######## design 1 ########
design_1/final_placement.png
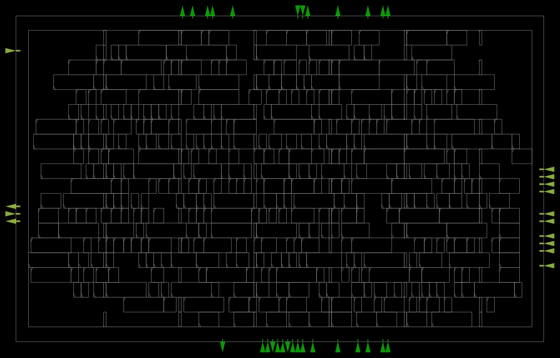

===== config.mk =====
export PLATFORM = sky130hd
export DESIGN_NAME = serial_bus_master
export DESIGN_NICKNAME = d
export VERILOG_FILES = /design/src/rtl/serial_bus_master.sv
export SDC_FILE = /design/constraint.sdc
export NUM_CORES = 1
export LEC_CHECK = 0
export ABC_AREA = 1
export CAP_MARGIN = 20
export CORE_ASPECT_RATIO = 0.6
export CORE_MARGIN = 2
export CORE_UTILIZATION = 55
export CTS_CLUSTER_DIAMETER = 120
export DETAILED_ROUTE_END_ITERATION = 6
export GPL_TIMING_DRIVEN = 0
export PLACE_DENSITY = 0.86
export SLEW_MARGIN = 15
export SYNTH_ARGS = -nofsm -noshare
export SYNTH_HDL_FRONTEND = slang
export SYNTH_SLANG_ARGS = --single-unit

===== constraint.sdc =====
create_clock -name clk -period 4.5 [get_ports clk]
set_input_delay 0.9 -clock clk [delete_from_list [all_inputs] [get_ports clk]]
set_output_delay 0.9 -clock clk [all_outputs]
set_load 0.05 [all_outputs]

===== src/rtl/serial_bus_master.sv =====
// Initiator side of the single-wire serial memory bus: takes one parallel request
// at a time, shifts it out MSB-first, and collects the responder's read reply.
module serial_bus_master #(
  parameter int ADN     = 12,
  parameter int N       = 8,
  parameter int TIMEOUT = 64
) (
  input  logic           clk,
  input  logic           rst,
  input  logic           req_valid,
  output logic           req_ready,
  input  logic           req_wr,
  input  logic [ADN-1:0] req_addr,
  input  logic [N-1:0]   req_wdata,
  output logic           resp_valid,
  output logic [N-1:0]   resp_rdata,
  output logic           resp_err,
  output logic           busValid,
  output logic           busWren,
  output logic           busAddress,
  output logic           busDataOut,
  input  logic           busReady,
  input  logic           busValidIn,
  input  logic           busDataIn
);

  localparam int BW = (N > 1) ? $clog2(N) : 1;
  localparam int TW = $clog2(TIMEOUT + 1);

  typedef enum logic [2:0] {
    IDLE, START, ADDR, TURN, WDATA, RWAIT, RDATA, DONE
  } state_t;

  state_t         state, stateNext;
  logic           wrLatch, wrNext;
  logic [ADN-1:0] addrShift, addrShiftNext;
  logic [N-1:0]   wdataShift, wdataShiftNext;
  logic [N-1:0]   rdataShift, rdataShiftNext;
  logic [4:0]     addrCount, addrCountNext;
  logic [BW-1:0]  bitCount, bitCountNext;
  logic [TW-1:0]  waitCount, waitCountNext;
  logic           accept;
  logic           frameDrive;
  logic           busValidNext, busWrenNext, busAddressNext, busDataOutNext;
  logic           respValidNext, respErrNext;
  logic [N-1:0]   respRdataNext;

  assign req_ready = (state == IDLE) && busReady && !rst;
  assign accept    = req_valid && req_ready;

  // Bus outputs are computed from the next state so they come straight out of flops.
  always_comb begin
    stateNext      = state;
    wrNext         = wrLatch;
    addrShiftNext  = addrShift;
    wdataShiftNext = wdataShift;
    rdataShiftNext = rdataShift;
    addrCountNext  = addrCount;
    bitCountNext   = bitCount;
    waitCountNext  = waitCount;
    respErrNext    = resp_err;
    respRdataNext  = resp_rdata;

    case (state)
      IDLE: begin
        if (accept) begin
          stateNext      = START;
          wrNext         = req_wr;
          addrShiftNext  = req_addr;
          wdataShiftNext = req_wdata;
          rdataShiftNext = '0;
          addrCountNext  = '0;
          bitCountNext   = '0;
          waitCountNext  = '0;
        end
      end
      START: stateNext = ADDR;
      ADDR: begin
        if (addrCount == 5'(ADN - 1)) begin
          stateNext = TURN;
        end else begin
          addrCountNext = addrCount + 5'd1;
          addrShiftNext = addrShift << 1;
        end
      end
      TURN: begin
        stateNext     = wrLatch ? WDATA : RWAIT;
        waitCountNext = TW'(1);
      end
      WDATA: begin
        if (bitCount == BW'(N - 1)) begin
          stateNext     = DONE;
          respErrNext   = 1'b0;
          respRdataNext = '0;
        end else begin
          bitCountNext   = bitCount + BW'(1);
          wdataShiftNext = wdataShift << 1;
        end
      end
      // waitCount holds the number of cycles since the turnaround cycle
      RWAIT: begin
        if (busValidIn) begin
          stateNext = RDATA;
        end else if (waitCount == TW'(TIMEOUT - 1)) begin
          stateNext     = DONE;
          respErrNext   = 1'b1;
          respRdataNext = '0;
        end else begin
          waitCountNext = waitCount + TW'(1);
        end
      end
      RDATA: begin
        if (busValidIn) begin
          rdataShiftNext = {rdataShift[N-2:0], busDataIn};
          if (bitCount == BW'(N - 1)) begin
            stateNext     = DONE;
            respErrNext   = 1'b0;
            respRdataNext = rdataShiftNext;
          end else begin
            bitCountNext = bitCount + BW'(1);
          end
        end
      end
      DONE:    stateNext = IDLE;
      default: stateNext = IDLE;
    endcase

    frameDrive     = stateNext inside {START, ADDR, TURN, WDATA};
    busValidNext   = frameDrive;
    busWrenNext    = frameDrive && wrNext;
    busAddressNext = ((stateNext == START) || (stateNext == ADDR)) && addrShiftNext[ADN-1];
    busDataOutNext = (stateNext == WDATA) && wdataShiftNext[N-1];
    respValidNext  = (stateNext == DONE);
  end

  always_ff @(posedge clk) begin
    if (rst) begin
      state      <= IDLE;
      wrLatch    <= 1'b0;
      addrShift  <= '0;
      wdataShift <= '0;
      rdataShift <= '0;
      addrCount  <= '0;
      bitCount   <= '0;
      waitCount  <= '0;
      busValid   <= 1'b0;
      busWren    <= 1'b0;
      busAddress <= 1'b0;
      busDataOut <= 1'b0;
      resp_valid <= 1'b0;
      resp_rdata <= '0;
      resp_err   <= 1'b0;
    end else begin
      state      <= stateNext;
      wrLatch    <= wrNext;
      addrShift  <= addrShiftNext;
      wdataShift <= wdataShiftNext;
      rdataShift <= rdataShiftNext;
      addrCount  <= addrCountNext;
      bitCount   <= bitCountNext;
      waitCount  <= waitCountNext;
      busValid   <= busValidNext;
      busWren    <= busWrenNext;
      busAddress <= busAddressNext;
      busDataOut <= busDataOutNext;
      resp_valid <= respValidNext;
      resp_rdata <= respRdataNext;
      resp_err   <= respErrNext;
    end
  end

endmodule


######## design 2 ########
File: config.mk
export PLATFORM = sky130hd
export DESIGN_NAME = systolic_ctrl
export DESIGN_NICKNAME = d
export VERILOG_FILES = /design/src/rtl/systolic_ctrl.sv
export SDC_FILE = /design/constraint.sdc
export NUM_CORES = 1
export LEC_CHECK = 0
export CAP_MARGIN = 20
export CORE_UTILIZATION = 48
export CTS_CLUSTER_SIZE = 12
export DETAILED_ROUTE_END_ITERATION = 10
export GPL_ROUTABILITY_DRIVEN = 0
export HOLD_SLACK_MARGIN = 0.05
export PLACE_DENSITY = 0.85
export SETUP_SLACK_MARGIN = 0.15
export SYNTH_ARGS = -nofsm -noshare
export SYNTH_HDL_FRONTEND = slang
export SYNTH_SLANG_ARGS = --single-unit
File: constraint.sdc
create_clock -name clk -period 5.9 [get_ports clk]
set_input_delay 0.59 -clock clk [delete_from_list [all_inputs] [get_ports clk]]
set_output_delay 0.59 -clock clk [all_outputs]
set_load 0.01 [all_outputs]
File: src/rtl/systolic_ctrl.sv
// systolic_ctrl: job sequencer for the weight-stationary systolic array.
// Loads weight rows, streams skewed activations, captures result rows.
module systolic_ctrl #(
  parameter int ARRAY_SIZE  = 2,
  parameter int DATA_WIDTH  = 4,
  parameter int OUT_LATENCY = 3
) (
  input  logic clk,
  input  logic reset,
  input  logic start,
  input  logic [ARRAY_SIZE*ARRAY_SIZE*DATA_WIDTH-1:0] w_mat,
  input  logic [ARRAY_SIZE*ARRAY_SIZE*DATA_WIDTH-1:0] a_mat,
  output logic busy,
  output logic done,
  output logic arr_load,
  output logic [ARRAY_SIZE*DATA_WIDTH-1:0] arr_weights,
  output logic [ARRAY_SIZE*DATA_WIDTH-1:0] arr_activations,
  input  logic [ARRAY_SIZE*DATA_WIDTH*DATA_WIDTH-1:0] arr_output_row,
  output logic res_valid,
  output logic [ARRAY_SIZE*DATA_WIDTH*DATA_WIDTH-1:0] res_row,
  output logic [((ARRAY_SIZE > 1) ? $clog2(ARRAY_SIZE) : 1)-1:0] res_idx
);

  localparam int N  = ARRAY_SIZE;
  localparam int DW = DATA_WIDTH;
  localparam int RW = N * DW;
  localparam int CW = $clog2(OUT_LATENCY + N + 1);
  localparam int IW = (N > 1) ? $clog2(N) : 1;

  localparam logic [CW-1:0] LOAD_END = CW'(N - 1);
  localparam logic [CW-1:0] CAP_BEG  = CW'(OUT_LATENCY);
  localparam logic [CW-1:0] RUN_END  = CW'(OUT_LATENCY + N - 1);

  typedef enum logic [2:0] {
    IDLE, LOAD, GAP, RUN, DONE
  } state_t;

  state_t          state, state_nx;
  logic [CW-1:0]   cnt, cnt_nx;
  logic [N*N*DW-1:0] w_lat, a_lat;
  logic            capture;

  always_ff @(posedge clk or negedge reset) begin
    if (!reset) begin
      state <= IDLE;
      cnt   <= '0;
    end else begin
      state <= state_nx;
      cnt   <= cnt_nx;
    end
  end

  always_comb begin
    state_nx = state;
    cnt_nx   = cnt + CW'(1);
    unique case (state)
      IDLE: begin
        cnt_nx = '0;
        if (start) state_nx = LOAD;
      end
      LOAD: begin
        if (cnt == LOAD_END) begin
          state_nx = GAP;
          cnt_nx   = '0;
        end
      end
      GAP: begin
        state_nx = RUN;
        cnt_nx   = '0;
      end
      RUN: begin
        if (cnt == RUN_END) begin
          state_nx = DONE;
          cnt_nx   = '0;
        end
      end
      DONE: begin
        state_nx = IDLE;
        cnt_nx   = '0;
      end
      default: begin
        state_nx = IDLE;
        cnt_nx   = '0;
      end
    endcase
  end

  assign capture = (state == RUN) && (cnt >= CAP_BEG);

  always_ff @(posedge clk or negedge reset) begin
    if (!reset) begin
      w_lat     <= '0;
      a_lat     <= '0;
      res_valid <= 1'b0;
      res_row   <= '0;
      res_idx   <= '0;
    end else begin
      if (state == IDLE && start) begin
        w_lat <= w_mat;
        a_lat <= a_mat;
      end
      res_valid <= capture;
      if (capture) begin
        res_row <= arr_output_row;
        res_idx <= IW'(cnt - CAP_BEG);
      end
    end
  end

  assign busy     = (state != IDLE);
  assign done     = (state == DONE);
  assign arr_load = (state == LOAD);

  // Weights go last row first; activation lane k lags lane 0 by k cycles.
  always_comb begin
    arr_weights     = '0;
    arr_activations = '0;
    if (state == LOAD)
      arr_weights = w_lat[(N - 1 - int'(cnt)) * RW +: RW];
    if (state == RUN) begin
      for (int k = 0; k < N; k++) begin
        if (int'(cnt) >= k && int'(cnt) - k <= N - 1)
          arr_activations[k*DW +: DW] =
            a_lat[((int'(cnt) - k) * N + k) * DW +: DW];
      end
    end
  end

endmodule

######## design 3 ########
<file path="src/rtl/pipeline_hazard_ctrl.sv">
// Pipeline sequencing controller for the 5-stage MIPS pipeline: stage keep/clear, PC hold/redirect,
// load-use and taken-branch handling, data-memory wait sequencing with timeout, stall/flush counters.
module pipeline_hazard_ctrl #(
  parameter int unsigned CNT_W       = 16,
  parameter int unsigned MEM_TIMEOUT = 64
) (
  input  logic             clk_i,
  input  logic             rst_i,
  input  logic [4:0]       id_rs_i,
  input  logic [4:0]       id_rt_i,
  input  logic             id_uses_rs_i,
  input  logic             id_uses_rt_i,
  input  logic             ex_memread_i,
  input  logic [4:0]       ex_rt_i,
  input  logic             mem_branch_taken_i,
  input  logic             mem_access_i,
  input  logic             dmem_ready_i,
  output logic             pc_keep_o,
  output logic             pc_src_o,
  output logic             if_id_keep_o,
  output logic             id_ex_keep_o,
  output logic             ex_mem_keep_o,
  output logic             mem_wb_keep_o,
  output logic             if_id_clear_o,
  output logic             id_ex_clear_o,
  output logic             ex_mem_clear_o,
  output logic             mem_wb_clear_o,
  output logic             dmem_req_o,
  output logic             halted_o,
  output logic [CNT_W-1:0] stall_cnt_o,
  output logic [CNT_W-1:0] flush_cnt_o
);

  localparam int unsigned WAIT_W = $clog2(MEM_TIMEOUT + 1);

  typedef enum logic [1:0] {RUN, MEM_WAIT, HALT} state_t;

  state_t            state, state_nxt;
  logic [WAIT_W-1:0] wait_cnt, wait_cnt_nxt;
  logic [CNT_W-1:0]  stall_cnt, flush_cnt;

  logic       memwait, flush, loaduse, freeze;
  logic       pc_keep, pc_src, req, halt, do_flush;
  // Stage vectors: [0] IF/ID, [1] ID/EX, [2] EX/MEM, [3] MEM/WB
  logic [3:0] keep, clear, keep_res;

  assign memwait = mem_access_i & ~dmem_ready_i;
  assign flush   = mem_branch_taken_i;
  assign loaduse = ex_memread_i & (ex_rt_i != 5'd0) &
                   ((id_uses_rs_i & (id_rs_i == ex_rt_i)) |
                    (id_uses_rt_i & (id_rt_i == ex_rt_i)));

  // In MEM_WAIT the freeze lasts until ready, independent of mem_access_i
  assign freeze = (state == MEM_WAIT) ? ~dmem_ready_i : memwait;

  // Next state, wait counter and raw control outputs
  always_comb begin
    state_nxt    = state;
    wait_cnt_nxt = wait_cnt;
    pc_keep      = 1'b0;
    pc_src       = 1'b0;
    keep         = 4'b0000;
    clear        = 4'b0000;
    req          = 1'b0;
    halt         = 1'b0;
    do_flush     = 1'b0;
    case (state)
      RUN, MEM_WAIT: begin
        req = mem_access_i;
        if (freeze) begin
          pc_keep = 1'b1;
          keep    = 4'b0111;
          clear   = 4'b1000;
          if (state == RUN) begin
            state_nxt    = MEM_WAIT;
            wait_cnt_nxt = WAIT_W'(1);
          end else if (wait_cnt == WAIT_W'(MEM_TIMEOUT)) begin
            state_nxt = HALT;
          end else begin
            wait_cnt_nxt = wait_cnt + WAIT_W'(1);
          end
        end else begin
          state_nxt    = RUN;
          wait_cnt_nxt = '0;
          if (flush) begin
            pc_src   = 1'b1;
            clear    = 4'b0111;
            do_flush = 1'b1;
          end else if (loaduse) begin
            pc_keep = 1'b1;
            keep    = 4'b0001;
            clear   = 4'b0010;
          end
        end
      end
      HALT: begin
        pc_keep = 1'b1;
        keep    = 4'b1111;
        clear   = 4'b1000;
        halt    = 1'b1;
      end
      default: state_nxt = RUN;
    endcase
  end

  // A register never sees keep and clear together; clear wins
  assign keep_res = keep & ~clear;

  assign pc_keep_o      = rst_i & pc_keep;
  assign pc_src_o       = rst_i & pc_src;
  assign if_id_keep_o   = rst_i & keep_res[0];
  assign id_ex_keep_o   = rst_i & keep_res[1];
  assign ex_mem_keep_o  = rst_i & keep_res[2];
  assign mem_wb_keep_o  = rst_i & keep_res[3];
  assign if_id_clear_o  = rst_i & clear[0];
  assign id_ex_clear_o  = rst_i & clear[1];
  assign ex_mem_clear_o = rst_i & clear[2];
  assign mem_wb_clear_o = rst_i & clear[3];
  assign dmem_req_o     = rst_i & req;
  assign halted_o       = rst_i & halt;

  always_ff @(posedge clk_i) begin
    if (!rst_i) begin
      state    <= RUN;
      wait_cnt <= '0;
    end else begin
      state    <= state_nxt;
      wait_cnt <= wait_cnt_nxt;
    end
  end

  // Saturating event counters, frozen in HALT
  always_ff @(posedge clk_i) begin
    if (!rst_i) begin
      stall_cnt <= '0;
      flush_cnt <= '0;
    end else begin
      if ((state != HALT) && pc_keep && (stall_cnt != '1))
        stall_cnt <= stall_cnt + CNT_W'(1);
      if (do_flush && (flush_cnt != '1))
        flush_cnt <= flush_cnt + CNT_W'(1);
    end
  end

  assign stall_cnt_o = stall_cnt;
  assign flush_cnt_o = flush_cnt;

endmodule

</file>
<file path="config.mk">
export PLATFORM = sky130hd
export DESIGN_NAME = pipeline_hazard_ctrl
export DESIGN_NICKNAME = d
export VERILOG_FILES = /design/src/rtl/pipeline_hazard_ctrl.sv
export SDC_FILE = /design/constraint.sdc
export NUM_CORES = 1
export LEC_CHECK = 0
export CAP_MARGIN = 20
export CORE_MARGIN = 2
export CORE_UTILIZATION = 47
export CTS_BUF_LIST = sky130_fd_sc_hd__clkbuf_4 sky130_fd_sc_hd__clkbuf_8 sky130_fd_sc_hd__clkbuf_16
export CTS_CLUSTER_SIZE = 12
export DETAILED_ROUTE_END_ITERATION = 8
export PLACE_DENSITY = 0.79
export SETUP_SLACK_MARGIN = 0.4
export SYNTH_ARGS = -nofsm -noshare
export SYNTH_HDL_FRONTEND = slang
export SYNTH_SLANG_ARGS = --single-unit
</file>
<file path="constraint.sdc">
create_clock -name clk_i -period 2.5 [get_ports clk_i]
set_input_delay 0.25 -clock clk_i [delete_from_list [all_inputs] [get_ports clk_i]]
set_output_delay 0.25 -clock clk_i [all_outputs]
set_load 0.05 [all_outputs]
</file>
######## design 4 ########
File: src/rtl/pc_return_stack_unit.sv
`default_nettype none
// ============================================================================
// pc_return_stack_unit : program counter sequencing with a call/ret stack.
// Rev 1.0
// ============================================================================
module pc_return_stack_unit #(
   parameter int ADDR_W   = 16,
   parameter int IMM_W    = 16,
   parameter int DEPTH    = 8,
   parameter int RESET_PC = 0
) (
   input  logic                       clk,
   input  logic                       rst_n,
   input  logic                       write_pc,
   input  logic [2:0]                 branch,
   input  logic                       push,
   input  logic                       pop,
   input  logic                       add_pc,
   input  logic                       brfl_control,
   input  logic                       flag_taken,
   input  logic [ADDR_W-1:0]          reg_target,
   input  logic [IMM_W-1:0]           imm,
   output logic [ADDR_W-1:0]          pc,
   output logic                       halted,
   output logic [$clog2(DEPTH+1)-1:0] stack_depth,
   output logic                       stack_full,
   output logic                       stack_empty,
   output logic                       stack_overflow,
   output logic                       stack_underflow
);

   localparam int DW = $clog2(DEPTH + 1);
   localparam int AW = $clog2(DEPTH);

   localparam logic [2:0] BR_JR   = 3'b001;
   localparam logic [2:0] BR_HALT = 3'b011;
   localparam logic [2:0] BR_JPC  = 3'b100;

   logic [ADDR_W-1:0] mem [DEPTH];
   logic [DW-1:0]     depth_q;
   logic [ADDR_W-1:0] imm_zext;
   logic [ADDR_W-1:0] imm_sext;

   // Immediate is truncated when wider than the pc, extended otherwise.
   generate
      if (IMM_W >= ADDR_W) begin : g_imm_trunc
         assign imm_zext = imm[ADDR_W-1:0];
         assign imm_sext = imm[ADDR_W-1:0];
      end else begin : g_imm_ext
         assign imm_zext = {{(ADDR_W-IMM_W){1'b0}}, imm};
         assign imm_sext = {{(ADDR_W-IMM_W){imm[IMM_W-1]}}, imm};
      end
   endgenerate

   logic [ADDR_W-1:0] pc_inc;
   logic [ADDR_W-1:0] pc_rel;
   logic [DW-1:0]     depth_dec;
   logic [AW-1:0]     push_idx;
   logic [AW-1:0]     pop_idx;

   assign pc_inc    = pc + ADDR_W'(1);
   assign pc_rel    = pc_inc + imm_sext;
   assign depth_dec = depth_q - DW'(1);
   assign push_idx  = depth_q[AW-1:0];
   assign pop_idx   = depth_dec[AW-1:0];

   assign stack_depth = depth_q;
   assign stack_full  = (depth_q == DW'(DEPTH));
   assign stack_empty = (depth_q == '0);

   logic [ADDR_W-1:0] pc_next;
   logic [DW-1:0]     depth_next;
   logic              halted_next;
   logic              ovf_next;
   logic              unf_next;
   logic              push_en;

   always_comb begin
      pc_next     = pc;
      depth_next  = depth_q;
      halted_next = halted;
      ovf_next    = stack_overflow;
      unf_next    = stack_underflow;
      push_en     = 1'b0;
      if (write_pc && !halted) begin
         if (push && pop) begin
            pc_next = pc_inc;
         end else if (push) begin
            if (stack_full) begin
               ovf_next    = 1'b1;
               halted_next = 1'b1;
            end else begin
               push_en    = 1'b1;
               depth_next = depth_q + DW'(1);
               pc_next    = imm_zext;
            end
         end else if (pop) begin
            if (stack_empty) begin
               unf_next    = 1'b1;
               halted_next = 1'b1;
            end else begin
               depth_next = depth_dec;
               pc_next    = mem[pop_idx] + (add_pc ? ADDR_W'(1) : ADDR_W'(0));
            end
         end else if (branch == BR_HALT) begin
            halted_next = 1'b1;
         end else if (branch == BR_JR) begin
            pc_next = reg_target;
         end else if (branch == BR_JPC) begin
            pc_next = pc_rel;
         end else if (brfl_control) begin
            pc_next = flag_taken ? pc_rel : pc_inc;
         end else begin
            pc_next = pc_inc;
         end
      end
   end

   always_ff @(posedge clk or negedge rst_n) begin
      if (!rst_n) begin
         pc              <= ADDR_W'(RESET_PC);
         depth_q         <= '0;
         halted          <= 1'b0;
         stack_overflow  <= 1'b0;
         stack_underflow <= 1'b0;
      end else begin
         pc              <= pc_next;
         depth_q         <= depth_next;
         halted          <= halted_next;
         stack_overflow  <= ovf_next;
         stack_underflow <= unf_next;
      end
   end

   // Stack storage is not reset; depth alone defines which entries are live.
   always_ff @(posedge clk) begin
      if (push_en) mem[push_idx] <= pc;
   end

endmodule
`default_nettype wire

File: config.mk
export PLATFORM = sky130hd
export DESIGN_NAME = pc_return_stack_unit
export DESIGN_NICKNAME = d
export VERILOG_FILES = /design/src/rtl/pc_return_stack_unit.sv
export SDC_FILE = /design/constraint.sdc
export NUM_CORES = 1
export LEC_CHECK = 0
export CORE_MARGIN = 4
export CORE_UTILIZATION = 45
export CTS_BUF_LIST = sky130_fd_sc_hd__clkbuf_8
export DETAILED_ROUTE_END_ITERATION = 6
export GPL_ROUTABILITY_DRIVEN = 0
export GPL_TIMING_DRIVEN = 1
export REMOVE_ABC_BUFFERS = 1
export SETUP_SLACK_MARGIN = 0.2
export SYNTH_ARGS = -nofsm -noshare
export SYNTH_HDL_FRONTEND = slang
export SYNTH_SLANG_ARGS = --single-unit
export TNS_END_PERCENT = 1
File: constraint.sdc
create_clock -name clk -period 8.3 [get_ports clk]
set_input_delay 1.245 -clock clk [delete_from_list [all_inputs] [get_ports clk]]
set_output_delay 1.245 -clock clk [all_outputs]
set_load 0.01 [all_outputs]
design_1/pdn.png
The bar under the picture is 20 um long. Pins as bars on the die edge. Tap cells in grey.
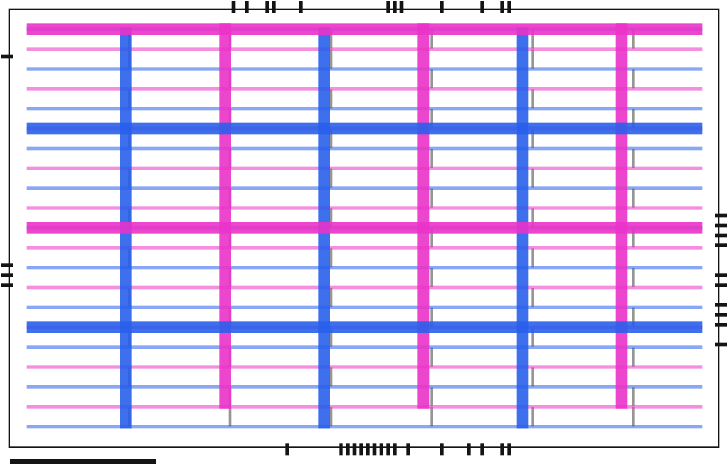
blue -> VSS
magenta -> VDD
tap cells = 66
signal pins = 42
met4 straps = 6
width of the die: 96.9 um
Max rail drop VDD: 0.000264 V
die span in y: 59.8 um

About design_1/final_placement.png:
Core Box Area: 5030 um^2
count of standard-cell rows: 20

==> flow_metrics.tcl, design 1 <==
# yosys + openroad results
set metrics [dict create \
    ys_top_cells_by_area "sky130_fd_sc_hd__dfxtp_1 42%, sky130_fd_sc_hd__nand2_1 14%, sky130_fd_sc_hd__nor2_1 5.8%" \
    run_status "completed" \
    route.top_layer_used "met4" \
    netlist_area_um2 2850 \
    detailroute.via_count 2749 \
    p_total_mw 1.09 \
    finish.instance_area_um2 3500 \
    drv_cap 0 \
    cts-htree-levels 3 \
    synth.top_cells.by_count "105 x sky130_fd_sc_hd__nand2_1, 60 x sky130_fd_sc_hd__dfxtp_1, 44 x sky130_fd_sc_hd__nor2_1" \
    critical_path.cell_chain "clkdlybuf4s50_1 -> clkbuf_1 -> nor3_1 -> clkdlybuf4s50_1" \
    timing.rr.start "bitCount[0]" \
    worst-r2r-setup-slack_ns 2.45 \
    maxSlewHeadroom_pct 58.8 \
    critical-path-max-stage-delay_ns 0.83 \
    cts_setup_buffers 0 \
    crit_path_frequent_cell "sky130_fd_sc_hd__clkdlybuf4s50_1" \
    place_inst 496 \
    stage_log_warnings 26 \
    grt_max_usage_layer "met2" \
    async_reset_ff_share_pct 0 \
    netSwitchingFraction_pct 26.0 \
    global_route.usage.met3_pct 8.07 \
    clockNetworkAreaShare_pct 4.47 \
    detailedPlacementHpwl_um 5130 \
    path_buffers 3 \
    p_clk_uw 403 \
    postSynthNetCount 420 \
    dr.pass1.iters 6 \
    synth_chip_area_um2 2850 \
]
==> design 1: tightest hold or removal path, cell delays in order (launching register included) <==
cell                      delay [ns]
sky130_fd_sc_hd__dfxtp_1        0.31
sky130_fd_sc_hd__nand2_1        0.06
sky130_fd_sc_hd__a21oi_1        0.05
==> design 1: logic make-up after synthesis <==
group,after synthesis,share of synthesized area (%)
AND-OR/OR-AND,68,14.4
XOR/XNOR,3,0.922
adder cells (fa/ha/maj),4,1.76
buffers and inverters,53,8.30
flip-flops,60,42.2
AND/OR/NAND/NOR,201,32.4
==> design 1: how the worst max path moves through the flow <==
stage / endpoint / slack, ns / cells after the start
CTS: req_ready / 0.87 / 4
global placement: req_ready / 0.88 / 4
global route: req_ready / 0.81 / 4
finish: req_ready / 0.89 / 4
floorplan: req_ready / 1.42 / 2
detailed placement: req_ready / 0.86 / 4
==> design 1: state kept, by name, indices dropped and copies added (netlist names) <==
name / count
rdataShift: 7
busWren: 1
resp_rdata: 8
state: 3
addrShift: 12
resp_err: 1
wrLatch: 1
busAddress: 1
waitCount: 7
busValid: 1
busDataOut: 1
bitCount: 3
resp_valid: 1
wdataShift: 8
addrCount: 5
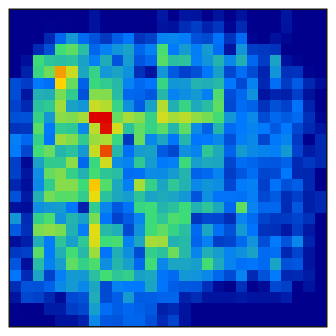
design_4/wire_density.png
The die is cut into 28 by 28 equal tiles; dark blue is low, red is high, scaled to the fullest tile. Values are wire area over tile area, all layers added.
tiles over half the peak = 11%
nearly empty tiles = 14%
densest ninth of the die = west
mean over tiles = 0.17

==> flow_metrics.tcl, design 4 <==
# yosys + openroad results
set metrics [dict create \
    run_status "completed" \
    maxSlewHeadroom_pct 22.9 \
    largest_reg_flops 128 \
    grt_pass1_vias 6020 \
    post-synth-top-area-cell "sky130_fd_sc_hd__edfxtp_1" \
    multi_input_comb_area_um2 3530 \
    pwr_density_cell_nw_per_um2 356 \
    ys_ff 151 \
    grtUsageTotal_pct 21.9 \
    synth-seq-area-share_pct 54.3 \
    cts_root_buffer "sky130_fd_sc_hd__clkbuf_8" \
    leakage_power_total_nw 3.31 \
    layout.area.seq_um2 4420 \
    num-clock-buffers 17 \
    dominantRegCellSynth "sky130_fd_sc_hd__edfxtp_1" \
    irDropWorstVdd_v 0.000184 \
    stage_log_warnings 33 \
    core_area_um2 17500 \
    fp-utilization_pct 46.5 \
    drt-wirelength-per-cell_um 22.3 \
    power_group_with_the_largest_share "combinational cells" \
    fraction_of_standard_cell_area_in_multi_input_logic_pct 37.5 \
    n_tap_cell 225 \
    drt.antenna.violating_nets 0 \
    clkPwrFrac_pct 14.9 \
    worst_path_dominant_cell_family "buffers and inverters" \
    grt_remaining_overflow 0 \
    detailedPlacementHpwl_um 15100 \
    synthCells 651 \
    syn_area_per_cell_um2 12.5 \
]
design 4: synth_stat cells, drive strengths merged, types with 5 or more instances:
cell type  count
a211oi        16
a21o           7
a21oi         36
a31o           5
a31oi          8
and3           8
buf            9
clkbuf        21
dfrtp         23
edfxtp       128
ha            28
inv           13
mux2i         14
mux4          32
nand2         62
nand3         16
nand4         15
nor2          45
nor2b          5
nor3          10
nor4           8
o211ai        10
o21ai         33
o31ai          5
xnor2         13
xor2          23
design 4: layer usage:
metal  global-route usage [%]  up-vias  share of wire [%]
met4                     5.85        0                1.5
met1                     29.9     2947                 44
met5                        0        -                  0
met3                     4.67       29                5.8
met2                     35.8      211                 49
li1                         -     2692                  -
design 4: per-stage QoR:
step	util [%]	worst slack, ns	instances
finish	53.8	3.98	957
global route	53.8	3.73	957
CTS	53.8	3.96	957
detailed placement	51.9	3.48	927
global placement	51.9	3.67	927
floorplan	-	3.72	621
design 4: logic make-up after synthesis:
group	Yosys count	synth area share, %
compound gates	157	12.8
xor+xnor	36	4.11
fa+ha+maj	29	4.55
buf+inv	44	2.34
flops	151	54.3
mux	47	10.7
simple gates	187	11.1
design_3/wire_density.png
The die is cut into 15 by 15 equal tiles; dark blue is low, red is high, scaled to the fullest tile. Values are wire area over tile area, all layers added.
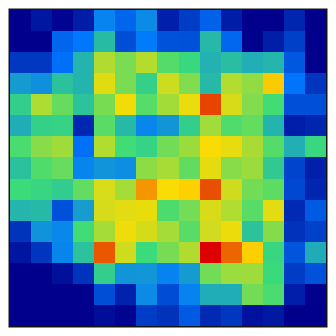
densest ninth of the die = centre
nearly empty tiles = 11%
mean over tiles = 0.17
emptiest ninth of the die = south-west

==> flow_metrics.tcl, design 3 <==
# yosys + openroad results
set metrics [dict create \
    grt_max_degree 21 \
    layout.area.seq_um2 841 \
    antennaDiodeCount 0 \
    p_total_mw 1.50 \
    synth_stat.cells 277 \
    clk-insertion-delay-late_ns 0.30 \
    maxSlewHeadroom_pct 64.7 \
    place_inst 401 \
    worst_ep_arrival_time_ns 1.78 \
    gp_routability_congestion 0.839 \
    yosys_warnings 0 \
    netSwitchingFraction_pct 26.1 \
    run_status "completed" \
    period_used_pct 81.3 \
    ioPinCount 67 \
    fraction_of_standard_cell_area_in_multi_input_logic_pct 43.3 \
    clkPwrFrac_pct 38.5 \
    nMultiInputCombCells 215 \
    cts-htree-levels 2 \
    synthSimpleGateAreaFrac_pct 29.2 \
]
design 3: metal layers:
metal / global-route usage, % / vias up
li1: - / 1125
met1: 27.5 / 1075
met2: 39.1 / 62
met3: 5.01 / 5
met4: 5.45 / 0
met5: 0 / -
design 3: worst paths after layout:
check / start / to / slack, ns / depth (start not counted)
setup / recovery: ex_rt_i[3] / pc_keep_o / 0.47 / 8
hold / removal: stall_cnt_o[15] / stall_cnt_o[15] / 0.49 / 2
hold reg to reg: stall_cnt_o[15] / stall_cnt_o[15] / 0.49 / 2
setup reg to reg: stall_cnt_o[0] / stall_cnt_o[5] / 0.50 / 7
design 3: worst max-delay path: cells and delay by family:
kind | cells | cell delay [ns]
compound gates | 3 | 0.44
buf+inv | 2 | 0.42
simple gates | 3 | 0.66
design 3: power groups by stage:
stage / sequential [mW] / clock (mW) / combinational [mW]
floorplan: 0.706 / 0 / 0.118
detailed placement: 0.690 / 0 / 0.234
finish: 0.675 / 0.578 / 0.249
CTS: 0.674 / 0.577 / 0.242
global route: 0.676 / 0.617 / 0.264
global placement: 0.690 / 0 / 0.230
design 3: state kept, by name, indices dropped and copies added (netlist names):
signal and cells:
state 2, stall_cnt_o 16, wait_cnt 7, flush_cnt_o 16
design_2/wire_density.png
The die is cut into 17 by 17 equal tiles; dark blue is low, red is high, scaled to the fullest tile. Values are wire area over tile area, all layers added.
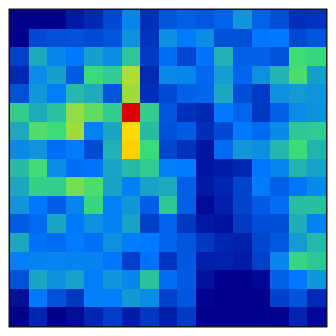
densest ninth of the die = west
mean over tiles = 0.15
tiles over half the peak = 4.8%
emptiest ninth of the die = south-east
nearly empty tiles = 6.6%

==> flow_metrics.tcl, design 2 <==
# yosys + openroad results
set metrics [dict create \
    run_status "completed" \
    antennaDiodeCount 0 \
    grt_max_degree 73 \
    crit_path_start "cnt[0]" \
    cell_internal_pwr_mw 1.79 \
    worstSetupPathDepth 7 \
    net-switching-power_uw 776 \
    critical_path.max_fanout 23 \
    worstSetupStartpointType "flip-flop" \
    io_buffers 119 \
    clkPwrFrac_pct 20.2 \
    p_total_mw 2.56 \
    synth-seq-area-share_pct 53.9 \
    rows 30 \
    dominantRegCellSynth "sky130_fd_sc_hd__dfrtp_1" \
    gr-usage-met2_pct 31.1 \
]
==> design 2: power by group through the flow <==
stage                     clock network [mW]  registers (mW)  logic (mW)
after floorplan                            0           0.916       0.677
after global placement                     0           0.915        1.10
after detailed placement                   0           0.924        1.13
after CTS                              0.524           0.923        1.14
after global routing                   0.550           0.957        1.21
final                                  0.516           0.922        1.12
==> design 2: flip-flops by register name, indices dropped and copies added (netlist names) <==
name / cells
res_row: 32
a_lat: 16
w_lat: 16
cnt: 3
state: 3
res_idx: 1
res_valid: 1
==> design 2: metrics by stage <==
stage	std cells	setup WS, ns	hold WS (ns)	util [%]	instance area [um^2]
3_5_place_dp	415	2.20	0.477	67.1	4530
2_1_floorplan	226	3.45	0.294	-	3350
5_1_grt	431	1.61	0.427	71.0	4800
4_1_cts	431	1.78	0.398	71.0	4800
3_3_place_gp	415	2.37	0.467	67.1	4530
6_report	431	1.76	0.360	71.0	4800
==> design 2: layout make-up <==
type                       count  share of cell area [%]
multi-input combinational    137                    29.4
clock inverter                 5                    2.66
tap                           80                    2.09
inverter                       6                   0.469
sequential                    72                    37.5
clock buffer                  11                    2.95
timing repair buffer         120                    24.9

==> notes/layouts.md <==
Pictures saved along the way, in no particular order.

Nets reached from selected ports.
panel A
The bar under the picture is 20 um long.
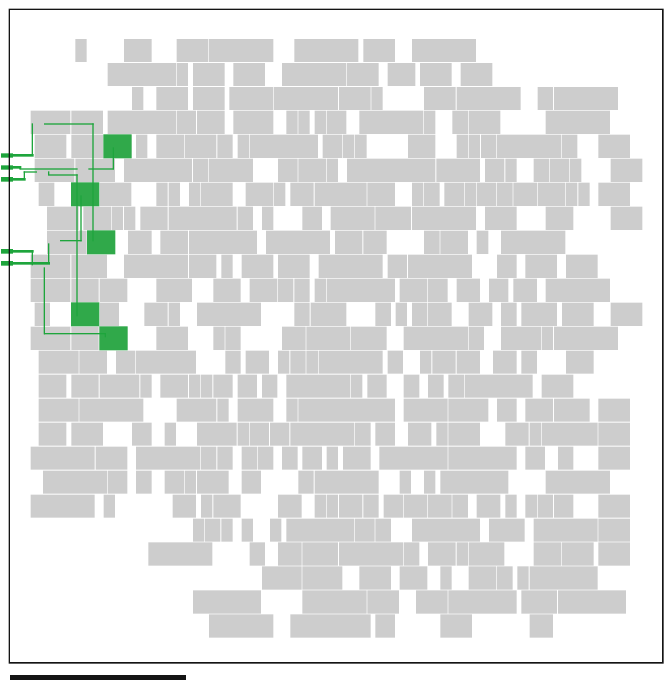
panel B
The bar under the picture is 20 um long.
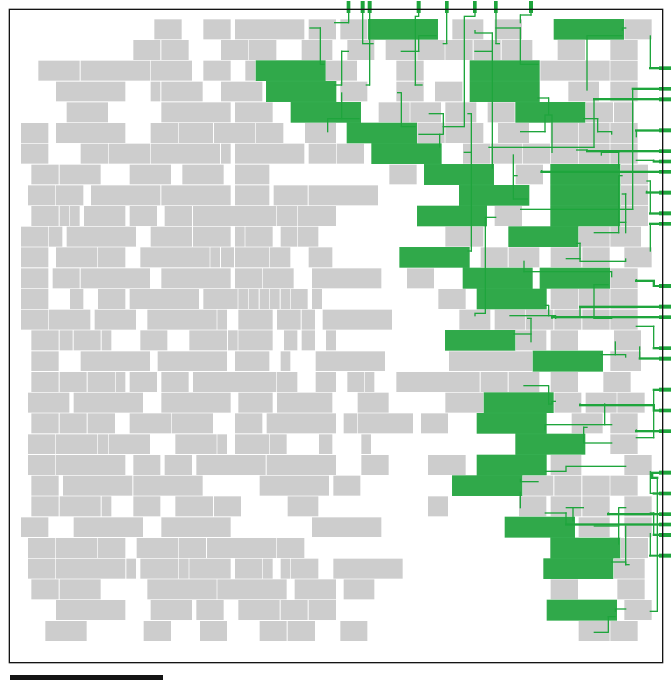
panel C
The bar under the picture is 50 um long.
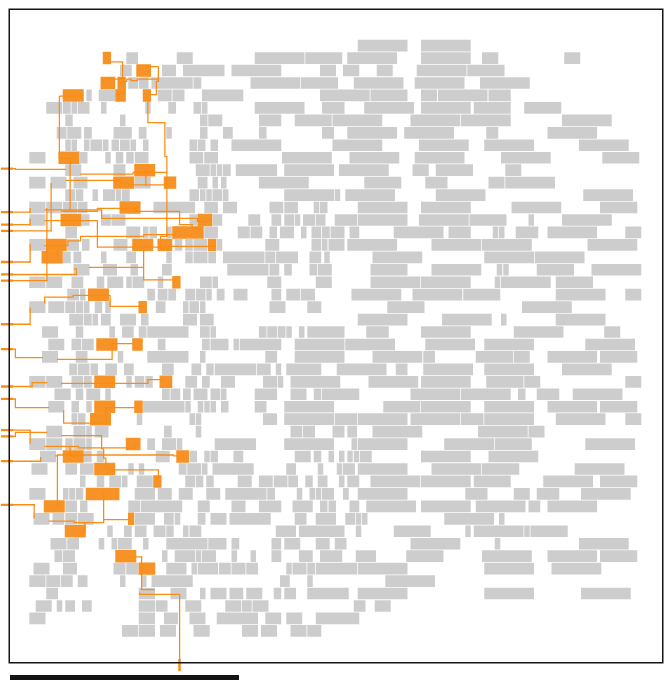
panel D
The bar under the picture is 20 um long.
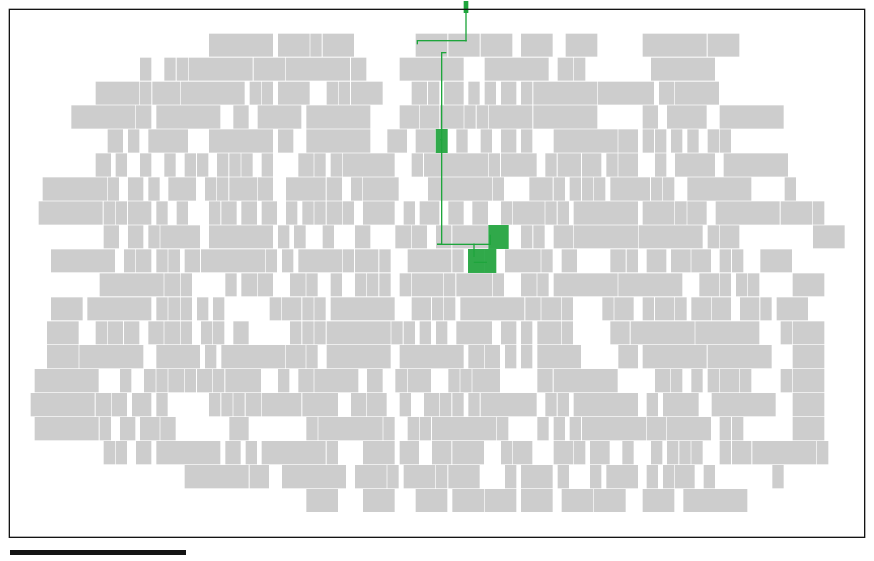
- panel C = design 4
- panel D = design 1
- panel B = design 2
- panel A = design 3
Of these, largest die: panel C
Of these, most cells: panel C

Key to panel A:
green -> id_rs_i  # bits 5, direction input, end cells 5, buffers 5, wire 91.6 um


######## design 5 ########
design_5/port_nets.png
The bar under the picture is 20 um long.
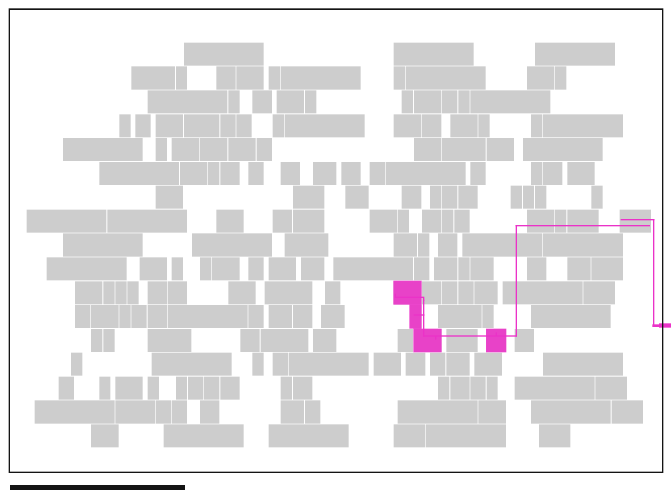

[config.mk]
export PLATFORM = sky130hd
export DESIGN_NAME = btn_press_classifier
export DESIGN_NICKNAME = d
export VERILOG_FILES = /design/src/rtl/btn_press_classifier.sv
export SDC_FILE = /design/constraint.sdc
export NUM_CORES = 1
export LEC_CHECK = 0
export CELL_PAD_IN_SITES_DETAIL_PLACEMENT = 0
export CELL_PAD_IN_SITES_GLOBAL_PLACEMENT = 1
export CORE_ASPECT_RATIO = 0.7
export CORE_UTILIZATION = 48
export CTS_BUF_LIST = sky130_fd_sc_hd__clkbuf_2 sky130_fd_sc_hd__clkbuf_4 sky130_fd_sc_hd__clkbuf_8
export DETAILED_ROUTE_END_ITERATION = 12
export PLACE_DENSITY = 0.86
export REMOVE_ABC_BUFFERS = 1
export SETUP_SLACK_MARGIN = 0.1
export SYNTH_ARGS = -nofsm -noshare
export SYNTH_HDL_FRONTEND = slang
export SYNTH_SLANG_ARGS = --single-unit
[constraint.sdc]
create_clock -name clk -period 3.5 [get_ports clk]
set_input_delay 0.7 -clock clk [delete_from_list [all_inputs] [get_ports clk]]
set_output_delay 0.7 -clock clk [all_outputs]
set_load 0.1 [all_outputs]
[src/rtl/btn_press_classifier.sv]
// Classifies debounced button gestures into single click, double click and long press.
// Emits registered one-cycle event pulses, a held flag for long presses, and a busy flag.
module btn_press_classifier #(
    parameter int LONG_TICKS = 25_000_000,
    parameter int DBL_TICKS  = 12_500_000,
    parameter int CW         = 25
) (
    input  logic clk,
    input  logic rst,
    input  logic db_level,
    input  logic db_tick,
    output logic click_tick,
    output logic dbl_tick,
    output logic long_tick,
    output logic held,
    output logic busy
);

    typedef enum logic [2:0] {
        IDLE   = 3'd0,
        PRESS1 = 3'd1,
        LONG   = 3'd2,
        WAIT2  = 3'd3,
        PRESS2 = 3'd4
    } state_t;

    localparam logic [CW-1:0] LONG_LAST = CW'(LONG_TICKS - 1);
    localparam logic [CW-1:0] DBL_LAST  = CW'(DBL_TICKS - 1);

    state_t        state;
    state_t        state_nxt;
    logic [CW-1:0] cnt;
    logic [CW-1:0] cnt_nxt;
    logic          lvl_d;
    logic          release_ev;
    logic          click_nxt;
    logic          dbl_nxt;
    logic          long_nxt;
    logic          held_nxt;
    logic          busy_nxt;

    // lvl_d resets low so a level already high at reset never yields a release in a live state
    assign release_ev = lvl_d & ~db_level;

    always_ff @(posedge clk or posedge rst) begin
        if (rst) begin
            state      <= IDLE;
            cnt        <= '0;
            lvl_d      <= 1'b0;
            click_tick <= 1'b0;
            dbl_tick   <= 1'b0;
            long_tick  <= 1'b0;
            held       <= 1'b0;
            busy       <= 1'b0;
        end else begin
            state      <= state_nxt;
            cnt        <= cnt_nxt;
            lvl_d      <= db_level;
            click_tick <= click_nxt;
            dbl_tick   <= dbl_nxt;
            long_tick  <= long_nxt;
            held       <= held_nxt;
            busy       <= busy_nxt;
        end
    end

    always_comb begin
        state_nxt = IDLE;
        cnt_nxt   = cnt;
        case (state)
            IDLE: begin
                state_nxt = IDLE;
                if (db_tick) begin
                    state_nxt = PRESS1;
                    cnt_nxt   = '0;
                end
            end
            PRESS1: begin
                state_nxt = PRESS1;
                cnt_nxt   = cnt + CW'(1);
                // release beats a coincident terminal count: short press
                if (release_ev) begin
                    state_nxt = WAIT2;
                    cnt_nxt   = '0;
                end else if (cnt == LONG_LAST) begin
                    state_nxt = LONG;
                end
            end
            LONG: begin
                state_nxt = release_ev ? IDLE : LONG;
            end
            WAIT2: begin
                state_nxt = WAIT2;
                cnt_nxt   = cnt + CW'(1);
                if (db_tick) begin
                    state_nxt = PRESS2;
                end else if (cnt == DBL_LAST) begin
                    state_nxt = IDLE;
                end
            end
            PRESS2: begin
                state_nxt = release_ev ? IDLE : PRESS2;
            end
            default: begin
                state_nxt = IDLE;
                cnt_nxt   = '0;
            end
        endcase
    end

    always_comb begin
        click_nxt = 1'b0;
        dbl_nxt   = 1'b0;
        long_nxt  = 1'b0;
        case (state)
            PRESS1: long_nxt = ~release_ev & (cnt == LONG_LAST);
            WAIT2: begin
                dbl_nxt   = db_tick;
                click_nxt = ~db_tick & (cnt == DBL_LAST);
            end
            default: begin
                click_nxt = 1'b0;
                dbl_nxt   = 1'b0;
                long_nxt  = 1'b0;
            end
        endcase
        held_nxt = (state_nxt == LONG);
        busy_nxt = (state_nxt != IDLE);
    end

endmodule

######## design 6 ########
$ cat src/rtl/sign_pkg.sv
// Shared types and constants for the sign-sensor frame packer.
// Optional macro SIGN_FRAME_TS_EN adds timestamp bytes to every frame.
package sign_pkg;

  typedef logic [7:0] byte_t;

  localparam int    NUM_CH_DEF   = 5;
  localparam int    SAMPLE_W_DEF = 12;
  localparam byte_t SYNC0_DEF    = 8'hAA;
  localparam byte_t SYNC1_DEF    = 8'h55;

  localparam logic [3:0] ST_IDLE  = 4'd0;
  localparam logic [3:0] ST_SYNC0 = 4'd1;
  localparam logic [3:0] ST_SYNC1 = 4'd2;
  localparam logic [3:0] ST_SEQ   = 4'd3;
  localparam logic [3:0] ST_HI    = 4'd4;
  localparam logic [3:0] ST_LO    = 4'd5;
  localparam logic [3:0] ST_CSUM  = 4'd6;
`ifdef SIGN_FRAME_TS_EN
  localparam logic [3:0] ST_TS_HI = 4'd7;
  localparam logic [3:0] ST_TS_LO = 4'd8;
`endif

  function automatic int frame_len(input int num_ch);
`ifdef SIGN_FRAME_TS_EN
    return 3 + 2 * num_ch + 2 + 1;
`else
    return 3 + 2 * num_ch + 1;
`endif
  endfunction

endpackage

$ cat src/rtl/sign_sample_buffer.sv
// Capture storage for one sample per channel, with fill mask, set-complete
// detection and the sticky bad-channel flag.
module sign_sample_buffer #(
  parameter int NUM_CH   = 5,
  parameter int SAMPLE_W = 12
) (
  input  logic                         clk,
  input  logic                         reset_n,
  input  logic                         wr_en,
  input  logic [2:0]                   wr_ch,
  input  logic [SAMPLE_W-1:0]          wr_data,
  input  logic                         clr_err,
  output logic [NUM_CH*SAMPLE_W-1:0]   cap_next,
  output logic                         set_done,
  output logic                         bad_ch
);

  logic [NUM_CH*SAMPLE_W-1:0] cap_q;
  logic [NUM_CH-1:0]          mask_q;
  logic [NUM_CH-1:0]          mask_next;
  logic                       ch_ok;

  assign ch_ok = (int'(wr_ch) < NUM_CH);

  // cap_next includes this cycle's write so the sender can copy a set on
  // the same edge the last sample arrives.
  always_comb begin
    cap_next  = cap_q;
    mask_next = mask_q;
    if (wr_en && ch_ok) begin
      cap_next[int'(wr_ch)*SAMPLE_W +: SAMPLE_W] = wr_data;
      mask_next[wr_ch] = 1'b1;
    end
  end

  assign set_done = &mask_next;

  always_ff @(posedge clk or negedge reset_n) begin
    if (!reset_n) begin
      cap_q  <= '0;
      mask_q <= '0;
      bad_ch <= 1'b0;
    end else begin
      cap_q  <= cap_next;
      mask_q <= set_done ? '0 : mask_next;
      if (wr_en && !ch_ok)
        bad_ch <= 1'b1;
      else if (clr_err)
        bad_ch <= 1'b0;
    end
  end

endmodule

$ cat src/rtl/sign_frame_packer.sv
// Packs completed sample sets into SYNC/SEQ/data/CSUM byte frames for UART TX.
// Optional macro SIGN_FRAME_TS_EN inserts TS_HI/TS_LO before the checksum.
//
// state    | meaning
// IDLE     | no frame in flight
// SYNC0    | presenting first sync byte
// SYNC1    | presenting second sync byte
// SEQ      | presenting sequence number
// HI       | presenting upper bits of sample ch_idx
// LO       | presenting lower byte of sample ch_idx
// TS_HI/LO | presenting latched timestamp (optional)
// CSUM     | presenting checksum; a new set may start on its acceptance
module sign_frame_packer
  import sign_pkg::*;
#(
  parameter int    NUM_CH   = NUM_CH_DEF,
  parameter int    SAMPLE_W = SAMPLE_W_DEF,
  parameter byte_t SYNC0    = SYNC0_DEF,
  parameter byte_t SYNC1    = SYNC1_DEF
) (
  input  logic                clk,
  input  logic                reset_n,
  input  logic                s_valid,
  output logic                s_ready,
  input  logic [2:0]          s_ch,
  input  logic [SAMPLE_W-1:0] s_data,
  output logic [7:0]          tx_data,
  output logic                tx_valid,
  input  logic                tx_ready,
  output logic                frame_busy,
  output logic                overrun,
  output logic                bad_ch,
  input  logic                clr_err
);

  localparam logic [2:0] LAST_CH = 3'(NUM_CH - 1);

  logic [3:0]                 state;
  logic [2:0]                 ch_idx;
  byte_t                      seq;
  byte_t                      csum;
  logic [NUM_CH*SAMPLE_W-1:0] snd;
  logic [NUM_CH*SAMPLE_W-1:0] cap_next;
  logic                       set_done;
  logic                       accept;
  logic                       sender_free;
  logic                       start;
  logic [15:0]                samp16;

  sign_sample_buffer #(
    .NUM_CH   (NUM_CH),
    .SAMPLE_W (SAMPLE_W)
  ) u_buf (
    .clk      (clk),
    .reset_n  (reset_n),
    .wr_en    (s_valid && s_ready),
    .wr_ch    (s_ch),
    .wr_data  (s_data),
    .clr_err  (clr_err),
    .cap_next (cap_next),
    .set_done (set_done),
    .bad_ch   (bad_ch)
  );

  always_ff @(posedge clk or negedge reset_n) begin
    if (!reset_n) s_ready <= 1'b0;
    else          s_ready <= 1'b1;
  end

  assign tx_valid    = (state != ST_IDLE);
  assign frame_busy  = (state != ST_IDLE);
  assign accept      = tx_valid && tx_ready;
  assign sender_free = (state == ST_IDLE) || (state == ST_CSUM && accept);
  assign start       = set_done && sender_free;
  assign samp16      = 16'(snd[int'(ch_idx)*SAMPLE_W +: SAMPLE_W]);

`ifdef SIGN_FRAME_TS_EN
  logic [15:0] ts_cnt;
  logic [15:0] ts_lat;

  // Latched only when a frame actually starts, so a dropped set cannot
  // disturb the timestamp of the frame still draining.
  always_ff @(posedge clk or negedge reset_n) begin
    if (!reset_n) begin
      ts_cnt <= '0;
      ts_lat <= '0;
    end else begin
      ts_cnt <= ts_cnt + 16'd1;
      if (start) ts_lat <= ts_cnt;
    end
  end
`endif

  always_comb begin
    tx_data = 8'h00;
    case (state)
      ST_SYNC0: tx_data = SYNC0;
      ST_SYNC1: tx_data = SYNC1;
      ST_SEQ:   tx_data = seq;
      ST_HI:    tx_data = samp16[15:8];
      ST_LO:    tx_data = samp16[7:0];
`ifdef SIGN_FRAME_TS_EN
      ST_TS_HI: tx_data = ts_lat[15:8];
      ST_TS_LO: tx_data = ts_lat[7:0];
`endif
      ST_CSUM:  tx_data = csum;
      default:  tx_data = 8'h00;
    endcase
  end

  always_ff @(posedge clk or negedge reset_n) begin
    if (!reset_n) begin
      state   <= ST_IDLE;
      ch_idx  <= '0;
      seq     <= '0;
      csum    <= '0;
      snd     <= '0;
      overrun <= 1'b0;
    end else begin
      if (accept) begin
        case (state)
          ST_SYNC0: state <= ST_SYNC1;
          ST_SYNC1: state <= ST_SEQ;
          ST_SEQ: begin
            state  <= ST_HI;
            ch_idx <= '0;
            csum   <= csum + tx_data;
          end
          ST_HI: begin
            state <= ST_LO;
            csum  <= csum + tx_data;
          end
          ST_LO: begin
            csum <= csum + tx_data;
            if (ch_idx == LAST_CH) begin
`ifdef SIGN_FRAME_TS_EN
              state <= ST_TS_HI;
`else
              state <= ST_CSUM;
`endif
            end else begin
              ch_idx <= ch_idx + 3'd1;
              state  <= ST_HI;
            end
          end
`ifdef SIGN_FRAME_TS_EN
          ST_TS_HI: begin
            state <= ST_TS_LO;
            csum  <= csum + tx_data;
          end
          ST_TS_LO: begin
            state <= ST_CSUM;
            csum  <= csum + tx_data;
          end
`endif
          ST_CSUM: begin
            state <= ST_IDLE;
            seq   <= seq + 8'd1;
          end
          default: state <= ST_IDLE;
        endcase
      end

      // A start overrides the CSUM->IDLE step for back-to-back frames.
      if (start) begin
        state  <= ST_SYNC0;
        snd    <= cap_next;
        csum   <= '0;
        ch_idx <= '0;
      end

      if (set_done && !sender_free)
        overrun <= 1'b1;
      else if (clr_err)
        overrun <= 1'b0;
    end
  end

endmodule

$ cat config.mk
export PLATFORM = sky130hd
export DESIGN_NAME = sign_frame_packer
export DESIGN_NICKNAME = d
export VERILOG_FILES = /design/src/rtl/sign_pkg.sv /design/src/rtl/sign_sample_buffer.sv /design/src/rtl/sign_frame_packer.sv
export SDC_FILE = /design/constraint.sdc
export NUM_CORES = 1
export LEC_CHECK = 0
export ABC_AREA = 0
export CORE_UTILIZATION = 40
export CTS_CLUSTER_DIAMETER = 80
export DETAILED_ROUTE_END_ITERATION = 10
export PLACE_DENSITY_LB_ADDON = 0.1
export SLEW_MARGIN = 20
export SYNTH_ARGS = -nofsm -noshare
export SYNTH_HDL_FRONTEND = slang
export SYNTH_HIERARCHICAL = 1
export SYNTH_SLANG_ARGS = --single-unit
$ cat constraint.sdc
create_clock -name clk -period 7.08 [get_ports clk]
set_input_delay 1.416 -clock clk [delete_from_list [all_inputs] [get_ports clk]]
set_output_delay 1.416 -clock clk [all_outputs]
set_load 0.1 [all_outputs]
######## design 7 ########
<file path="src/rtl/uart_rx_sipo.sv">
// UART receiver: oversampled start validation, LSB-first shift-in, parity/stop checks,
// single-cycle delivery strobe with error flags held until the next word.
module uart_rx_sipo #(
  parameter int DATA_BITS  = 8,
  parameter int PARITY_EN  = 1,
  parameter int PARITY_TYP = 0,
  parameter int STOP_BITS  = 1,
  parameter int OVERSAMPLE = 16
) (
  input  logic                 clock,
  input  logic                 reset_n,
  input  logic                 os_tick,
  input  logic                 data_rx,
  output logic [DATA_BITS-1:0] data_out,
  output logic                 valid_flag,
  output logic                 parity_err,
  output logic                 frame_err,
  output logic                 active_flag
);

  localparam int OSW = $clog2(OVERSAMPLE);
  localparam logic [OSW-1:0] HALF_CNT = OSW'(OVERSAMPLE / 2 - 1);
  localparam logic [OSW-1:0] FULL_CNT = OSW'(OVERSAMPLE - 1);
  localparam logic [3:0] LAST_DATA = 4'(DATA_BITS - 1);
  localparam logic [3:0] LAST_STOP = 4'(STOP_BITS - 1);
  localparam logic PAR_ODD = (PARITY_TYP != 0);

  typedef enum logic [2:0] {IDLE, START, DATA, PARITY, STOP} state_t;

  state_t               state;
  logic                 rx_meta;
  logic                 rx_s;
  logic                 armed;
  logic [OSW-1:0]       os_cnt;
  logic [3:0]           bit_cnt;
  logic [DATA_BITS-1:0] shift_reg;
  logic                 par_bit;
  logic                 ferr_acc;

  always_ff @(posedge clock or negedge reset_n) begin
    if (!reset_n) begin
      rx_meta <= 1'b1;
      rx_s    <= 1'b1;
    end else begin
      rx_meta <= data_rx;
      rx_s    <= rx_meta;
    end
  end

  always_ff @(posedge clock or negedge reset_n) begin
    if (!reset_n) begin
      state       <= IDLE;
      armed       <= 1'b0;
      os_cnt      <= '0;
      bit_cnt     <= '0;
      shift_reg   <= '0;
      par_bit     <= 1'b0;
      ferr_acc    <= 1'b0;
      data_out    <= '0;
      valid_flag  <= 1'b0;
      parity_err  <= 1'b0;
      frame_err   <= 1'b0;
      active_flag <= 1'b0;
    end else begin
      valid_flag <= 1'b0;
      case (state)
        // armed only after the line is seen high, so a break or a reset mid-frame cannot start a frame
        IDLE: begin
          active_flag <= 1'b0;
          if (rx_s) begin
            armed <= 1'b1;
          end else if (armed) begin
            state       <= START;
            os_cnt      <= '0;
            armed       <= 1'b0;
            active_flag <= 1'b1;
          end
        end
        START: if (os_tick) begin
          if (os_cnt == HALF_CNT) begin
            if (!rx_s) begin
              state    <= DATA;
              os_cnt   <= '0;
              bit_cnt  <= '0;
              ferr_acc <= 1'b0;
            end else begin
              state       <= IDLE;
              active_flag <= 1'b0;
            end
          end else begin
            os_cnt <= os_cnt + 1'b1;
          end
        end
        DATA: if (os_tick) begin
          if (os_cnt == FULL_CNT) begin
            shift_reg <= {rx_s, shift_reg[DATA_BITS-1:1]};
            os_cnt    <= '0;
            if (bit_cnt == LAST_DATA) begin
              bit_cnt <= '0;
              state   <= (PARITY_EN != 0) ? PARITY : STOP;
            end else begin
              bit_cnt <= bit_cnt + 1'b1;
            end
          end else begin
            os_cnt <= os_cnt + 1'b1;
          end
        end
        PARITY: if (os_tick) begin
          if (os_cnt == FULL_CNT) begin
            par_bit <= rx_s;
            os_cnt  <= '0;
            bit_cnt <= '0;
            state   <= STOP;
          end else begin
            os_cnt <= os_cnt + 1'b1;
          end
        end
        STOP: if (os_tick) begin
          if (os_cnt == FULL_CNT) begin
            os_cnt <= '0;
            // deliver at mid-stop so a following start edge is not missed
            if (bit_cnt == LAST_STOP) begin
              data_out    <= shift_reg;
              frame_err   <= ferr_acc | ~rx_s;
              parity_err  <= (PARITY_EN != 0) && (par_bit != ((^shift_reg) ^ PAR_ODD));
              valid_flag  <= 1'b1;
              active_flag <= 1'b0;
              state       <= IDLE;
            end else begin
              ferr_acc <= ferr_acc | ~rx_s;
              bit_cnt  <= bit_cnt + 1'b1;
            end
          end else begin
            os_cnt <= os_cnt + 1'b1;
          end
        end
        default: begin
          state       <= IDLE;
          active_flag <= 1'b0;
        end
      endcase
    end
  end

endmodule

</file>
<file path="config.mk">
export PLATFORM = sky130hd
export DESIGN_NAME = uart_rx_sipo
export DESIGN_NICKNAME = d
export VERILOG_FILES = /design/src/rtl/uart_rx_sipo.sv
export SDC_FILE = /design/constraint.sdc
export NUM_CORES = 1
export LEC_CHECK = 0
export CAP_MARGIN = 20
export CORE_UTILIZATION = 37
export CTS_BUF_LIST = sky130_fd_sc_hd__clkbuf_2
export CTS_CLUSTER_DIAMETER = 200
export DETAILED_ROUTE_END_ITERATION = 16
export GPL_ROUTABILITY_DRIVEN = 0
export HOLD_SLACK_MARGIN = 0.02
export PLACE_DENSITY = 0.61
export SLEW_MARGIN = 20
export SYNTH_ARGS = -nofsm -noshare
export SYNTH_HDL_FRONTEND = slang
export SYNTH_SLANG_ARGS = --single-unit
</file>
<file path="constraint.sdc">
create_clock -name clock -period 2.16 [get_ports clock]
set_clock_uncertainty 0.2 [all_clocks]
set_input_delay 0.324 -clock clock [delete_from_list [all_inputs] [get_ports clock]]
set_output_delay 0.324 -clock clock [all_outputs]
set_load 0.05 [all_outputs]
</file>
design_5/cell_classes.png
Fill, decap, tap and diode cells in grey.
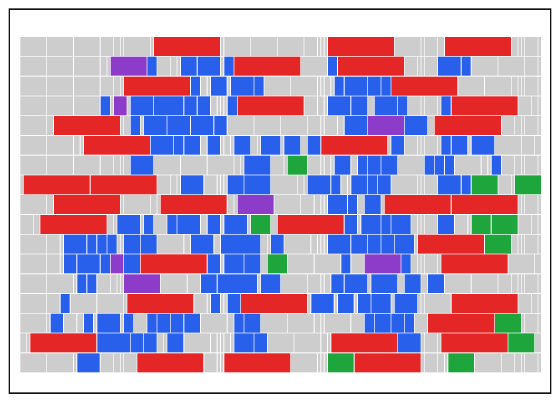
purple -> clock drivers and dummy loads  # cells 7, share of their area 4.1%
green -> other buffers and delay cells  # cells 12, share of their area 5.7%
blue -> all other logic  # cells 142, share of their area 46%
red -> flip-flops  # cells 34, share of their area 44%
final instance area: 1980 um^2
Final Util: 59.5%
count of standard-cell rows: 17
fraction of area in registers: 43.1%
Core Box Area: 3320 um^2

## Picture notes: design_5/port_nets.png
magenta -> db_tick  # bits 1, direction input, end cells 4, buffers 1, wire 64.5 um
number of buffer cells added on primary ports: 8
Boundary Pins: 9

==> flow_metrics.tcl, design 5 <==
# yosys + openroad results
set metrics [dict create \
    run_status "completed" \
    async_reset_ff_share_pct 100 \
    synthesized_area_fraction_occupied_by_xor_and_xnor_cells_pct 7.97 \
    cts_root_buffer "sky130_fd_sc_hd__clkbuf_8" \
    nNonClkInverters 5 \
    yosys_warnings 0 \
    grt_pass1_vias 1368 \
    tightest_slew_ns 0.962 \
    drt_iter0_markers 147 \
    ys_ff 34 \
    detail_route.drc_violations 0 \
    synth-seq-area-share_pct 48.4 \
    period_used_pct 76.8 \
    mux_share_pct 0.641 \
    holdCritPathClass "flip-flop to flip-flop" \
    gp_routability_congestion 0.852 \
    globalRouteMet1Util_pct 31.5 \
    cp_slowest_cell "sky130_fd_sc_hd__clkdlybuf4s50_1" \
    synthTopLogicFamily "simple AND/OR/NAND/NOR gates" \
    maxSlewHeadroom_pct 35.6 \
    grt_remaining_overflow 0 \
    gr-usage-met2_pct 35.3 \
    max-clock-path-buffers 2 \
    syn_area_per_cell_um2 9.55 \
    cts_tree "done" \
]
design 5: stage by stage:
| step | setup WS (ns) | hold WS [ns] | instance area [um^2] | util [%] | power, mW |
|---|---|---|---|---|---|
| final | 0.813 | 0.529 | 1980 | 59.5 | 1.14 |
| after CTS | 0.788 | 0.530 | 1980 | 59.5 | 1.14 |
| after global placement | 0.606 | 0.514 | 1900 | 57.2 | 0.853 |
| after floorplan | 0.903 | 0.481 | 1730 | - | 0.759 |
| after detailed placement | 0.496 | 0.518 | 1900 | 57.2 | 0.865 |
| after global routing | 0.710 | 0.558 | 1980 | 59.5 | 1.20 |
design 5: how the worst min path moves through the flow:
stage / to / slack (ns) / depth (start not counted)
global route: cnt[3] / 0.56 / 1
CTS: cnt[3] / 0.53 / 1
global placement: cnt[8] / 0.51 / 1
finish: cnt[3] / 0.53 / 1
floorplan: cnt[3] / 0.48 / 1
detailed placement: cnt[3] / 0.52 / 1
design 5: flip-flops by register name, indices dropped and copies added (netlist names):
register	flops
busy	1
click_tick	1
cnt	25
dbl_tick	1
held	1
long_tick	1
lvl_d	1
state	3
design_6/wire_density.png
The die is cut into 29 by 29 equal tiles; dark blue is low, red is high, scaled to the fullest tile. Values are wire area over tile area, all layers added.
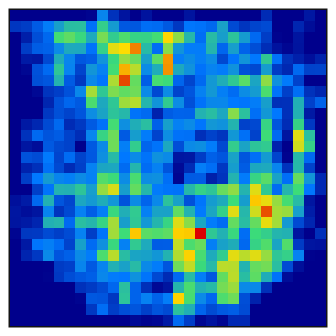
mean over tiles = 0.16
fullest tile = 0.63
nearly empty tiles = 18%
emptiest ninth of the die = south-west
tiles over half the peak = 13%
Tot GR Track Use: 21.2%
total vias in the final route: 5,743
wire length per cell: 21.3 um
sum of routed wire length over all layers: 21,400 um

design_6/final_placement.png
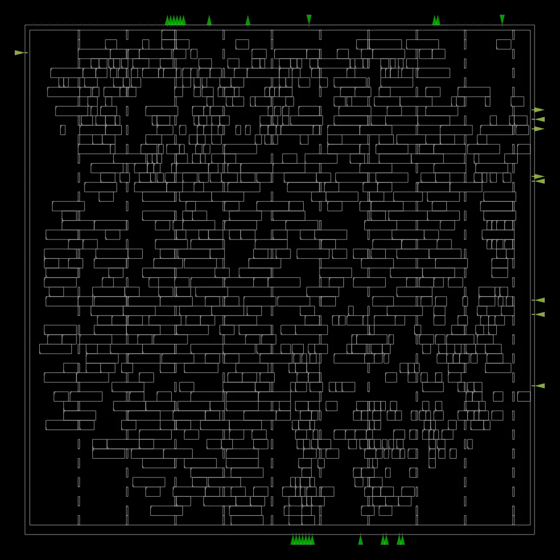
fraction of area in registers: 40.2%
Final Util: 46.2%
Core Box Area: 20,200 um^2

==> flow_metrics.tcl, design 6 <==
# yosys + openroad results
set metrics [dict create \
    mux_share_pct 21.7 \
    synth.top_cells.by_count "150 x sky130_fd_sc_hd__dfrtp_1, 119 x sky130_fd_sc_hd__mux2_2, 43 x sky130_fd_sc_hd__a21oi_1, 43 x sky130_fd_sc_hd__nand2_1, 29 x sky130_fd_sc_hd__nor2_1" \
    cts.repair.resized 0 \
    drv_cap 0 \
    timing.final.hold_violations 0 \
    multi_input_comb_area_um2 4210 \
    cts_tree "done" \
    drt-vias-per-instance 5.71 \
    ctsHoldBuffers 0 \
    io_buffers 32 \
    postSynthNetCount 745 \
    p_total_mw 2.98 \
    endpoint "snd[31]" \
    run_status "completed" \
    irDropWorstVdd_v 0.000174 \
    critPathCaptureType "flip-flop" \
    grt_max_usage_layer "met2" \
    worstSetupPathType "primary input to flip-flop" \
]
[design 6: flip-flops by register name, summed over array words and instances (netlist names)]
name          cells
snd              60
u_buf/cap_q      60
csum              8
seq               8
u_buf/mask_q      5
ch_idx            3
state             3
overrun           1
s_ready           1
u_buf/bad_ch      1
[design 6: worst min-delay path by stage]
stage                start  endpoint  cells past startpoint
floorplan           seq[7]    seq[7]                      1
global placement    seq[7]    seq[7]                      1
detailed placement  seq[7]    seq[7]                      1
CTS                 seq[7]    seq[7]                      1
global route        seq[7]    seq[7]                      1
finish              seq[7]    seq[7]                      1
[design 6: final cells by class]
class | count | area share [%]
Timing Repair Buffer | 40 | 4.17
Sequential cell | 150 | 40.2
Tap cell | 270 | 3.62
Multi-Input combinational cell | 497 | 45.1
Clock inverter | 15 | 1.71
Clock buffer | 17 | 4.55
Inverter | 17 | 0.683
[design 6: worst max-delay path: cells and delay by family]
family / cells / cell delay, ns
AND/OR/NAND/NOR: 4 / 1.40
adder cells (fa/ha/maj): 3 / 1.38
buffers and inverters: 1 / 0.70
multiplexers: 2 / 0.67
XOR/XNOR: 1 / 0.20
design_7/port_nets.png
The bar under the picture is 20 um long.
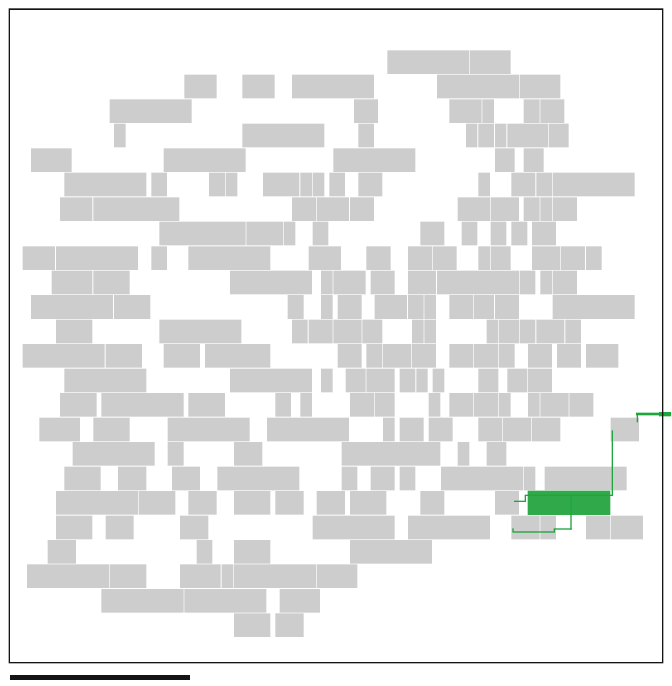
green -> active_flag  # bits 1, direction output, end cells 1, buffers 1, wire 32.9 um
number of buffer cells added on primary ports: 15
Boundary Pins: 16

design_7/final_placement.png
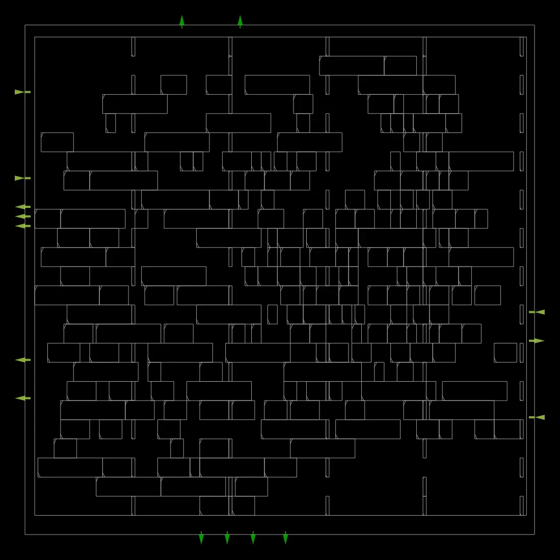
Core Box Area: 4750 um^2
tapcells inserted: 67
sequential cell count of the final layout: 36
number of standard cells in the layout, taps in and fillers out: 274
fraction of area in registers: 39.3%

==> flow_metrics.tcl, design 7 <==
# yosys + openroad results
set metrics [dict create \
    layout_setup_ws_ns 0.0625 \
    worst_ep_arrival_time_ns 2.21 \
    maxSlewHeadroom_pct 66.2 \
    fin_worst_hold_slack_ns 0.123 \
    placedInstanceArea_um2 2180 \
    timing.final.hold_violations 0 \
    synth_stat.cells 168 \
    synthesized_area_fraction_occupied_by_xor_and_xnor_cells_pct 4.29 \
    grt_max_degree 37 \
    n_fill_cell 448 \
    cts_root_buffer "sky130_fd_sc_hd__clkbuf_2" \
    cts.repair.resized 4 \
    drt-wirelength-per-cell_um 14.4 \
    top_cell_area_share_pct 46.4 \
    grt_first_pass_wirelength_um 6640 \
    wl_met1_um 1750 \
    run_status "completed" \
    global_route.usage.met3_pct 5.42 \
    drt.antenna.violating_nets 0 \
    layout_top_cell "sky130_fd_sc_hd__dfrtp_1" \
    critical_path.cell_chain "inv_1 -> ha_1 -> nor3b_2 -> and3_2 -> a211o_1 -> a211o_1 -> a32o_1" \
    place_inst 264 \
    ys_ff 36 \
    die_w_um 72.4 \
    layout_top_cells "34 x sky130_fd_sc_hd__dfrtp_1, 21 x sky130_fd_sc_hd__buf_4, 18 x sky130_fd_sc_hd__mux2_2" \
    numClockSinks 36 \
    final_max_slew_viol_count 0 \
    setup-tns-final_ns 0 \
]
design 7: path summary, 6_finish.rpt:
check	cells after the start	to	slack [ns]	from
worst max-delay path	7	bit_cnt[3]	0.06	bit_cnt[1]
worst min-delay path	2	data_out[7]	0.12	reset_n
worst max register to register	7	bit_cnt[3]	0.06	bit_cnt[1]
worst min register to register	0	rx_s	0.17	rx_meta
max in group asynchronous	2	rx_s	1.26	reset_n
min in group clock	1	rx_meta	0.13	data_rx
design 7: power breakdown:
group,switching [mW],internal [mW]
combinational,0.445,0.459
clock,0.238,0.193
sequential,0.155,0.799
total,0.838,1.45
design 7: layout make-up:
| cell class | instances | area (um^2) | area share (%) |
|---|---|---|---|
| clock buffer | 5 | 25.0 | 1.09 |
| tap | 67 | 83.8 | 3.65 |
| inverter | 8 | 30.0 | 1.31 |
| sequential | 36 | 903 | 39.3 |
| clock inverter | 3 | 42.5 | 1.85 |
| timing repair buffer | 37 | 339 | 14.8 |
| multi-input combinational | 118 | 873 | 38.0 |

######## design 8 ########
**config.mk**
```make
export PLATFORM = sky130hd
export DESIGN_NAME = ch_dac_spi_wr
export DESIGN_NICKNAME = d
export VERILOG_FILES = /design/src/rtl/ch_dac_pkg.sv /design/src/rtl/ch_dac_phase_cnt.sv /design/src/rtl/ch_dac_spi_wr.sv
export SDC_FILE = /design/constraint.sdc
export NUM_CORES = 1
export LEC_CHECK = 0
export ABC_CLOCK_PERIOD_IN_PS = 5800
export CAP_MARGIN = 25
export CORE_MARGIN = 1.5
export CORE_UTILIZATION = 48
export DETAILED_ROUTE_END_ITERATION = 16
export MAX_ROUTING_LAYER = met4
export PLACE_DENSITY = 0.69
export SYNTH_ARGS = -nofsm -noshare
export SYNTH_HDL_FRONTEND = slang
export SYNTH_HIERARCHICAL = 1
export SYNTH_SLANG_ARGS = --single-unit
```
**constraint.sdc**
```tcl
create_clock -name clk_i -period 5.8 [get_ports clk_i]
set_input_delay 1.16 -clock clk_i [delete_from_list [all_inputs] [get_ports clk_i]]
set_output_delay 1.16 -clock clk_i [all_outputs]
set_load 0.005 [all_outputs]
```
**src/rtl/ch_dac_pkg.sv**
```systemverilog
// Shared types and constants for the threshold DAC write engine.
// Frame layout is {command byte, 16-bit code}, MSB first.
package ch_dac_pkg;

  localparam int DAC_FRAME_BITS = 24;
  localparam logic [7:0] DAC_CMD_WRITE_UPDATE = 8'h30;

  typedef enum logic [2:0] {
    S_IDLE,
    S_LEAD,
    S_SHIFT_HI,
    S_SHIFT_LO,
    S_TRAIL,
    S_SETTLE
  } dac_wr_state_t;

endpackage

```
**src/rtl/ch_dac_phase_cnt.sv**
```systemverilog
// Loadable down-counter; tc_o is high in the last cycle of a loaded span.
// A load of N gives a span of N cycles, then the counter idles at zero.
module ch_dac_phase_cnt #(
  parameter int W = 3
) (
  input  logic         clk_i,
  input  logic         arst_i,
  input  logic         load_i,
  input  logic [W-1:0] load_val_i,
  output logic         tc_o
);

  logic [W-1:0] cnt_q, cnt_d;

  always_comb begin
    cnt_d = cnt_q;
    if (load_i) begin
      cnt_d = load_val_i;
    end else if (cnt_q != '0) begin
      cnt_d = cnt_q - W'(1);
    end
  end

  always_ff @(posedge clk_i or negedge arst_i) begin
    if (!arst_i) begin
      cnt_q <= '0;
    end else begin
      cnt_q <= cnt_d;
    end
  end

  assign tc_o = (cnt_q == W'(1));

endmodule

```
**src/rtl/ch_dac_spi_wr.sv**
```systemverilog
// Threshold DAC write engine: serializes {CMD, code} over SPI, waits for
// the DAC to settle, then pulses ready; one write may queue while busy.
module ch_dac_spi_wr
  import ch_dac_pkg::*;
#(
  parameter int         CLK_DIV       = 4,
  parameter int         SETTLE_CYCLES = 64,
  parameter logic [7:0] CMD           = DAC_CMD_WRITE_UPDATE,
  parameter int         FRAME_BITS    = DAC_FRAME_BITS
) (
  input  logic        clk_i,
  input  logic        arst_i,
  input  logic [15:0] threshold_i,
  input  logic        threshold_wre_i,
  output logic        threshold_rdy_o,
  output logic        busy_o,
  output logic [15:0] dac_code_o,
  output logic        dac_cs_n_o,
  output logic        dac_sclk_o,
  output logic        dac_mosi_o
);

  localparam int PW = $clog2(CLK_DIV + 1);
  localparam int SW = $clog2(SETTLE_CYCLES + 1);

  if (CLK_DIV < 1) begin : g_bad_div
    $error("CLK_DIV must be at least 1");
  end
  if (SETTLE_CYCLES < 1) begin : g_bad_settle
    $error("SETTLE_CYCLES must be at least 1");
  end
  if (FRAME_BITS != DAC_FRAME_BITS) begin : g_bad_frame
    $error("FRAME_BITS must be 24");
  end

  dac_wr_state_t state_q, state_d;
  logic [DAC_FRAME_BITS-1:0] shreg_q, shreg_d;
  logic [4:0]  bit_q, bit_d;
  logic [15:0] frame_q, frame_d;
  logic        pend_q, pend_d;
  logic [15:0] pcode_q, pcode_d;
  logic        cs_n_q, cs_n_d;
  logic        sclk_q, sclk_d;
  logic        mosi_q, mosi_d;
  logic        rdy_q, rdy_d;
  logic        busy_q, busy_d;
  logic [15:0] code_q, code_d;

  logic ph_load, ph_tc;
  logic st_load, st_tc;
  logic on_wire;

  ch_dac_phase_cnt #(.W(PW)) u_phase (
    .clk_i      (clk_i),
    .arst_i     (arst_i),
    .load_i     (ph_load),
    .load_val_i (PW'(CLK_DIV)),
    .tc_o       (ph_tc)
  );

  ch_dac_phase_cnt #(.W(SW)) u_settle (
    .clk_i      (clk_i),
    .arst_i     (arst_i),
    .load_i     (st_load),
    .load_val_i (SW'(SETTLE_CYCLES)),
    .tc_o       (st_tc)
  );

  always_comb begin
    state_d = state_q;
    shreg_d = shreg_q;
    bit_d   = bit_q;
    frame_d = frame_q;
    pend_d  = pend_q;
    pcode_d = pcode_q;
    rdy_d   = 1'b0;
    code_d  = code_q;

    if (threshold_wre_i && state_q != S_IDLE) begin
      pend_d  = 1'b1;
      pcode_d = threshold_i;
    end

    unique case (state_q)
      S_IDLE: begin
        if (threshold_wre_i || pend_q) begin
          frame_d = threshold_wre_i ? threshold_i : pcode_q;
          shreg_d = {CMD, frame_d};
          bit_d   = '0;
          pend_d  = 1'b0;
          state_d = S_LEAD;
        end
      end
      S_LEAD: begin
        if (ph_tc) state_d = S_SHIFT_HI;
      end
      S_SHIFT_HI: begin
        if (ph_tc) state_d = S_SHIFT_LO;
      end
      S_SHIFT_LO: begin
        if (ph_tc) begin
          if (bit_q == 5'(FRAME_BITS - 1)) begin
            state_d = S_TRAIL;
          end else begin
            state_d = S_SHIFT_HI;
            bit_d   = bit_q + 5'd1;
            shreg_d = {shreg_q[DAC_FRAME_BITS-2:0], 1'b0};
          end
        end
      end
      S_TRAIL: begin
        if (ph_tc) state_d = S_SETTLE;
      end
      S_SETTLE: begin
        if (st_tc) begin
          state_d = S_IDLE;
          rdy_d   = 1'b1;
          code_d  = frame_q;
        end
      end
      default: state_d = S_IDLE;
    endcase
  end

  // Outputs are decoded from the next state so every pin is a flop.
  always_comb begin
    ph_load = (state_d != state_q);
    st_load = (state_d == S_SETTLE) && (state_q != S_SETTLE);
    on_wire = (state_d == S_LEAD) || (state_d == S_SHIFT_HI) ||
              (state_d == S_SHIFT_LO) || (state_d == S_TRAIL);
    cs_n_d  = !on_wire;
    sclk_d  = (state_d == S_SHIFT_HI);
    mosi_d  = on_wire && shreg_d[DAC_FRAME_BITS-1];
    busy_d  = (state_d != S_IDLE);
  end

  always_ff @(posedge clk_i or negedge arst_i) begin
    if (!arst_i) begin
      state_q <= S_IDLE;
      shreg_q <= '0;
      bit_q   <= '0;
      frame_q <= '0;
      pend_q  <= 1'b0;
      pcode_q <= '0;
      cs_n_q  <= 1'b1;
      sclk_q  <= 1'b0;
      mosi_q  <= 1'b0;
      rdy_q   <= 1'b0;
      busy_q  <= 1'b0;
      code_q  <= '0;
    end else begin
      state_q <= state_d;
      shreg_q <= shreg_d;
      bit_q   <= bit_d;
      frame_q <= frame_d;
      pend_q  <= pend_d;
      pcode_q <= pcode_d;
      cs_n_q  <= cs_n_d;
      sclk_q  <= sclk_d;
      mosi_q  <= mosi_d;
      rdy_q   <= rdy_d;
      busy_q  <= busy_d;
      code_q  <= code_d;
    end
  end

  assign threshold_rdy_o = rdy_q;
  assign busy_o          = busy_q;
  assign dac_code_o      = code_q;
  assign dac_cs_n_o      = cs_n_q;
  assign dac_sclk_o      = sclk_q;
  assign dac_mosi_o      = mosi_q;

endmodule

```
######## design 9 ########
File: config.mk
export PLATFORM = sky130hd
export DESIGN_NAME = scan_chain_programmer_flat
export DESIGN_NICKNAME = d
export VERILOG_FILES = /design/src/rtl/scan_chain_programmer_if.sv /design/src/rtl/scan_chain_programmer.sv /design/src/flat_wrapper.sv
export SDC_FILE = /design/constraint.sdc
export NUM_CORES = 1
export LEC_CHECK = 0
export CORE_UTILIZATION = 48
export DETAILED_ROUTE_END_ITERATION = 10
export PLACE_DENSITY_LB_ADDON = 0.2
export SYNTH_ARGS = -nofsm -noshare
export SYNTH_HDL_FRONTEND = slang
export SYNTH_SLANG_ARGS = --single-unit
File: constraint.sdc
create_clock -name clk -period 1.58 [get_ports clk]
set_input_delay 0.237 -clock clk [delete_from_list [all_inputs] [get_ports clk]]
set_output_delay 0.237 -clock clk [all_outputs]
set_load 0.01 [all_outputs]
File: src/rtl/scan_chain_programmer_if.sv
// Byte-stream port of the scan-chain loader: start pulse, write bytes in, readback bytes out.
// The master side is the upstream host; the slave side is scan_chain_programmer.
interface scan_chain_programmer_if;
    logic       start;
    logic [7:0] wr_data;
    logic       wr_valid;
    logic       wr_ready;
    logic [7:0] rd_data;
    logic       rd_valid;
    logic       rd_ready;

    modport master (
        output start, wr_data, wr_valid, rd_ready,
        input  wr_ready, rd_data, rd_valid
    );

    modport slave (
        input  start, wr_data, wr_valid, rd_ready,
        output wr_ready, rd_data, rd_valid
    );
endinterface

File: src/rtl/scan_chain_programmer.sv
// Loads bytes MSB-first into the microcontroller scan chain, returns the displaced bits as
// readback bytes, then releases the processor and waits for it to halt.
module scan_chain_programmer #(
    parameter int CHAIN_LEN = 280
) (
    input  logic                    clk,
    input  logic                    rst_n,
    scan_chain_programmer_if.slave  host,
    output logic                    sc_scan_enable,
    output logic                    sc_scan_in,
    input  logic                    sc_scan_out,
    output logic                    mcu_proc_en,
    input  logic                    mcu_halt,
    output logic                    busy,
    output logic                    done
);
    typedef enum logic [2:0] {
        S_IDLE,
        S_LOAD,
        S_SHIFT,
        S_DRAIN,
        S_RUN,
        S_DONE
    } state_t;

    localparam logic [9:0] LEN = 10'(CHAIN_LEN);

    state_t     state_q, state_d;
    logic [9:0] rem_q, rem_d;
    logic [3:0] cnt_q, cnt_d;
    logic [7:0] sh_q, sh_d;
    logic [7:0] cap_q, cap_d;
    logic [7:0] rd_data_q, rd_data_d;
    logic       scan_in_q, scan_in_d;
    logic       scan_en_q, scan_en_d;
    logic       wr_ready_q, wr_ready_d;
    logic       rd_valid_q, rd_valid_d;
    logic       proc_en_q, proc_en_d;
    logic       busy_q, busy_d;
    logic       done_q, done_d;

    always_comb begin
        state_d   = state_q;
        rem_d     = rem_q;
        cnt_d     = cnt_q;
        sh_d      = sh_q;
        cap_d     = cap_q;
        rd_data_d = rd_data_q;
        scan_in_d = 1'b0;

        case (state_q)
            S_IDLE, S_RUN, S_DONE: begin
                if (host.start) begin
                    state_d = S_LOAD;
                    rem_d   = LEN;
                end else if (state_q == S_RUN && mcu_halt) begin
                    state_d = S_DONE;
                end
            end
            S_LOAD: begin
                if (host.start) begin
                    rem_d = LEN;
                end else if (host.wr_valid) begin
                    // First bit goes out on the cycle after acceptance, so it is presented now
                    scan_in_d = host.wr_data[7];
                    sh_d      = {host.wr_data[6:0], 1'b0};
                    cap_d     = 8'h00;
                    cnt_d     = (rem_q >= 10'd8) ? 4'd8 : rem_q[3:0];
                    state_d   = S_SHIFT;
                end
            end
            S_SHIFT: begin
                cap_d = {cap_q[6:0], sc_scan_out};
                sh_d  = {sh_q[6:0], 1'b0};
                rem_d = rem_q - 10'd1;
                cnt_d = cnt_q - 4'd1;
                if (cnt_q == 4'd1) begin
                    rd_data_d = {cap_q[6:0], sc_scan_out};
                    state_d   = S_DRAIN;
                end else begin
                    scan_in_d = sh_q[7];
                end
            end
            S_DRAIN: begin
                if (host.rd_ready) begin
                    state_d = (rem_q != 10'd0) ? S_LOAD : S_RUN;
                end
            end
            default: state_d = S_IDLE;
        endcase

        // Outputs are decoded from the next state so every port comes straight from a flop
        wr_ready_d = (state_d == S_LOAD);
        rd_valid_d = (state_d == S_DRAIN);
        scan_en_d  = (state_d == S_SHIFT);
        proc_en_d  = (state_d == S_RUN);
        done_d     = (state_d == S_DONE);
        busy_d     = (state_d == S_LOAD) || (state_d == S_SHIFT) || (state_d == S_DRAIN);
    end

    always_ff @(posedge clk or negedge rst_n) begin
        if (!rst_n) begin
            state_q    <= S_IDLE;
            rem_q      <= LEN;
            cnt_q      <= 4'd0;
            sh_q       <= 8'h00;
            cap_q      <= 8'h00;
            rd_data_q  <= 8'h00;
            scan_in_q  <= 1'b0;
            scan_en_q  <= 1'b0;
            wr_ready_q <= 1'b0;
            rd_valid_q <= 1'b0;
            proc_en_q  <= 1'b0;
            busy_q     <= 1'b0;
            done_q     <= 1'b0;
        end else begin
            state_q    <= state_d;
            rem_q      <= rem_d;
            cnt_q      <= cnt_d;
            sh_q       <= sh_d;
            cap_q      <= cap_d;
            rd_data_q  <= rd_data_d;
            scan_in_q  <= scan_in_d;
            scan_en_q  <= scan_en_d;
            wr_ready_q <= wr_ready_d;
            rd_valid_q <= rd_valid_d;
            proc_en_q  <= proc_en_d;
            busy_q     <= busy_d;
            done_q     <= done_d;
        end
    end

    assign host.wr_ready  = wr_ready_q;
    assign host.rd_valid  = rd_valid_q;
    assign host.rd_data   = rd_data_q;
    assign sc_scan_enable = scan_en_q;
    assign sc_scan_in     = scan_in_q;
    assign mcu_proc_en    = proc_en_q;
    assign busy           = busy_q;
    assign done           = done_q;
endmodule

File: src/flat_wrapper.sv
// flat-port wrapper written by rule: the top's interface ports become plain ports
module scan_chain_programmer_flat 
#(
    parameter int CHAIN_LEN = 280
)
  (clk, rst_n, sc_scan_enable, sc_scan_in, sc_scan_out, mcu_proc_en, mcu_halt, busy, done, host_start, host_wr_data, host_wr_valid, host_rd_ready, host_wr_ready, host_rd_data, host_rd_valid);
  scan_chain_programmer_if host_i ();
  input  logic clk;
  input  logic rst_n;
  output logic sc_scan_enable;
  output logic sc_scan_in;
  input  logic sc_scan_out;
  output logic mcu_proc_en;
  input  logic mcu_halt;
  output logic busy;
  output logic done;
  input wire logic [$bits(host_i.start)-1:0] host_start;
  input wire logic [$bits(host_i.wr_data)-1:0] host_wr_data;
  input wire logic [$bits(host_i.wr_valid)-1:0] host_wr_valid;
  input wire logic [$bits(host_i.rd_ready)-1:0] host_rd_ready;
  output wire logic [$bits(host_i.wr_ready)-1:0] host_wr_ready;
  output wire logic [$bits(host_i.rd_data)-1:0] host_rd_data;
  output wire logic [$bits(host_i.rd_valid)-1:0] host_rd_valid;
  assign host_i.start = host_start;
  assign host_i.wr_data = host_wr_data;
  assign host_i.wr_valid = host_wr_valid;
  assign host_i.rd_ready = host_rd_ready;
  assign host_wr_ready = host_i.wr_ready;
  assign host_rd_data = host_i.rd_data;
  assign host_rd_valid = host_i.rd_valid;
  scan_chain_programmer #(.CHAIN_LEN(CHAIN_LEN)) u_core (.clk(clk), .rst_n(rst_n), .host(host_i), .sc_scan_enable(sc_scan_enable), .sc_scan_in(sc_scan_in), .sc_scan_out(sc_scan_out), .mcu_proc_en(mcu_proc_en), .mcu_halt(mcu_halt), .busy(busy), .done(done));
endmodule
######## design 10 ########
File: src/rtl/freq_meter_core_if.sv
// rtl/freq_meter_core_if.sv - result bus of the gated frequency meter
interface freq_meter_core_if;
  logic [31:0] freq_bin;
  logic [31:0] freq_bcd;
  logic        overflow;
  logic        valid;
  logic        busy;

  modport master (output freq_bin, freq_bcd, overflow, valid, busy);
  modport slave  (input  freq_bin, freq_bcd, overflow, valid, busy);
endinterface

File: src/rtl/freq_meter_core.sv
// rtl/freq_meter_core.sv - gated edge counter with Hz scaling and double-dabble BCD conversion
module freq_meter_core #(
  parameter int unsigned CNT_W      = 27,
  parameter int unsigned GATE_SHIFT = 1,
  parameter logic [31:0] BCD_MAX    = 32'd99999999
) (
  input  logic               clk,
  input  logic               clr_n,
  input  logic               gate_1hz,
  input  logic               sig_in,
  freq_meter_core_if.master  res
);

  typedef enum logic [1:0] {IDLE, COUNT, CONVERT, DONE} state_t;

  state_t           state;
  state_t           state_nxt;

  logic             sig_s1;
  logic             sig_s2;
  logic             sig_s3;
  logic             gate_d;
  logic             sig_rise;
  logic             g_rise;
  logic             g_fall;

  logic [CNT_W-1:0] cnt;
  logic             sat_flag;
  logic [31:0]      result;
  logic [31:0]      res_q;
  logic             ovf_q;
  logic [31:0]      bin_w;
  logic [31:0]      bcd_w;
  logic [31:0]      bcd_adj;
  logic [63:0]      dd_shift;
  logic [4:0]       iter;

  logic [31:0]      freq_bin_q;
  logic [31:0]      freq_bcd_q;
  logic             overflow_q;
  logic             valid_q;

  assign sig_rise = sig_s2 & ~sig_s3;
  assign g_rise   = gate_1hz & ~gate_d;
  assign g_fall   = ~gate_1hz & gate_d;

  // Raw count scaled to Hz; the gate-high phase is a fraction of a second
  assign result = 32'(cnt) << GATE_SHIFT;

  // Resynchronise sig_in and keep a delayed gate for edge detection; gate_d
  // resets high so a gate already high at release is not taken as a rise
  always_ff @(posedge clk or negedge clr_n) begin
    if (!clr_n) begin
      sig_s1 <= 1'b0;
      sig_s2 <= 1'b0;
      sig_s3 <= 1'b0;
      gate_d <= 1'b1;
    end else begin
      sig_s1 <= sig_in;
      sig_s2 <= sig_s1;
      sig_s3 <= sig_s2;
      gate_d <= gate_1hz;
    end
  end

  // State register
  always_ff @(posedge clk or negedge clr_n) begin
    if (!clr_n) begin
      state <= IDLE;
    end else begin
      state <= state_nxt;
    end
  end

  // Next-state: gate edges only matter in IDLE and COUNT
  always_comb begin
    state_nxt = state;
    case (state)
      IDLE:    if (g_rise) state_nxt = COUNT;
      COUNT:   if (g_fall) state_nxt = CONVERT;
      CONVERT: if (iter == 5'd31) state_nxt = DONE;
      DONE:    state_nxt = IDLE;
      default: state_nxt = IDLE;
    endcase
  end

  // Double-dabble step: add 3 to every digit >= 5, then shift {bcd,bin} left
  always_comb begin
    bcd_adj = bcd_w;
    for (int i = 0; i < 8; i++) begin
      if (bcd_w[4*i +: 4] >= 4'd5) begin
        bcd_adj[4*i +: 4] = bcd_w[4*i +: 4] + 4'd3;
      end
    end
    dd_shift = {bcd_adj, bin_w} << 1;
  end

  // Counting, result latch and iterative conversion
  always_ff @(posedge clk or negedge clr_n) begin
    if (!clr_n) begin
      cnt      <= '0;
      sat_flag <= 1'b0;
      res_q    <= '0;
      ovf_q    <= 1'b0;
      bin_w    <= '0;
      bcd_w    <= '0;
      iter     <= '0;
    end else begin
      case (state)
        IDLE: begin
          if (g_rise) cnt <= '0;
        end
        COUNT: begin
          if (g_fall) begin
            res_q <= result;
            ovf_q <= (result > BCD_MAX) || sat_flag;
            bin_w <= result;
            bcd_w <= '0;
            iter  <= '0;
          end else if (sig_rise) begin
            if (&cnt) sat_flag <= 1'b1;
            else      cnt      <= cnt + 1'b1;
          end
        end
        CONVERT: begin
          bcd_w <= dd_shift[63:32];
          bin_w <= dd_shift[31:0];
          iter  <= iter + 1'b1;
        end
        DONE: begin
          sat_flag <= 1'b0;
        end
        default: ;
      endcase
    end
  end

  // Publish results as a unit with a one-cycle strobe
  always_ff @(posedge clk or negedge clr_n) begin
    if (!clr_n) begin
      freq_bin_q <= '0;
      freq_bcd_q <= '0;
      overflow_q <= 1'b0;
      valid_q    <= 1'b0;
    end else begin
      valid_q <= (state == DONE);
      if (state == DONE) begin
        freq_bin_q <= res_q;
        freq_bcd_q <= ovf_q ? 32'h9999_9999 : bcd_w;
        overflow_q <= ovf_q;
      end
    end
  end

  assign res.freq_bin = freq_bin_q;
  assign res.freq_bcd = freq_bcd_q;
  assign res.overflow = overflow_q;
  assign res.valid    = valid_q;
  assign res.busy     = (state == COUNT) || (state == CONVERT);

endmodule
File: src/flat_wrapper.sv
// flat-port wrapper written by rule: the top's interface ports become plain ports
module freq_meter_core_flat 
#(
  parameter int unsigned CNT_W      = 27,
  parameter int unsigned GATE_SHIFT = 1,
  parameter logic [31:0] BCD_MAX    = 32'd99999999
)
  (clk, clr_n, gate_1hz, sig_in, res_freq_bin, res_freq_bcd, res_overflow, res_valid, res_busy);
  freq_meter_core_if res_i ();
  input  logic clk;
  input  logic clr_n;
  input  logic gate_1hz;
  input  logic sig_in;
  output wire logic [$bits(res_i.freq_bin)-1:0] res_freq_bin;
  output wire logic [$bits(res_i.freq_bcd)-1:0] res_freq_bcd;
  output wire logic [$bits(res_i.overflow)-1:0] res_overflow;
  output wire logic [$bits(res_i.valid)-1:0] res_valid;
  output wire logic [$bits(res_i.busy)-1:0] res_busy;
  assign res_freq_bin = res_i.freq_bin;
  assign res_freq_bcd = res_i.freq_bcd;
  assign res_overflow = res_i.overflow;
  assign res_valid = res_i.valid;
  assign res_busy = res_i.busy;
  freq_meter_core #(.CNT_W(CNT_W), .GATE_SHIFT(GATE_SHIFT), .BCD_MAX(BCD_MAX)) u_core (.clk(clk), .clr_n(clr_n), .gate_1hz(gate_1hz), .sig_in(sig_in), .res(res_i));
endmodule
File: config.mk
export PLATFORM = sky130hd
export DESIGN_NAME = freq_meter_core_flat
export DESIGN_NICKNAME = d
export VERILOG_FILES = /design/src/rtl/freq_meter_core_if.sv /design/src/rtl/freq_meter_core.sv /design/src/flat_wrapper.sv
export SDC_FILE = /design/constraint.sdc
export NUM_CORES = 1
export LEC_CHECK = 0
export CAP_MARGIN = 30
export CORE_ASPECT_RATIO = 0.9
export CORE_MARGIN = 1.5
export CORE_UTILIZATION = 30
export CTS_CLUSTER_SIZE = 8
export DETAILED_ROUTE_END_ITERATION = 10
export PLACE_DENSITY = 0.52
export SYNTH_ARGS = -nofsm -noshare
export SYNTH_HDL_FRONTEND = slang
export SYNTH_SLANG_ARGS = --single-unit
File: constraint.sdc
create_clock -name clk -period 5.4 [get_ports clk]
set_input_delay 0.81 -clock clk [delete_from_list [all_inputs] [get_ports clk]]
set_output_delay 0.81 -clock clk [all_outputs]
set_load 0.01 [all_outputs]
######## design 11 ########
File: src/rtl/mem_access_unit.sv
// ============================================================================
// Module      : mem_access_unit
// Description : Load/store unit between a core request port and a word-wide
//               data memory, with sub-word read-modify-write stores.
// Revision    : 1.0 - initial release
// ============================================================================
`default_nettype none

module mem_access_unit #(
  parameter int ADDR_W = 32
) (
  input  logic              clk,
  input  logic              rstn,
  input  logic              i_req_valid,
  output logic              o_req_ready,
  input  logic              i_req_we,
  input  logic [1:0]        i_req_size,
  input  logic              i_req_unsigned,
  input  logic [ADDR_W-1:0] i_req_addr,
  input  logic [31:0]       i_req_wdata,
  output logic              o_resp_valid,
  output logic [31:0]       o_resp_rdata,
  output logic              o_resp_err,
  output logic              o_DMem_we,
  output logic [ADDR_W-1:0] o_DMem_addr,
  output logic [31:0]       o_DMem_wData,
  input  logic [31:0]       i_DMem_rData
);

  typedef enum logic [1:0] {
    IDLE  = 2'd0,
    READ  = 2'd1,
    WRITE = 2'd2,
    RESP  = 2'd3
  } state_t;

  localparam logic [1:0] c_SIZE_BYTE = 2'b00;
  localparam logic [1:0] c_SIZE_HALF = 2'b01;
  localparam logic [1:0] c_SIZE_WORD = 2'b10;
  localparam logic [1:0] c_SIZE_RSVD = 2'b11;

  state_t             r_state;
  state_t             w_next;
  logic               r_we;
  logic [1:0]         r_size;
  logic               r_unsigned;
  logic [ADDR_W-1:0]  r_addr;
  logic [31:0]        r_wdata;
  logic [31:0]        r_dmem_wdata;
  logic [31:0]        r_resp_rdata;
  logic               r_resp_err;

  logic               w_accept;
  logic               w_err;
  logic [7:0]         w_byte;
  logic [15:0]        w_half;
  logic [31:0]        w_load_data;
  logic [31:0]        w_merge_data;

  assign w_accept = (r_state == IDLE) && i_req_valid;

  always_comb begin
    w_err = 1'b0;
    case (i_req_size)
      c_SIZE_RSVD: w_err = 1'b1;
      c_SIZE_HALF: w_err = i_req_addr[0];
      c_SIZE_WORD: w_err = |i_req_addr[1:0];
      default:     w_err = 1'b0;
    endcase
  end

  // Lane extraction for loads and lane replacement for sub-word stores both
  // work on the word currently returned by memory for the latched address.
  always_comb begin
    w_byte = i_DMem_rData[7:0];
    case (r_addr[1:0])
      2'd1:    w_byte = i_DMem_rData[15:8];
      2'd2:    w_byte = i_DMem_rData[23:16];
      2'd3:    w_byte = i_DMem_rData[31:24];
      default: w_byte = i_DMem_rData[7:0];
    endcase
    w_half = r_addr[1] ? i_DMem_rData[31:16] : i_DMem_rData[15:0];

    case (r_size)
      c_SIZE_BYTE: w_load_data = r_unsigned ? {24'd0, w_byte} : {{24{w_byte[7]}}, w_byte};
      c_SIZE_HALF: w_load_data = r_unsigned ? {16'd0, w_half} : {{16{w_half[15]}}, w_half};
      default:     w_load_data = i_DMem_rData;
    endcase

    w_merge_data = i_DMem_rData;
    if (r_size == c_SIZE_BYTE) begin
      case (r_addr[1:0])
        2'd1:    w_merge_data[15:8]  = r_wdata[7:0];
        2'd2:    w_merge_data[23:16] = r_wdata[7:0];
        2'd3:    w_merge_data[31:24] = r_wdata[7:0];
        default: w_merge_data[7:0]   = r_wdata[7:0];
      endcase
    end else if (r_addr[1]) begin
      w_merge_data[31:16] = r_wdata[15:0];
    end else begin
      w_merge_data[15:0] = r_wdata[15:0];
    end
  end

  always_ff @(posedge clk or negedge rstn) begin
    if (!rstn) begin
      r_state      <= IDLE;
      r_we         <= 1'b0;
      r_size       <= 2'b00;
      r_unsigned   <= 1'b0;
      r_addr       <= '0;
      r_wdata      <= 32'd0;
      r_dmem_wdata <= 32'd0;
      r_resp_rdata <= 32'd0;
      r_resp_err   <= 1'b0;
    end else begin
      r_state <= w_next;
      if (w_accept) begin
        r_we       <= i_req_we;
        r_size     <= i_req_size;
        r_unsigned <= i_req_unsigned;
        r_addr     <= i_req_addr;
        r_wdata    <= i_req_wdata;
      end
      case (r_state)
        IDLE: begin
          if (w_accept && w_err) begin
            r_resp_rdata <= 32'd0;
            r_resp_err   <= 1'b1;
          end else if (w_accept && i_req_we && (i_req_size == c_SIZE_WORD)) begin
            r_dmem_wdata <= i_req_wdata;
          end
        end
        READ: begin
          if (r_we) begin
            r_dmem_wdata <= w_merge_data;
          end else begin
            r_resp_rdata <= w_load_data;
            r_resp_err   <= 1'b0;
          end
        end
        WRITE: begin
          r_resp_rdata <= 32'd0;
          r_resp_err   <= 1'b0;
        end
        default: ;
      endcase
    end
  end

  always_comb begin
    w_next       = r_state;
    o_req_ready  = 1'b0;
    o_resp_valid = 1'b0;
    o_DMem_we    = 1'b0;
    case (r_state)
      IDLE: begin
        o_req_ready = 1'b1;
        if (i_req_valid) begin
          if (w_err)
            w_next = RESP;
          else if (i_req_we && (i_req_size == c_SIZE_WORD))
            w_next = WRITE;
          else
            w_next = READ;
        end
      end
      READ:  w_next = r_we ? WRITE : RESP;
      WRITE: begin
        o_DMem_we = 1'b1;
        w_next    = RESP;
      end
      RESP: begin
        o_resp_valid = 1'b1;
        w_next       = IDLE;
      end
      default: w_next = IDLE;
    endcase
  end

  assign o_DMem_addr  = {r_addr[ADDR_W-1:2], 2'b00};
  assign o_DMem_wData = r_dmem_wdata;
  assign o_resp_rdata = r_resp_rdata;
  assign o_resp_err   = r_resp_err;

endmodule

`default_nettype wire
File: config.mk
export PLATFORM = sky130hd
export DESIGN_NAME = mem_access_unit
export DESIGN_NICKNAME = d
export VERILOG_FILES = /design/src/rtl/mem_access_unit.sv
export SDC_FILE = /design/constraint.sdc
export NUM_CORES = 1
export LEC_CHECK = 0
export CAP_MARGIN = 20
export CORE_AREA = 2 2 124 126
export DETAILED_ROUTE_END_ITERATION = 6
export DIE_AREA = 0 0 126 128
export PLACE_DENSITY = 0.76
export SLEW_MARGIN = 20
export SYNTH_ARGS = -nofsm -noshare
export SYNTH_HDL_FRONTEND = slang
export SYNTH_SLANG_ARGS = --single-unit
File: constraint.sdc
create_clock -name clk -period 2 [get_ports clk]
set_clock_uncertainty 0.2 [all_clocks]
set_input_delay 0.2 -clock clk [delete_from_list [all_inputs] [get_ports clk]]
set_output_delay 0.2 -clock clk [all_outputs]
set_load 0.03 [all_outputs]

## Gallery

Floorplan with the power grid.
shot_01.png
The bar under the picture is 50 um long. Pins as bars on the die edge. Tap cells in grey.
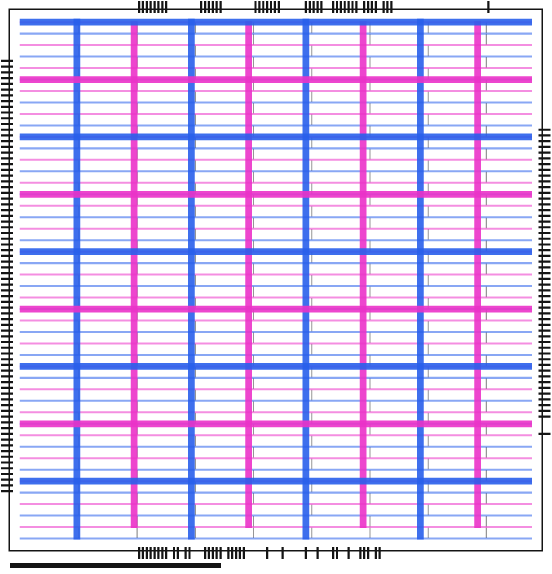
shot_02.png
The bar under the picture is 20 um long. Pins as bars on the die edge. Tap cells in grey.
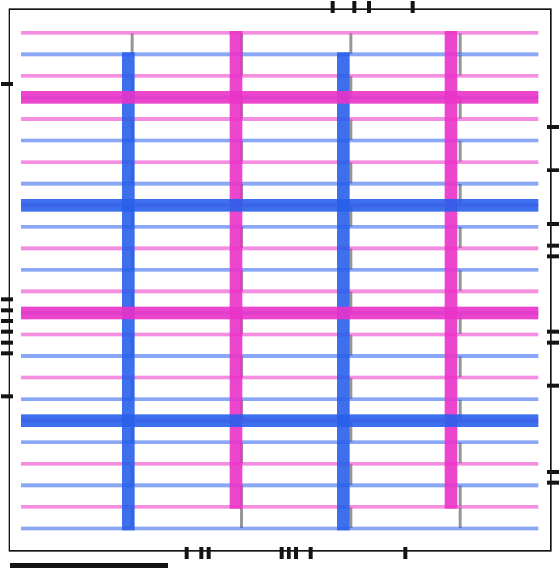
shot_03.png
The bar under the picture is 50 um long. Pins as bars on the die edge. Tap cells in grey.
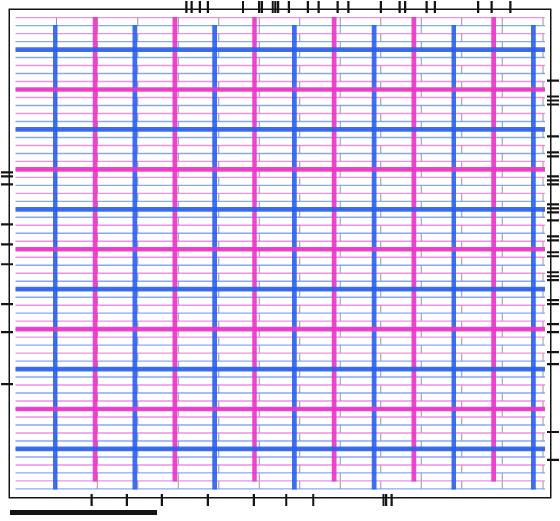
shot_04.png
The bar under the picture is 20 um long. Pins as bars on the die edge. Tap cells in grey.
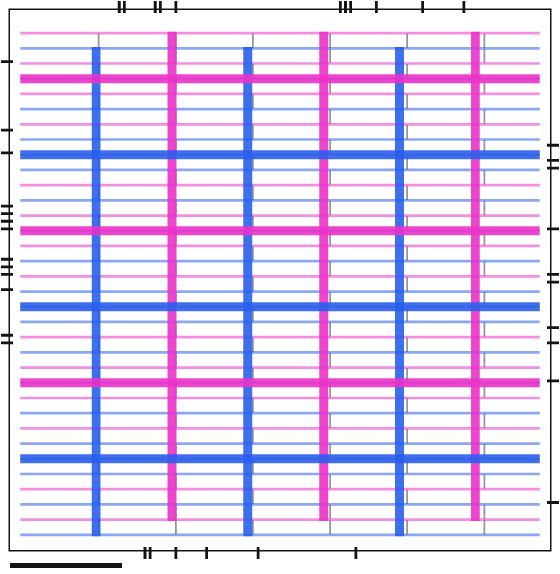
| picture | from |
|---|---|
| shot_01.png | design 11 |
| shot_03.png | design 10 |
| shot_02.png | design 9 |
| shot_04.png | design 8 |

Key to shot_03.png:
blue -> VSS
magenta -> VDD
met4 straps = 13
rows = 59
signal pins = 71

design_9/port_nets.png
The bar under the picture is 20 um long.
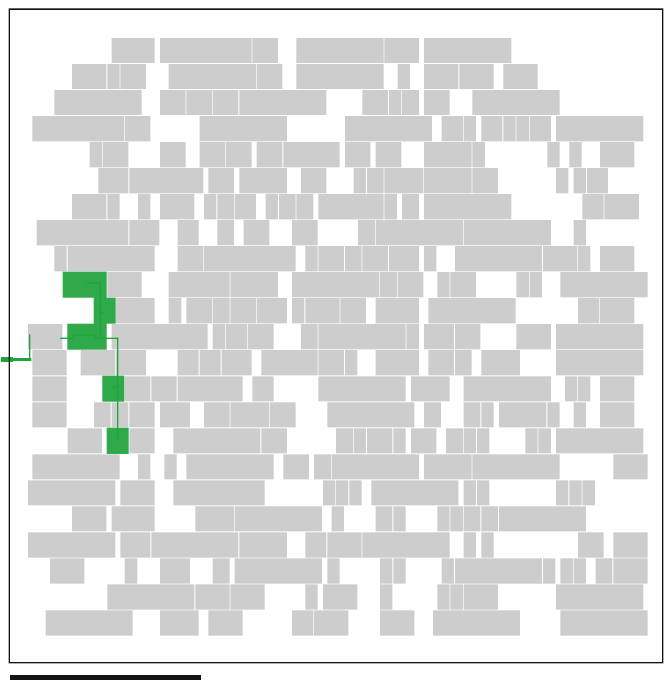
green -> host_start  # bits 1, direction input, end cells 5, buffers 1, wire 29.1 um

design_9/cell_classes.png
Fill, decap, tap and diode cells in grey.
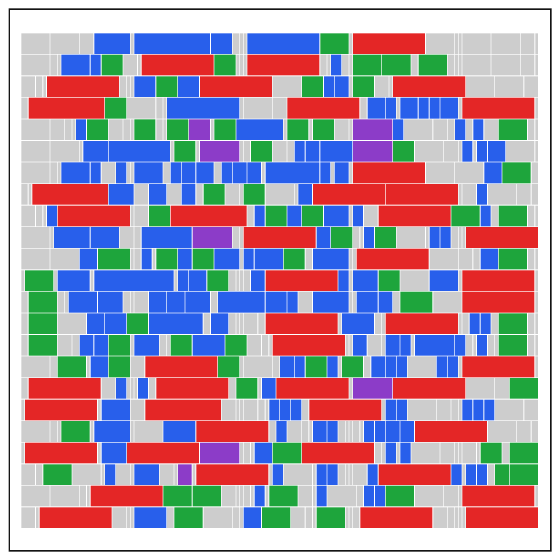
blue -> all other logic  # cells 156, share of their area 36%
red -> flip-flops  # cells 46, share of their area 40%
green -> other buffers and delay cells  # cells 69, share of their area 21%
purple -> clock drivers and dummy loads  # cells 8, share of their area 3.3%
Core Box Area: 4090 um^2
fraction of area in registers: 39.0%

==> flow_metrics.tcl, design 9 <==
# yosys + openroad results
set metrics [dict create \
    drt-wirelength-per-cell_um 13.9 \
    worstSetupStartpointType "flip-flop" \
    cts_root_buffer "sky130_fd_sc_hd__clkbuf_8" \
    cp_slowest_cell "sky130_fd_sc_hd__dfrtp_1" \
    worst_ep_arrival_time_ns 1.98 \
    fmaxAchievable_ghz 0.575 \
    fin_worst_hold_slack_ns 0.325 \
    grtUsageTotal_pct 21.9 \
    run_status "complete, but fails checks" \
    failed_checks "setup timing" \
    pwr_density_cell_nw_per_um2 1610 \
    worstSetupPathType "flip-flop to flip-flop" \
    dr_wl_met2_um 2200 \
    finalSetupViolCount 16 \
    detail_route.drc_violations 0 \
    ioPinCount 30 \
    synthesized_area_fraction_occupied_by_xor_and_xnor_cells_pct 0.834 \
    sequential_cell_count_of_the_final_layout 46 \
    synthCells 211 \
    largest_reg_flops 10 \
    layout_setup_ws_ns -0.159 \
    clockNetworkAreaShare_pct 3.21 \
    async_reset_ff_share_pct 100 \
    p_total_mw 4.77 \
    grt_max_degree 21 \
    route.top_layer_used "met4" \
    non_clock_buffer_count 69 \
    cell_internal_pwr_mw 3.08 \
]
==> design 9: synthesized netlist by cell type, types with 2 or more instances <==
cell type / count
sky130_fd_sc_hd__or3b_2: 3
sky130_fd_sc_hd__nor2_1: 19
sky130_fd_sc_hd__ha_1: 4
sky130_fd_sc_hd__o22ai_1: 6
sky130_fd_sc_hd__mux2i_1: 2
sky130_fd_sc_hd__nand2b_1: 5
sky130_fd_sc_hd__xor2_1: 2
sky130_fd_sc_hd__buf_2: 4
sky130_fd_sc_hd__nor3b_1: 4
sky130_fd_sc_hd__nand2_1: 50
sky130_fd_sc_hd__o21ai_0: 13
sky130_fd_sc_hd__clkbuf_1: 4
sky130_fd_sc_hd__nor3_1: 3
sky130_fd_sc_hd__nand3_1: 7
sky130_fd_sc_hd__nor2b_1: 2
sky130_fd_sc_hd__dfrtp_1: 43
sky130_fd_sc_hd__inv_1: 6
sky130_fd_sc_hd__dfstp_2: 3
sky130_fd_sc_hd__a211oi_1: 2
sky130_fd_sc_hd__a21oi_1: 6
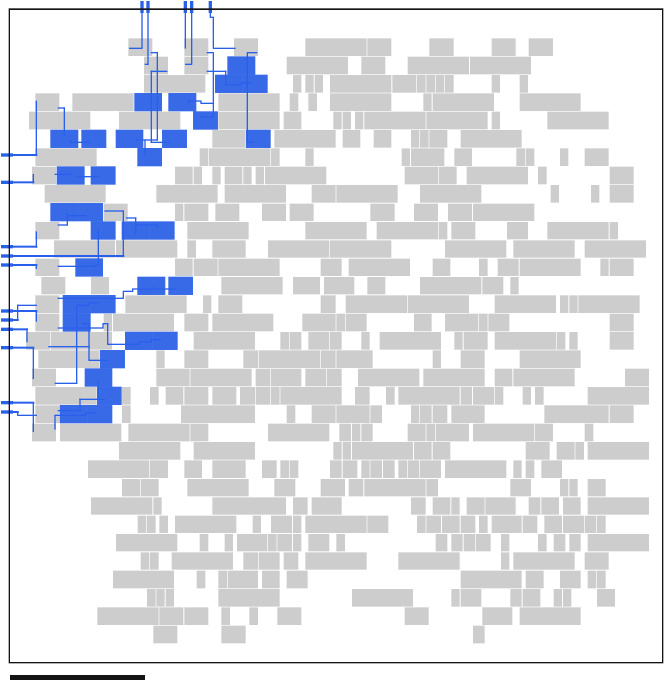
design_8/port_nets.png
The bar under the picture is 20 um long.
blue -> threshold_i  # bits 16, direction input, end cells 32, buffers 16, wire 329 um
number of buffer cells added on primary ports: 39
Boundary Pins: 40

==> flow_metrics.tcl, design 8 <==
# yosys + openroad results
set metrics [dict create \
    numClockSinks 96 \
    syn_area_per_cell_um2 11.4 \
    endpoint "u_phase/cnt_q[0]" \
    p_total_mw 1.94 \
    worst-endpoint-required_ns 6.05 \
    fp-utilization_pct 50.4 \
    worstHoldPathCells 2 \
    antennaDiodeCount 0 \
    synth.top_cells.by_count "95 x sky130_fd_sc_hd__dfrtp_1, 58 x sky130_fd_sc_hd__nand2_1, 27 x sky130_fd_sc_hd__nor2_1" \
    registers.top_by_ff_count "shreg_q" \
    finalSetupViolCount 0 \
    power_group_with_the_largest_share "sequential cells" \
    synthTopLogicFamily "simple AND/OR/NAND/NOR gates" \
    top_cell_area_share_pct 56.5 \
    ys_ff 96 \
    leakage_power_total_nw 2.36 \
    run_status "completed" \
    fmaxAchievable_ghz 0.285 \
    maxSlewHeadroom_pct 31.9 \
    synth-seq-area-share_pct 57.1 \
    grt_remaining_overflow 0 \
    design.die.area_um2 9330 \
    netSwitchingFraction_pct 29.4 \
    dominantRegCellSynth "sky130_fd_sc_hd__dfrtp_1" \
    detailroute.via_count 2777 \
    layout.area.seq_um2 2400 \
]
design 8: worst max-delay path, delay by kind of cell:
kind                   cells  cell delay (ns)
buffers and inverters      2             0.63
and+or+nand+nor            3             0.88
muxes                      1             0.48
AOI/OAI and AO/OA          2             0.61
design 8: metrics by stage:
step                      util, %  setup slack, ns  instance area [um^2]  cells  hold slack, ns
after floorplan                 -             3.13                  4240    378           0.439
after global placement       56.0             2.05                  4670    505           0.458
after detailed placement     56.0             1.88                  4670    505           0.462
after CTS                    58.6             2.25                  4890    521           0.484
after global routing         58.6             2.04                  4890    521           0.502
final                        58.6             2.29                  4890    521           0.477
design 8: final cells by class:
class / instances / share of cell area [%]
timing repair buffer: 41 / 8.24
clock inverter: 5 / 1.64
tap: 105 / 2.69
multi-input combinational: 251 / 34.5
clock buffer: 11 / 2.89
sequential: 96 / 49.2
inverter: 12 / 0.921
design 8: per-layer routing:
layer / up-vias / track usage (%) / share of wire, % / wire length, um
li1: 1359 / - / - / -
met1: 1357 / 24.8 / 52 / 3850
met2: 50 / 23.8 / 44 / 3220
met3: 11 / 2.89 / 3.4 / 250
met4: 0 / 6.02 / 1.0 / 76
met5: - / - / 0 / 0
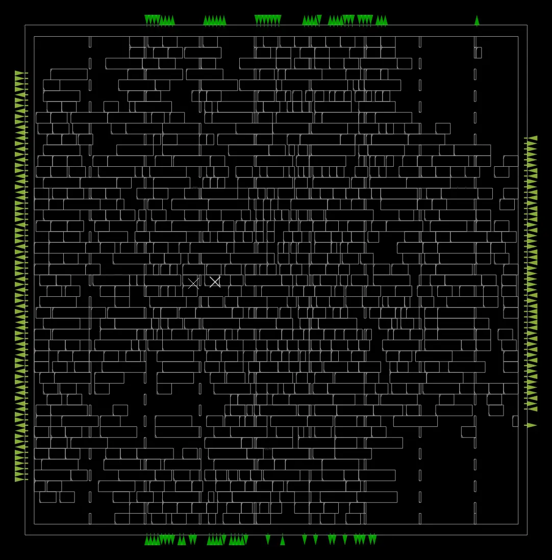
design_11/final_placement.png
tapcells inserted: 188
sequential cell count of the final layout: 119
number of standard cells in the layout, taps in and fillers out: 961
fill cell count: 1,128

==> flow_metrics.tcl, design 11 <==
# yosys + openroad results
set metrics [dict create \
    layout_top_cells "196 x sky130_fd_sc_hd__clkdlybuf4s50_1, 118 x sky130_fd_sc_hd__dfrtp_1, 67 x sky130_fd_sc_hd__mux2_2" \
    failed_checks "DRC, setup timing" \
    worst-r2r-setup-slack_ns -0.19 \
    synthesized_area_fraction_occupied_by_xor_and_xnor_cells_pct 0 \
    drt-vias-per-instance 5.97 \
    timing.final.hold_violations 0 \
    synth-compound-area-share_pct 22.0 \
    worstSetupPathDepth 6 \
    async_reset_ff_share_pct 100 \
    layout_setup_ws_ns -0.187 \
    irDropWorstVdd_v 0.00118 \
    worst_path_dominant_cell_family "AND-OR/OR-AND gates" \
    finalSetupViolCount 66 \
    detail_route.drc_violations 3 \
    p_total_mw 18.9 \
    run_status "complete, but fails checks" \
]
## design 11: report_power, final
group,switching (mW),internal (mW)
Clock,1.09,2.42
Sequential,0.828,3.61
Combinational,5.88,5.02
## design 11: cell type report
type,instances,area [um^2],area share (%)
tap,188,235,2.46
clock inverter,9,195,2.04
multi-input combinational,340,2850,29.7
inverter,8,31.3,0.327
timing repair buffer,275,2820,29.4
clock buffer,22,474,4.95
sequential,119,2980,31.1
## design 11: synth_stat cells (all sizes together) (7+ instances only)
cell	count	area, um^2
a31oi	19	119
dfrtp	119	2980
a221o	16	160
mux2	68	769
nand2	31	116
a21oi	54	270
buf	49	342
o2bb2ai	7	61.3
inv	7	26.3
o21ai	17	85.1
o221ai	22	193
nor2b	9	56.3
a2bb2oi	8	70.1
clkbuf	26	98.8
nand2b	8	50.1
a22o	9	78.8
a222oi	17	170
## design 11: sequential cells by signal, summed over array words and instances, names as in the netlist
register,flops
r_state,2
o_resp_rdata,32
r_wdata,16
o_resp_err,1
r_addr,32
r_we,1
r_size,2
o_DMem_wData,32
r_unsigned,1
design_10/final_placement.png
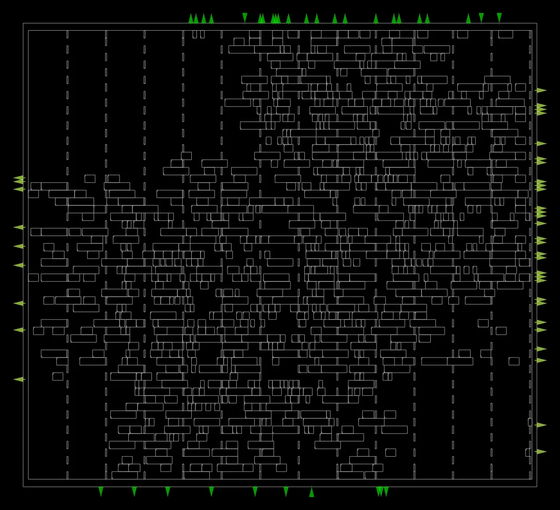
number of standard cells in the layout, taps in and fillers out: 1,266
count of standard-cell rows: 59

==> flow_metrics.tcl, design 10 <==
# yosys + openroad results
set metrics [dict create \
    grtUsageTotal_pct 13.4 \
    finalClockSkew_ns 0.0158 \
    synth-compound-area-share_pct 14.6 \
    layout.area.top_class "flip-flops and latches" \
    numClockSinks 191 \
    synth.top_cells.by_count "190 x sky130_fd_sc_hd__dfrtp_1, 71 x sky130_fd_sc_hd__nor2_1, 57 x sky130_fd_sc_hd__nand2_1" \
    synth_chip_area_um2 8830 \
    ys_ff 191 \
    synthTopLogicFamily "AND-OR/OR-AND gates" \
    top_cell "sky130_fd_sc_hd__dfrtp_1" \
    cts.repair.resized 0 \
    finish.instance_area_um2 10500 \
    drt.antenna.violating_nets 0 \
    nMultiInputCombCells 532 \
    synth_stat.cells 817 \
    final_max_slew_viol_count 0 \
    nets 884 \
    grt_antenna_before_repair 0 \
    cts_setup_buffers 0 \
    yosys_warnings 0 \
    run_status "completed" \
    bufAreaShareNonClock_pct 7.45 \
    clockNetworkAreaShare_pct 5.90 \
    grt_remaining_overflow 0 \
    detailroute.via_count 6145 \
    maxSlewHeadroom_pct 41.3 \
]
[design 10: stage by stage]
stage | utilization (%) | hold slack (ns) | std cells | setup WS, ns
after floorplan | - | 0.331 | 821 | 3.18
after global placement | 33.9 | 0.345 | 1230 | 2.14
after detailed placement | 34.1 | 0.352 | 1233 | 2.07
after CTS | 36.2 | 0.219 | 1265 | 2.08
after global routing | 36.3 | 0.221 | 1266 | 2.23
final | 36.3 | 0.223 | 1266 | 2.47
[design 10: layer usage]
layer	GRT usage, %	part of all wire, %
met5	0	0
met4	4.06	1.1
met3	2.70	3.2
met2	19.7	44
met1	19.7	51
[design 10: worst max-delay path: stages (launching register included)]
cell and delay [ns]:
sky130_fd_sc_hd__dfrtp_1 0.49, sky130_fd_sc_hd__ha_1 0.24, sky130_fd_sc_hd__nand3_1 0.28, sky130_fd_sc_hd__nor2_1 0.39, sky130_fd_sc_hd__and4_4 0.52, sky130_fd_sc_hd__or3_1 0.69, sky130_fd_sc_hd__o21ai_1 0.15
[design 10: where the power goes]
part	leakage, nW	switching, mW	internal, mW	total (mW)
clock network	0.301	0.678	0.643	1.32
logic	1.73	0.913	0.711	1.62
registers	2.51	0.221	1.76	1.98


## Gallery

Floorplan with the power grid.
Plate I
The bar under the picture is 50 um long. Pins as bars on the die edge. Tap cells in grey.
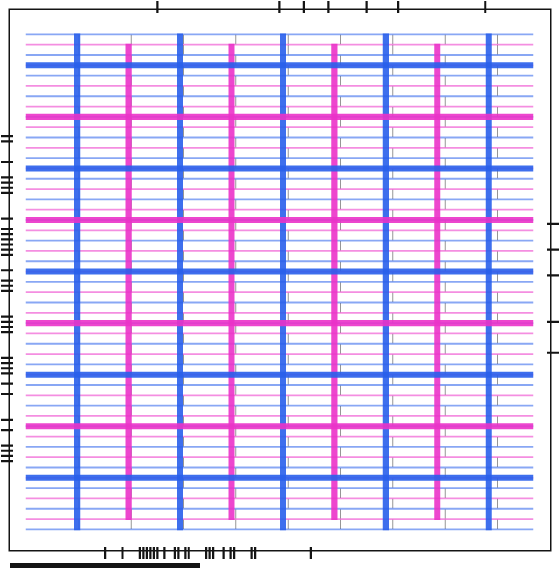
Plate II
The bar under the picture is 20 um long. Pins as bars on the die edge. Tap cells in grey.
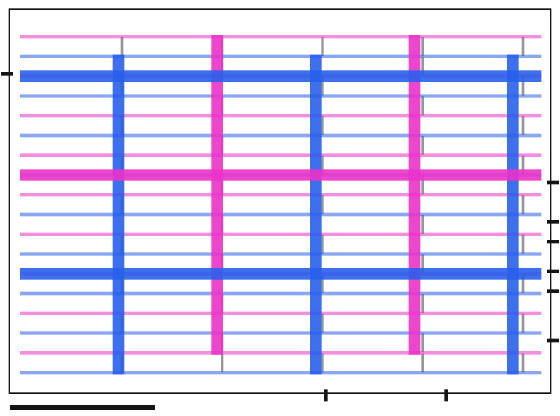
Plate III
The bar under the picture is 50 um long. Pins as bars on the die edge. Tap cells in grey.
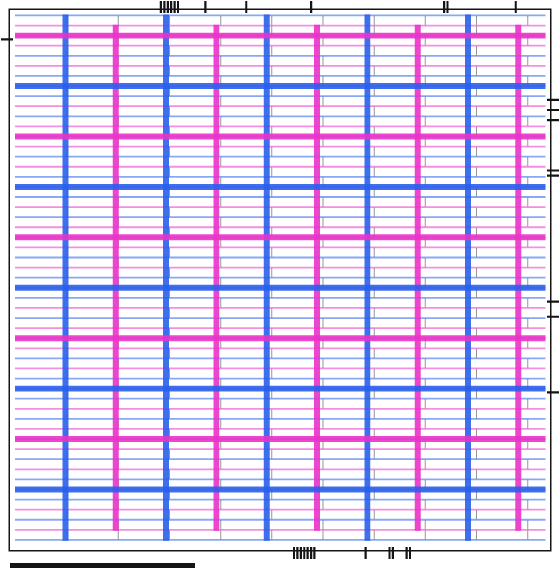
Plate IV
The bar under the picture is 20 um long. Pins as bars on the die edge. Tap cells in grey.
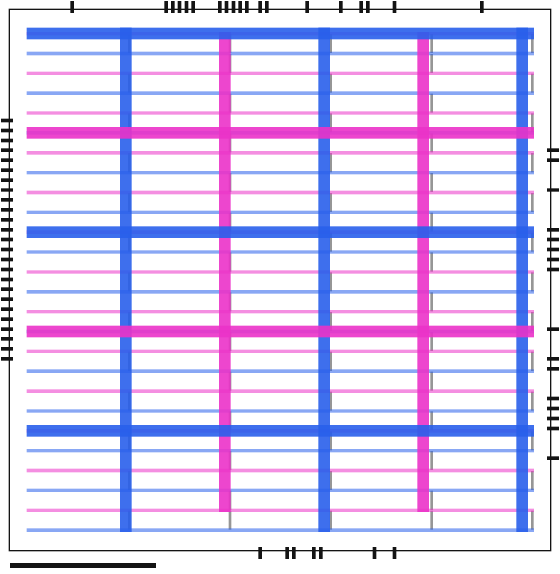
Plate V
The bar under the picture is 20 um long. Pins as bars on the die edge. Tap cells in grey.
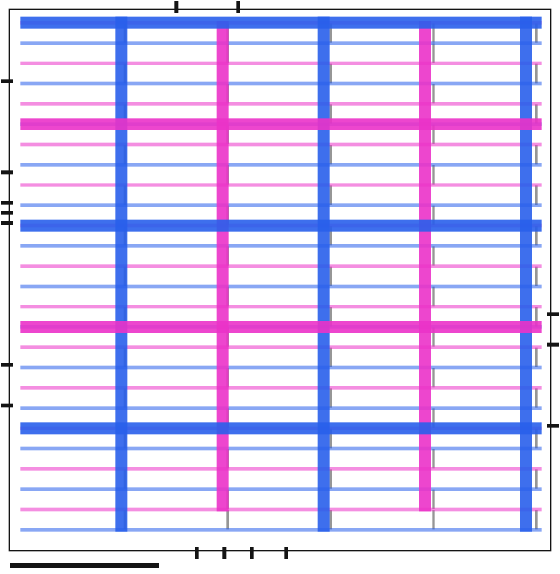
Plate VI
The bar under the picture is 20 um long. Pins as bars on the die edge. Tap cells in grey.
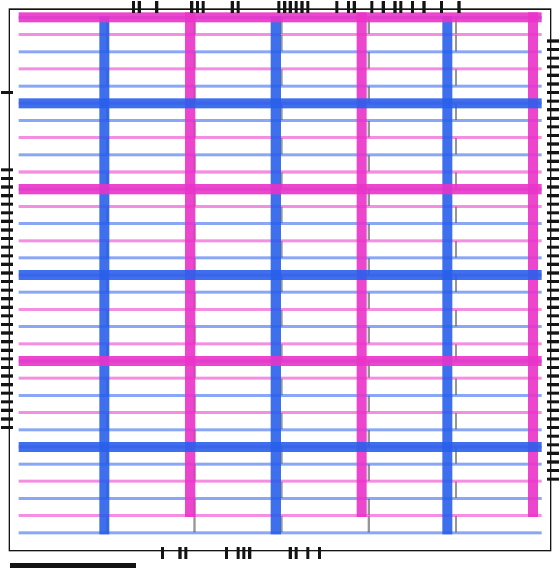
design 7 -> Plate V
design 2 -> Plate VI
design 5 -> Plate II
design 6 -> Plate III
design 4 -> Plate I
design 3 -> Plate IV
- smallest die: Plate II
- most pins: Plate VI

Key to Plate III:
blue -> VSS
magenta -> VDD
met5 straps = 10
met4 straps = 10
rows = 52
met1 rails = 53


==> gallery <==
Cell outlines without signal wires.
(a)
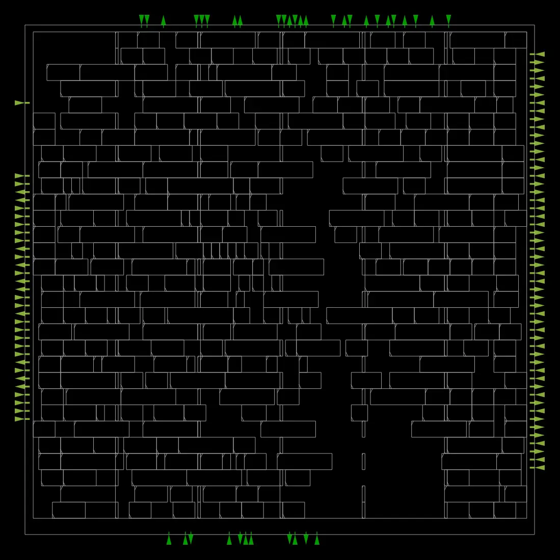
(b)
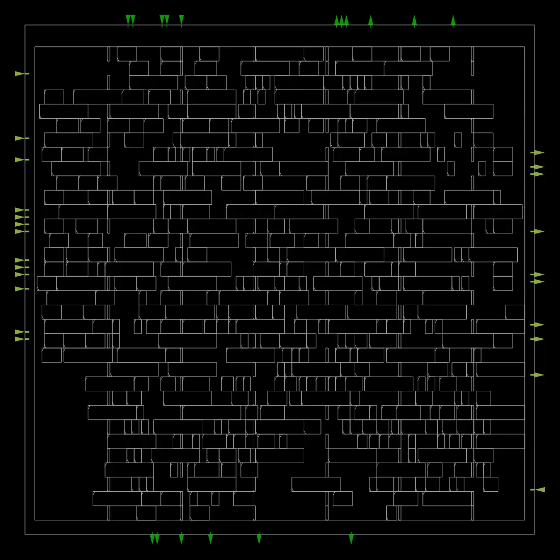
(c)
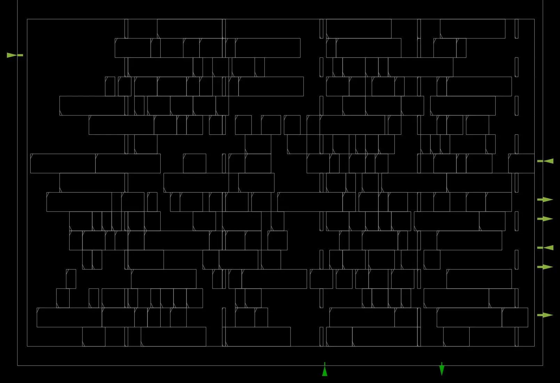
(d)
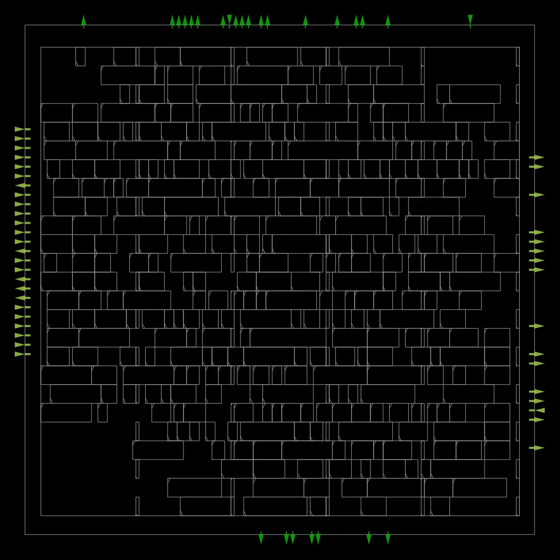
(e)
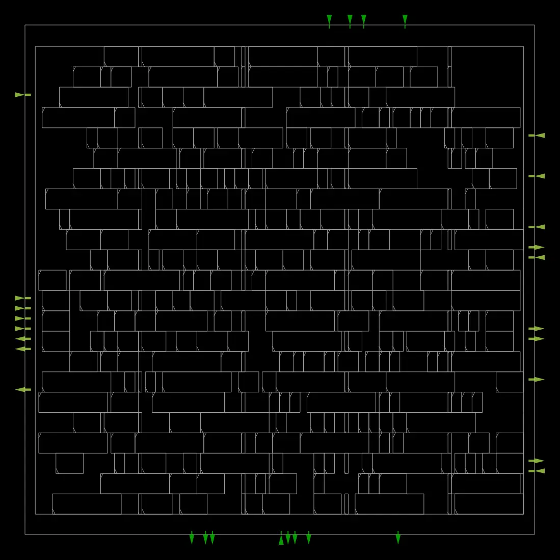
(f)
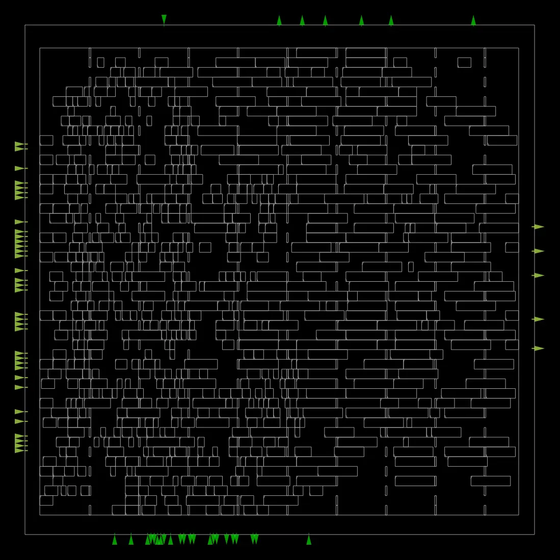
- design 3 = (d)
- design 4 = (f)
- design 9 = (e)
- design 5 = (c)
- design 2 = (a)
- design 8 = (b)

Power figures rest on the tool's default switching activity, not on a simulated workload.
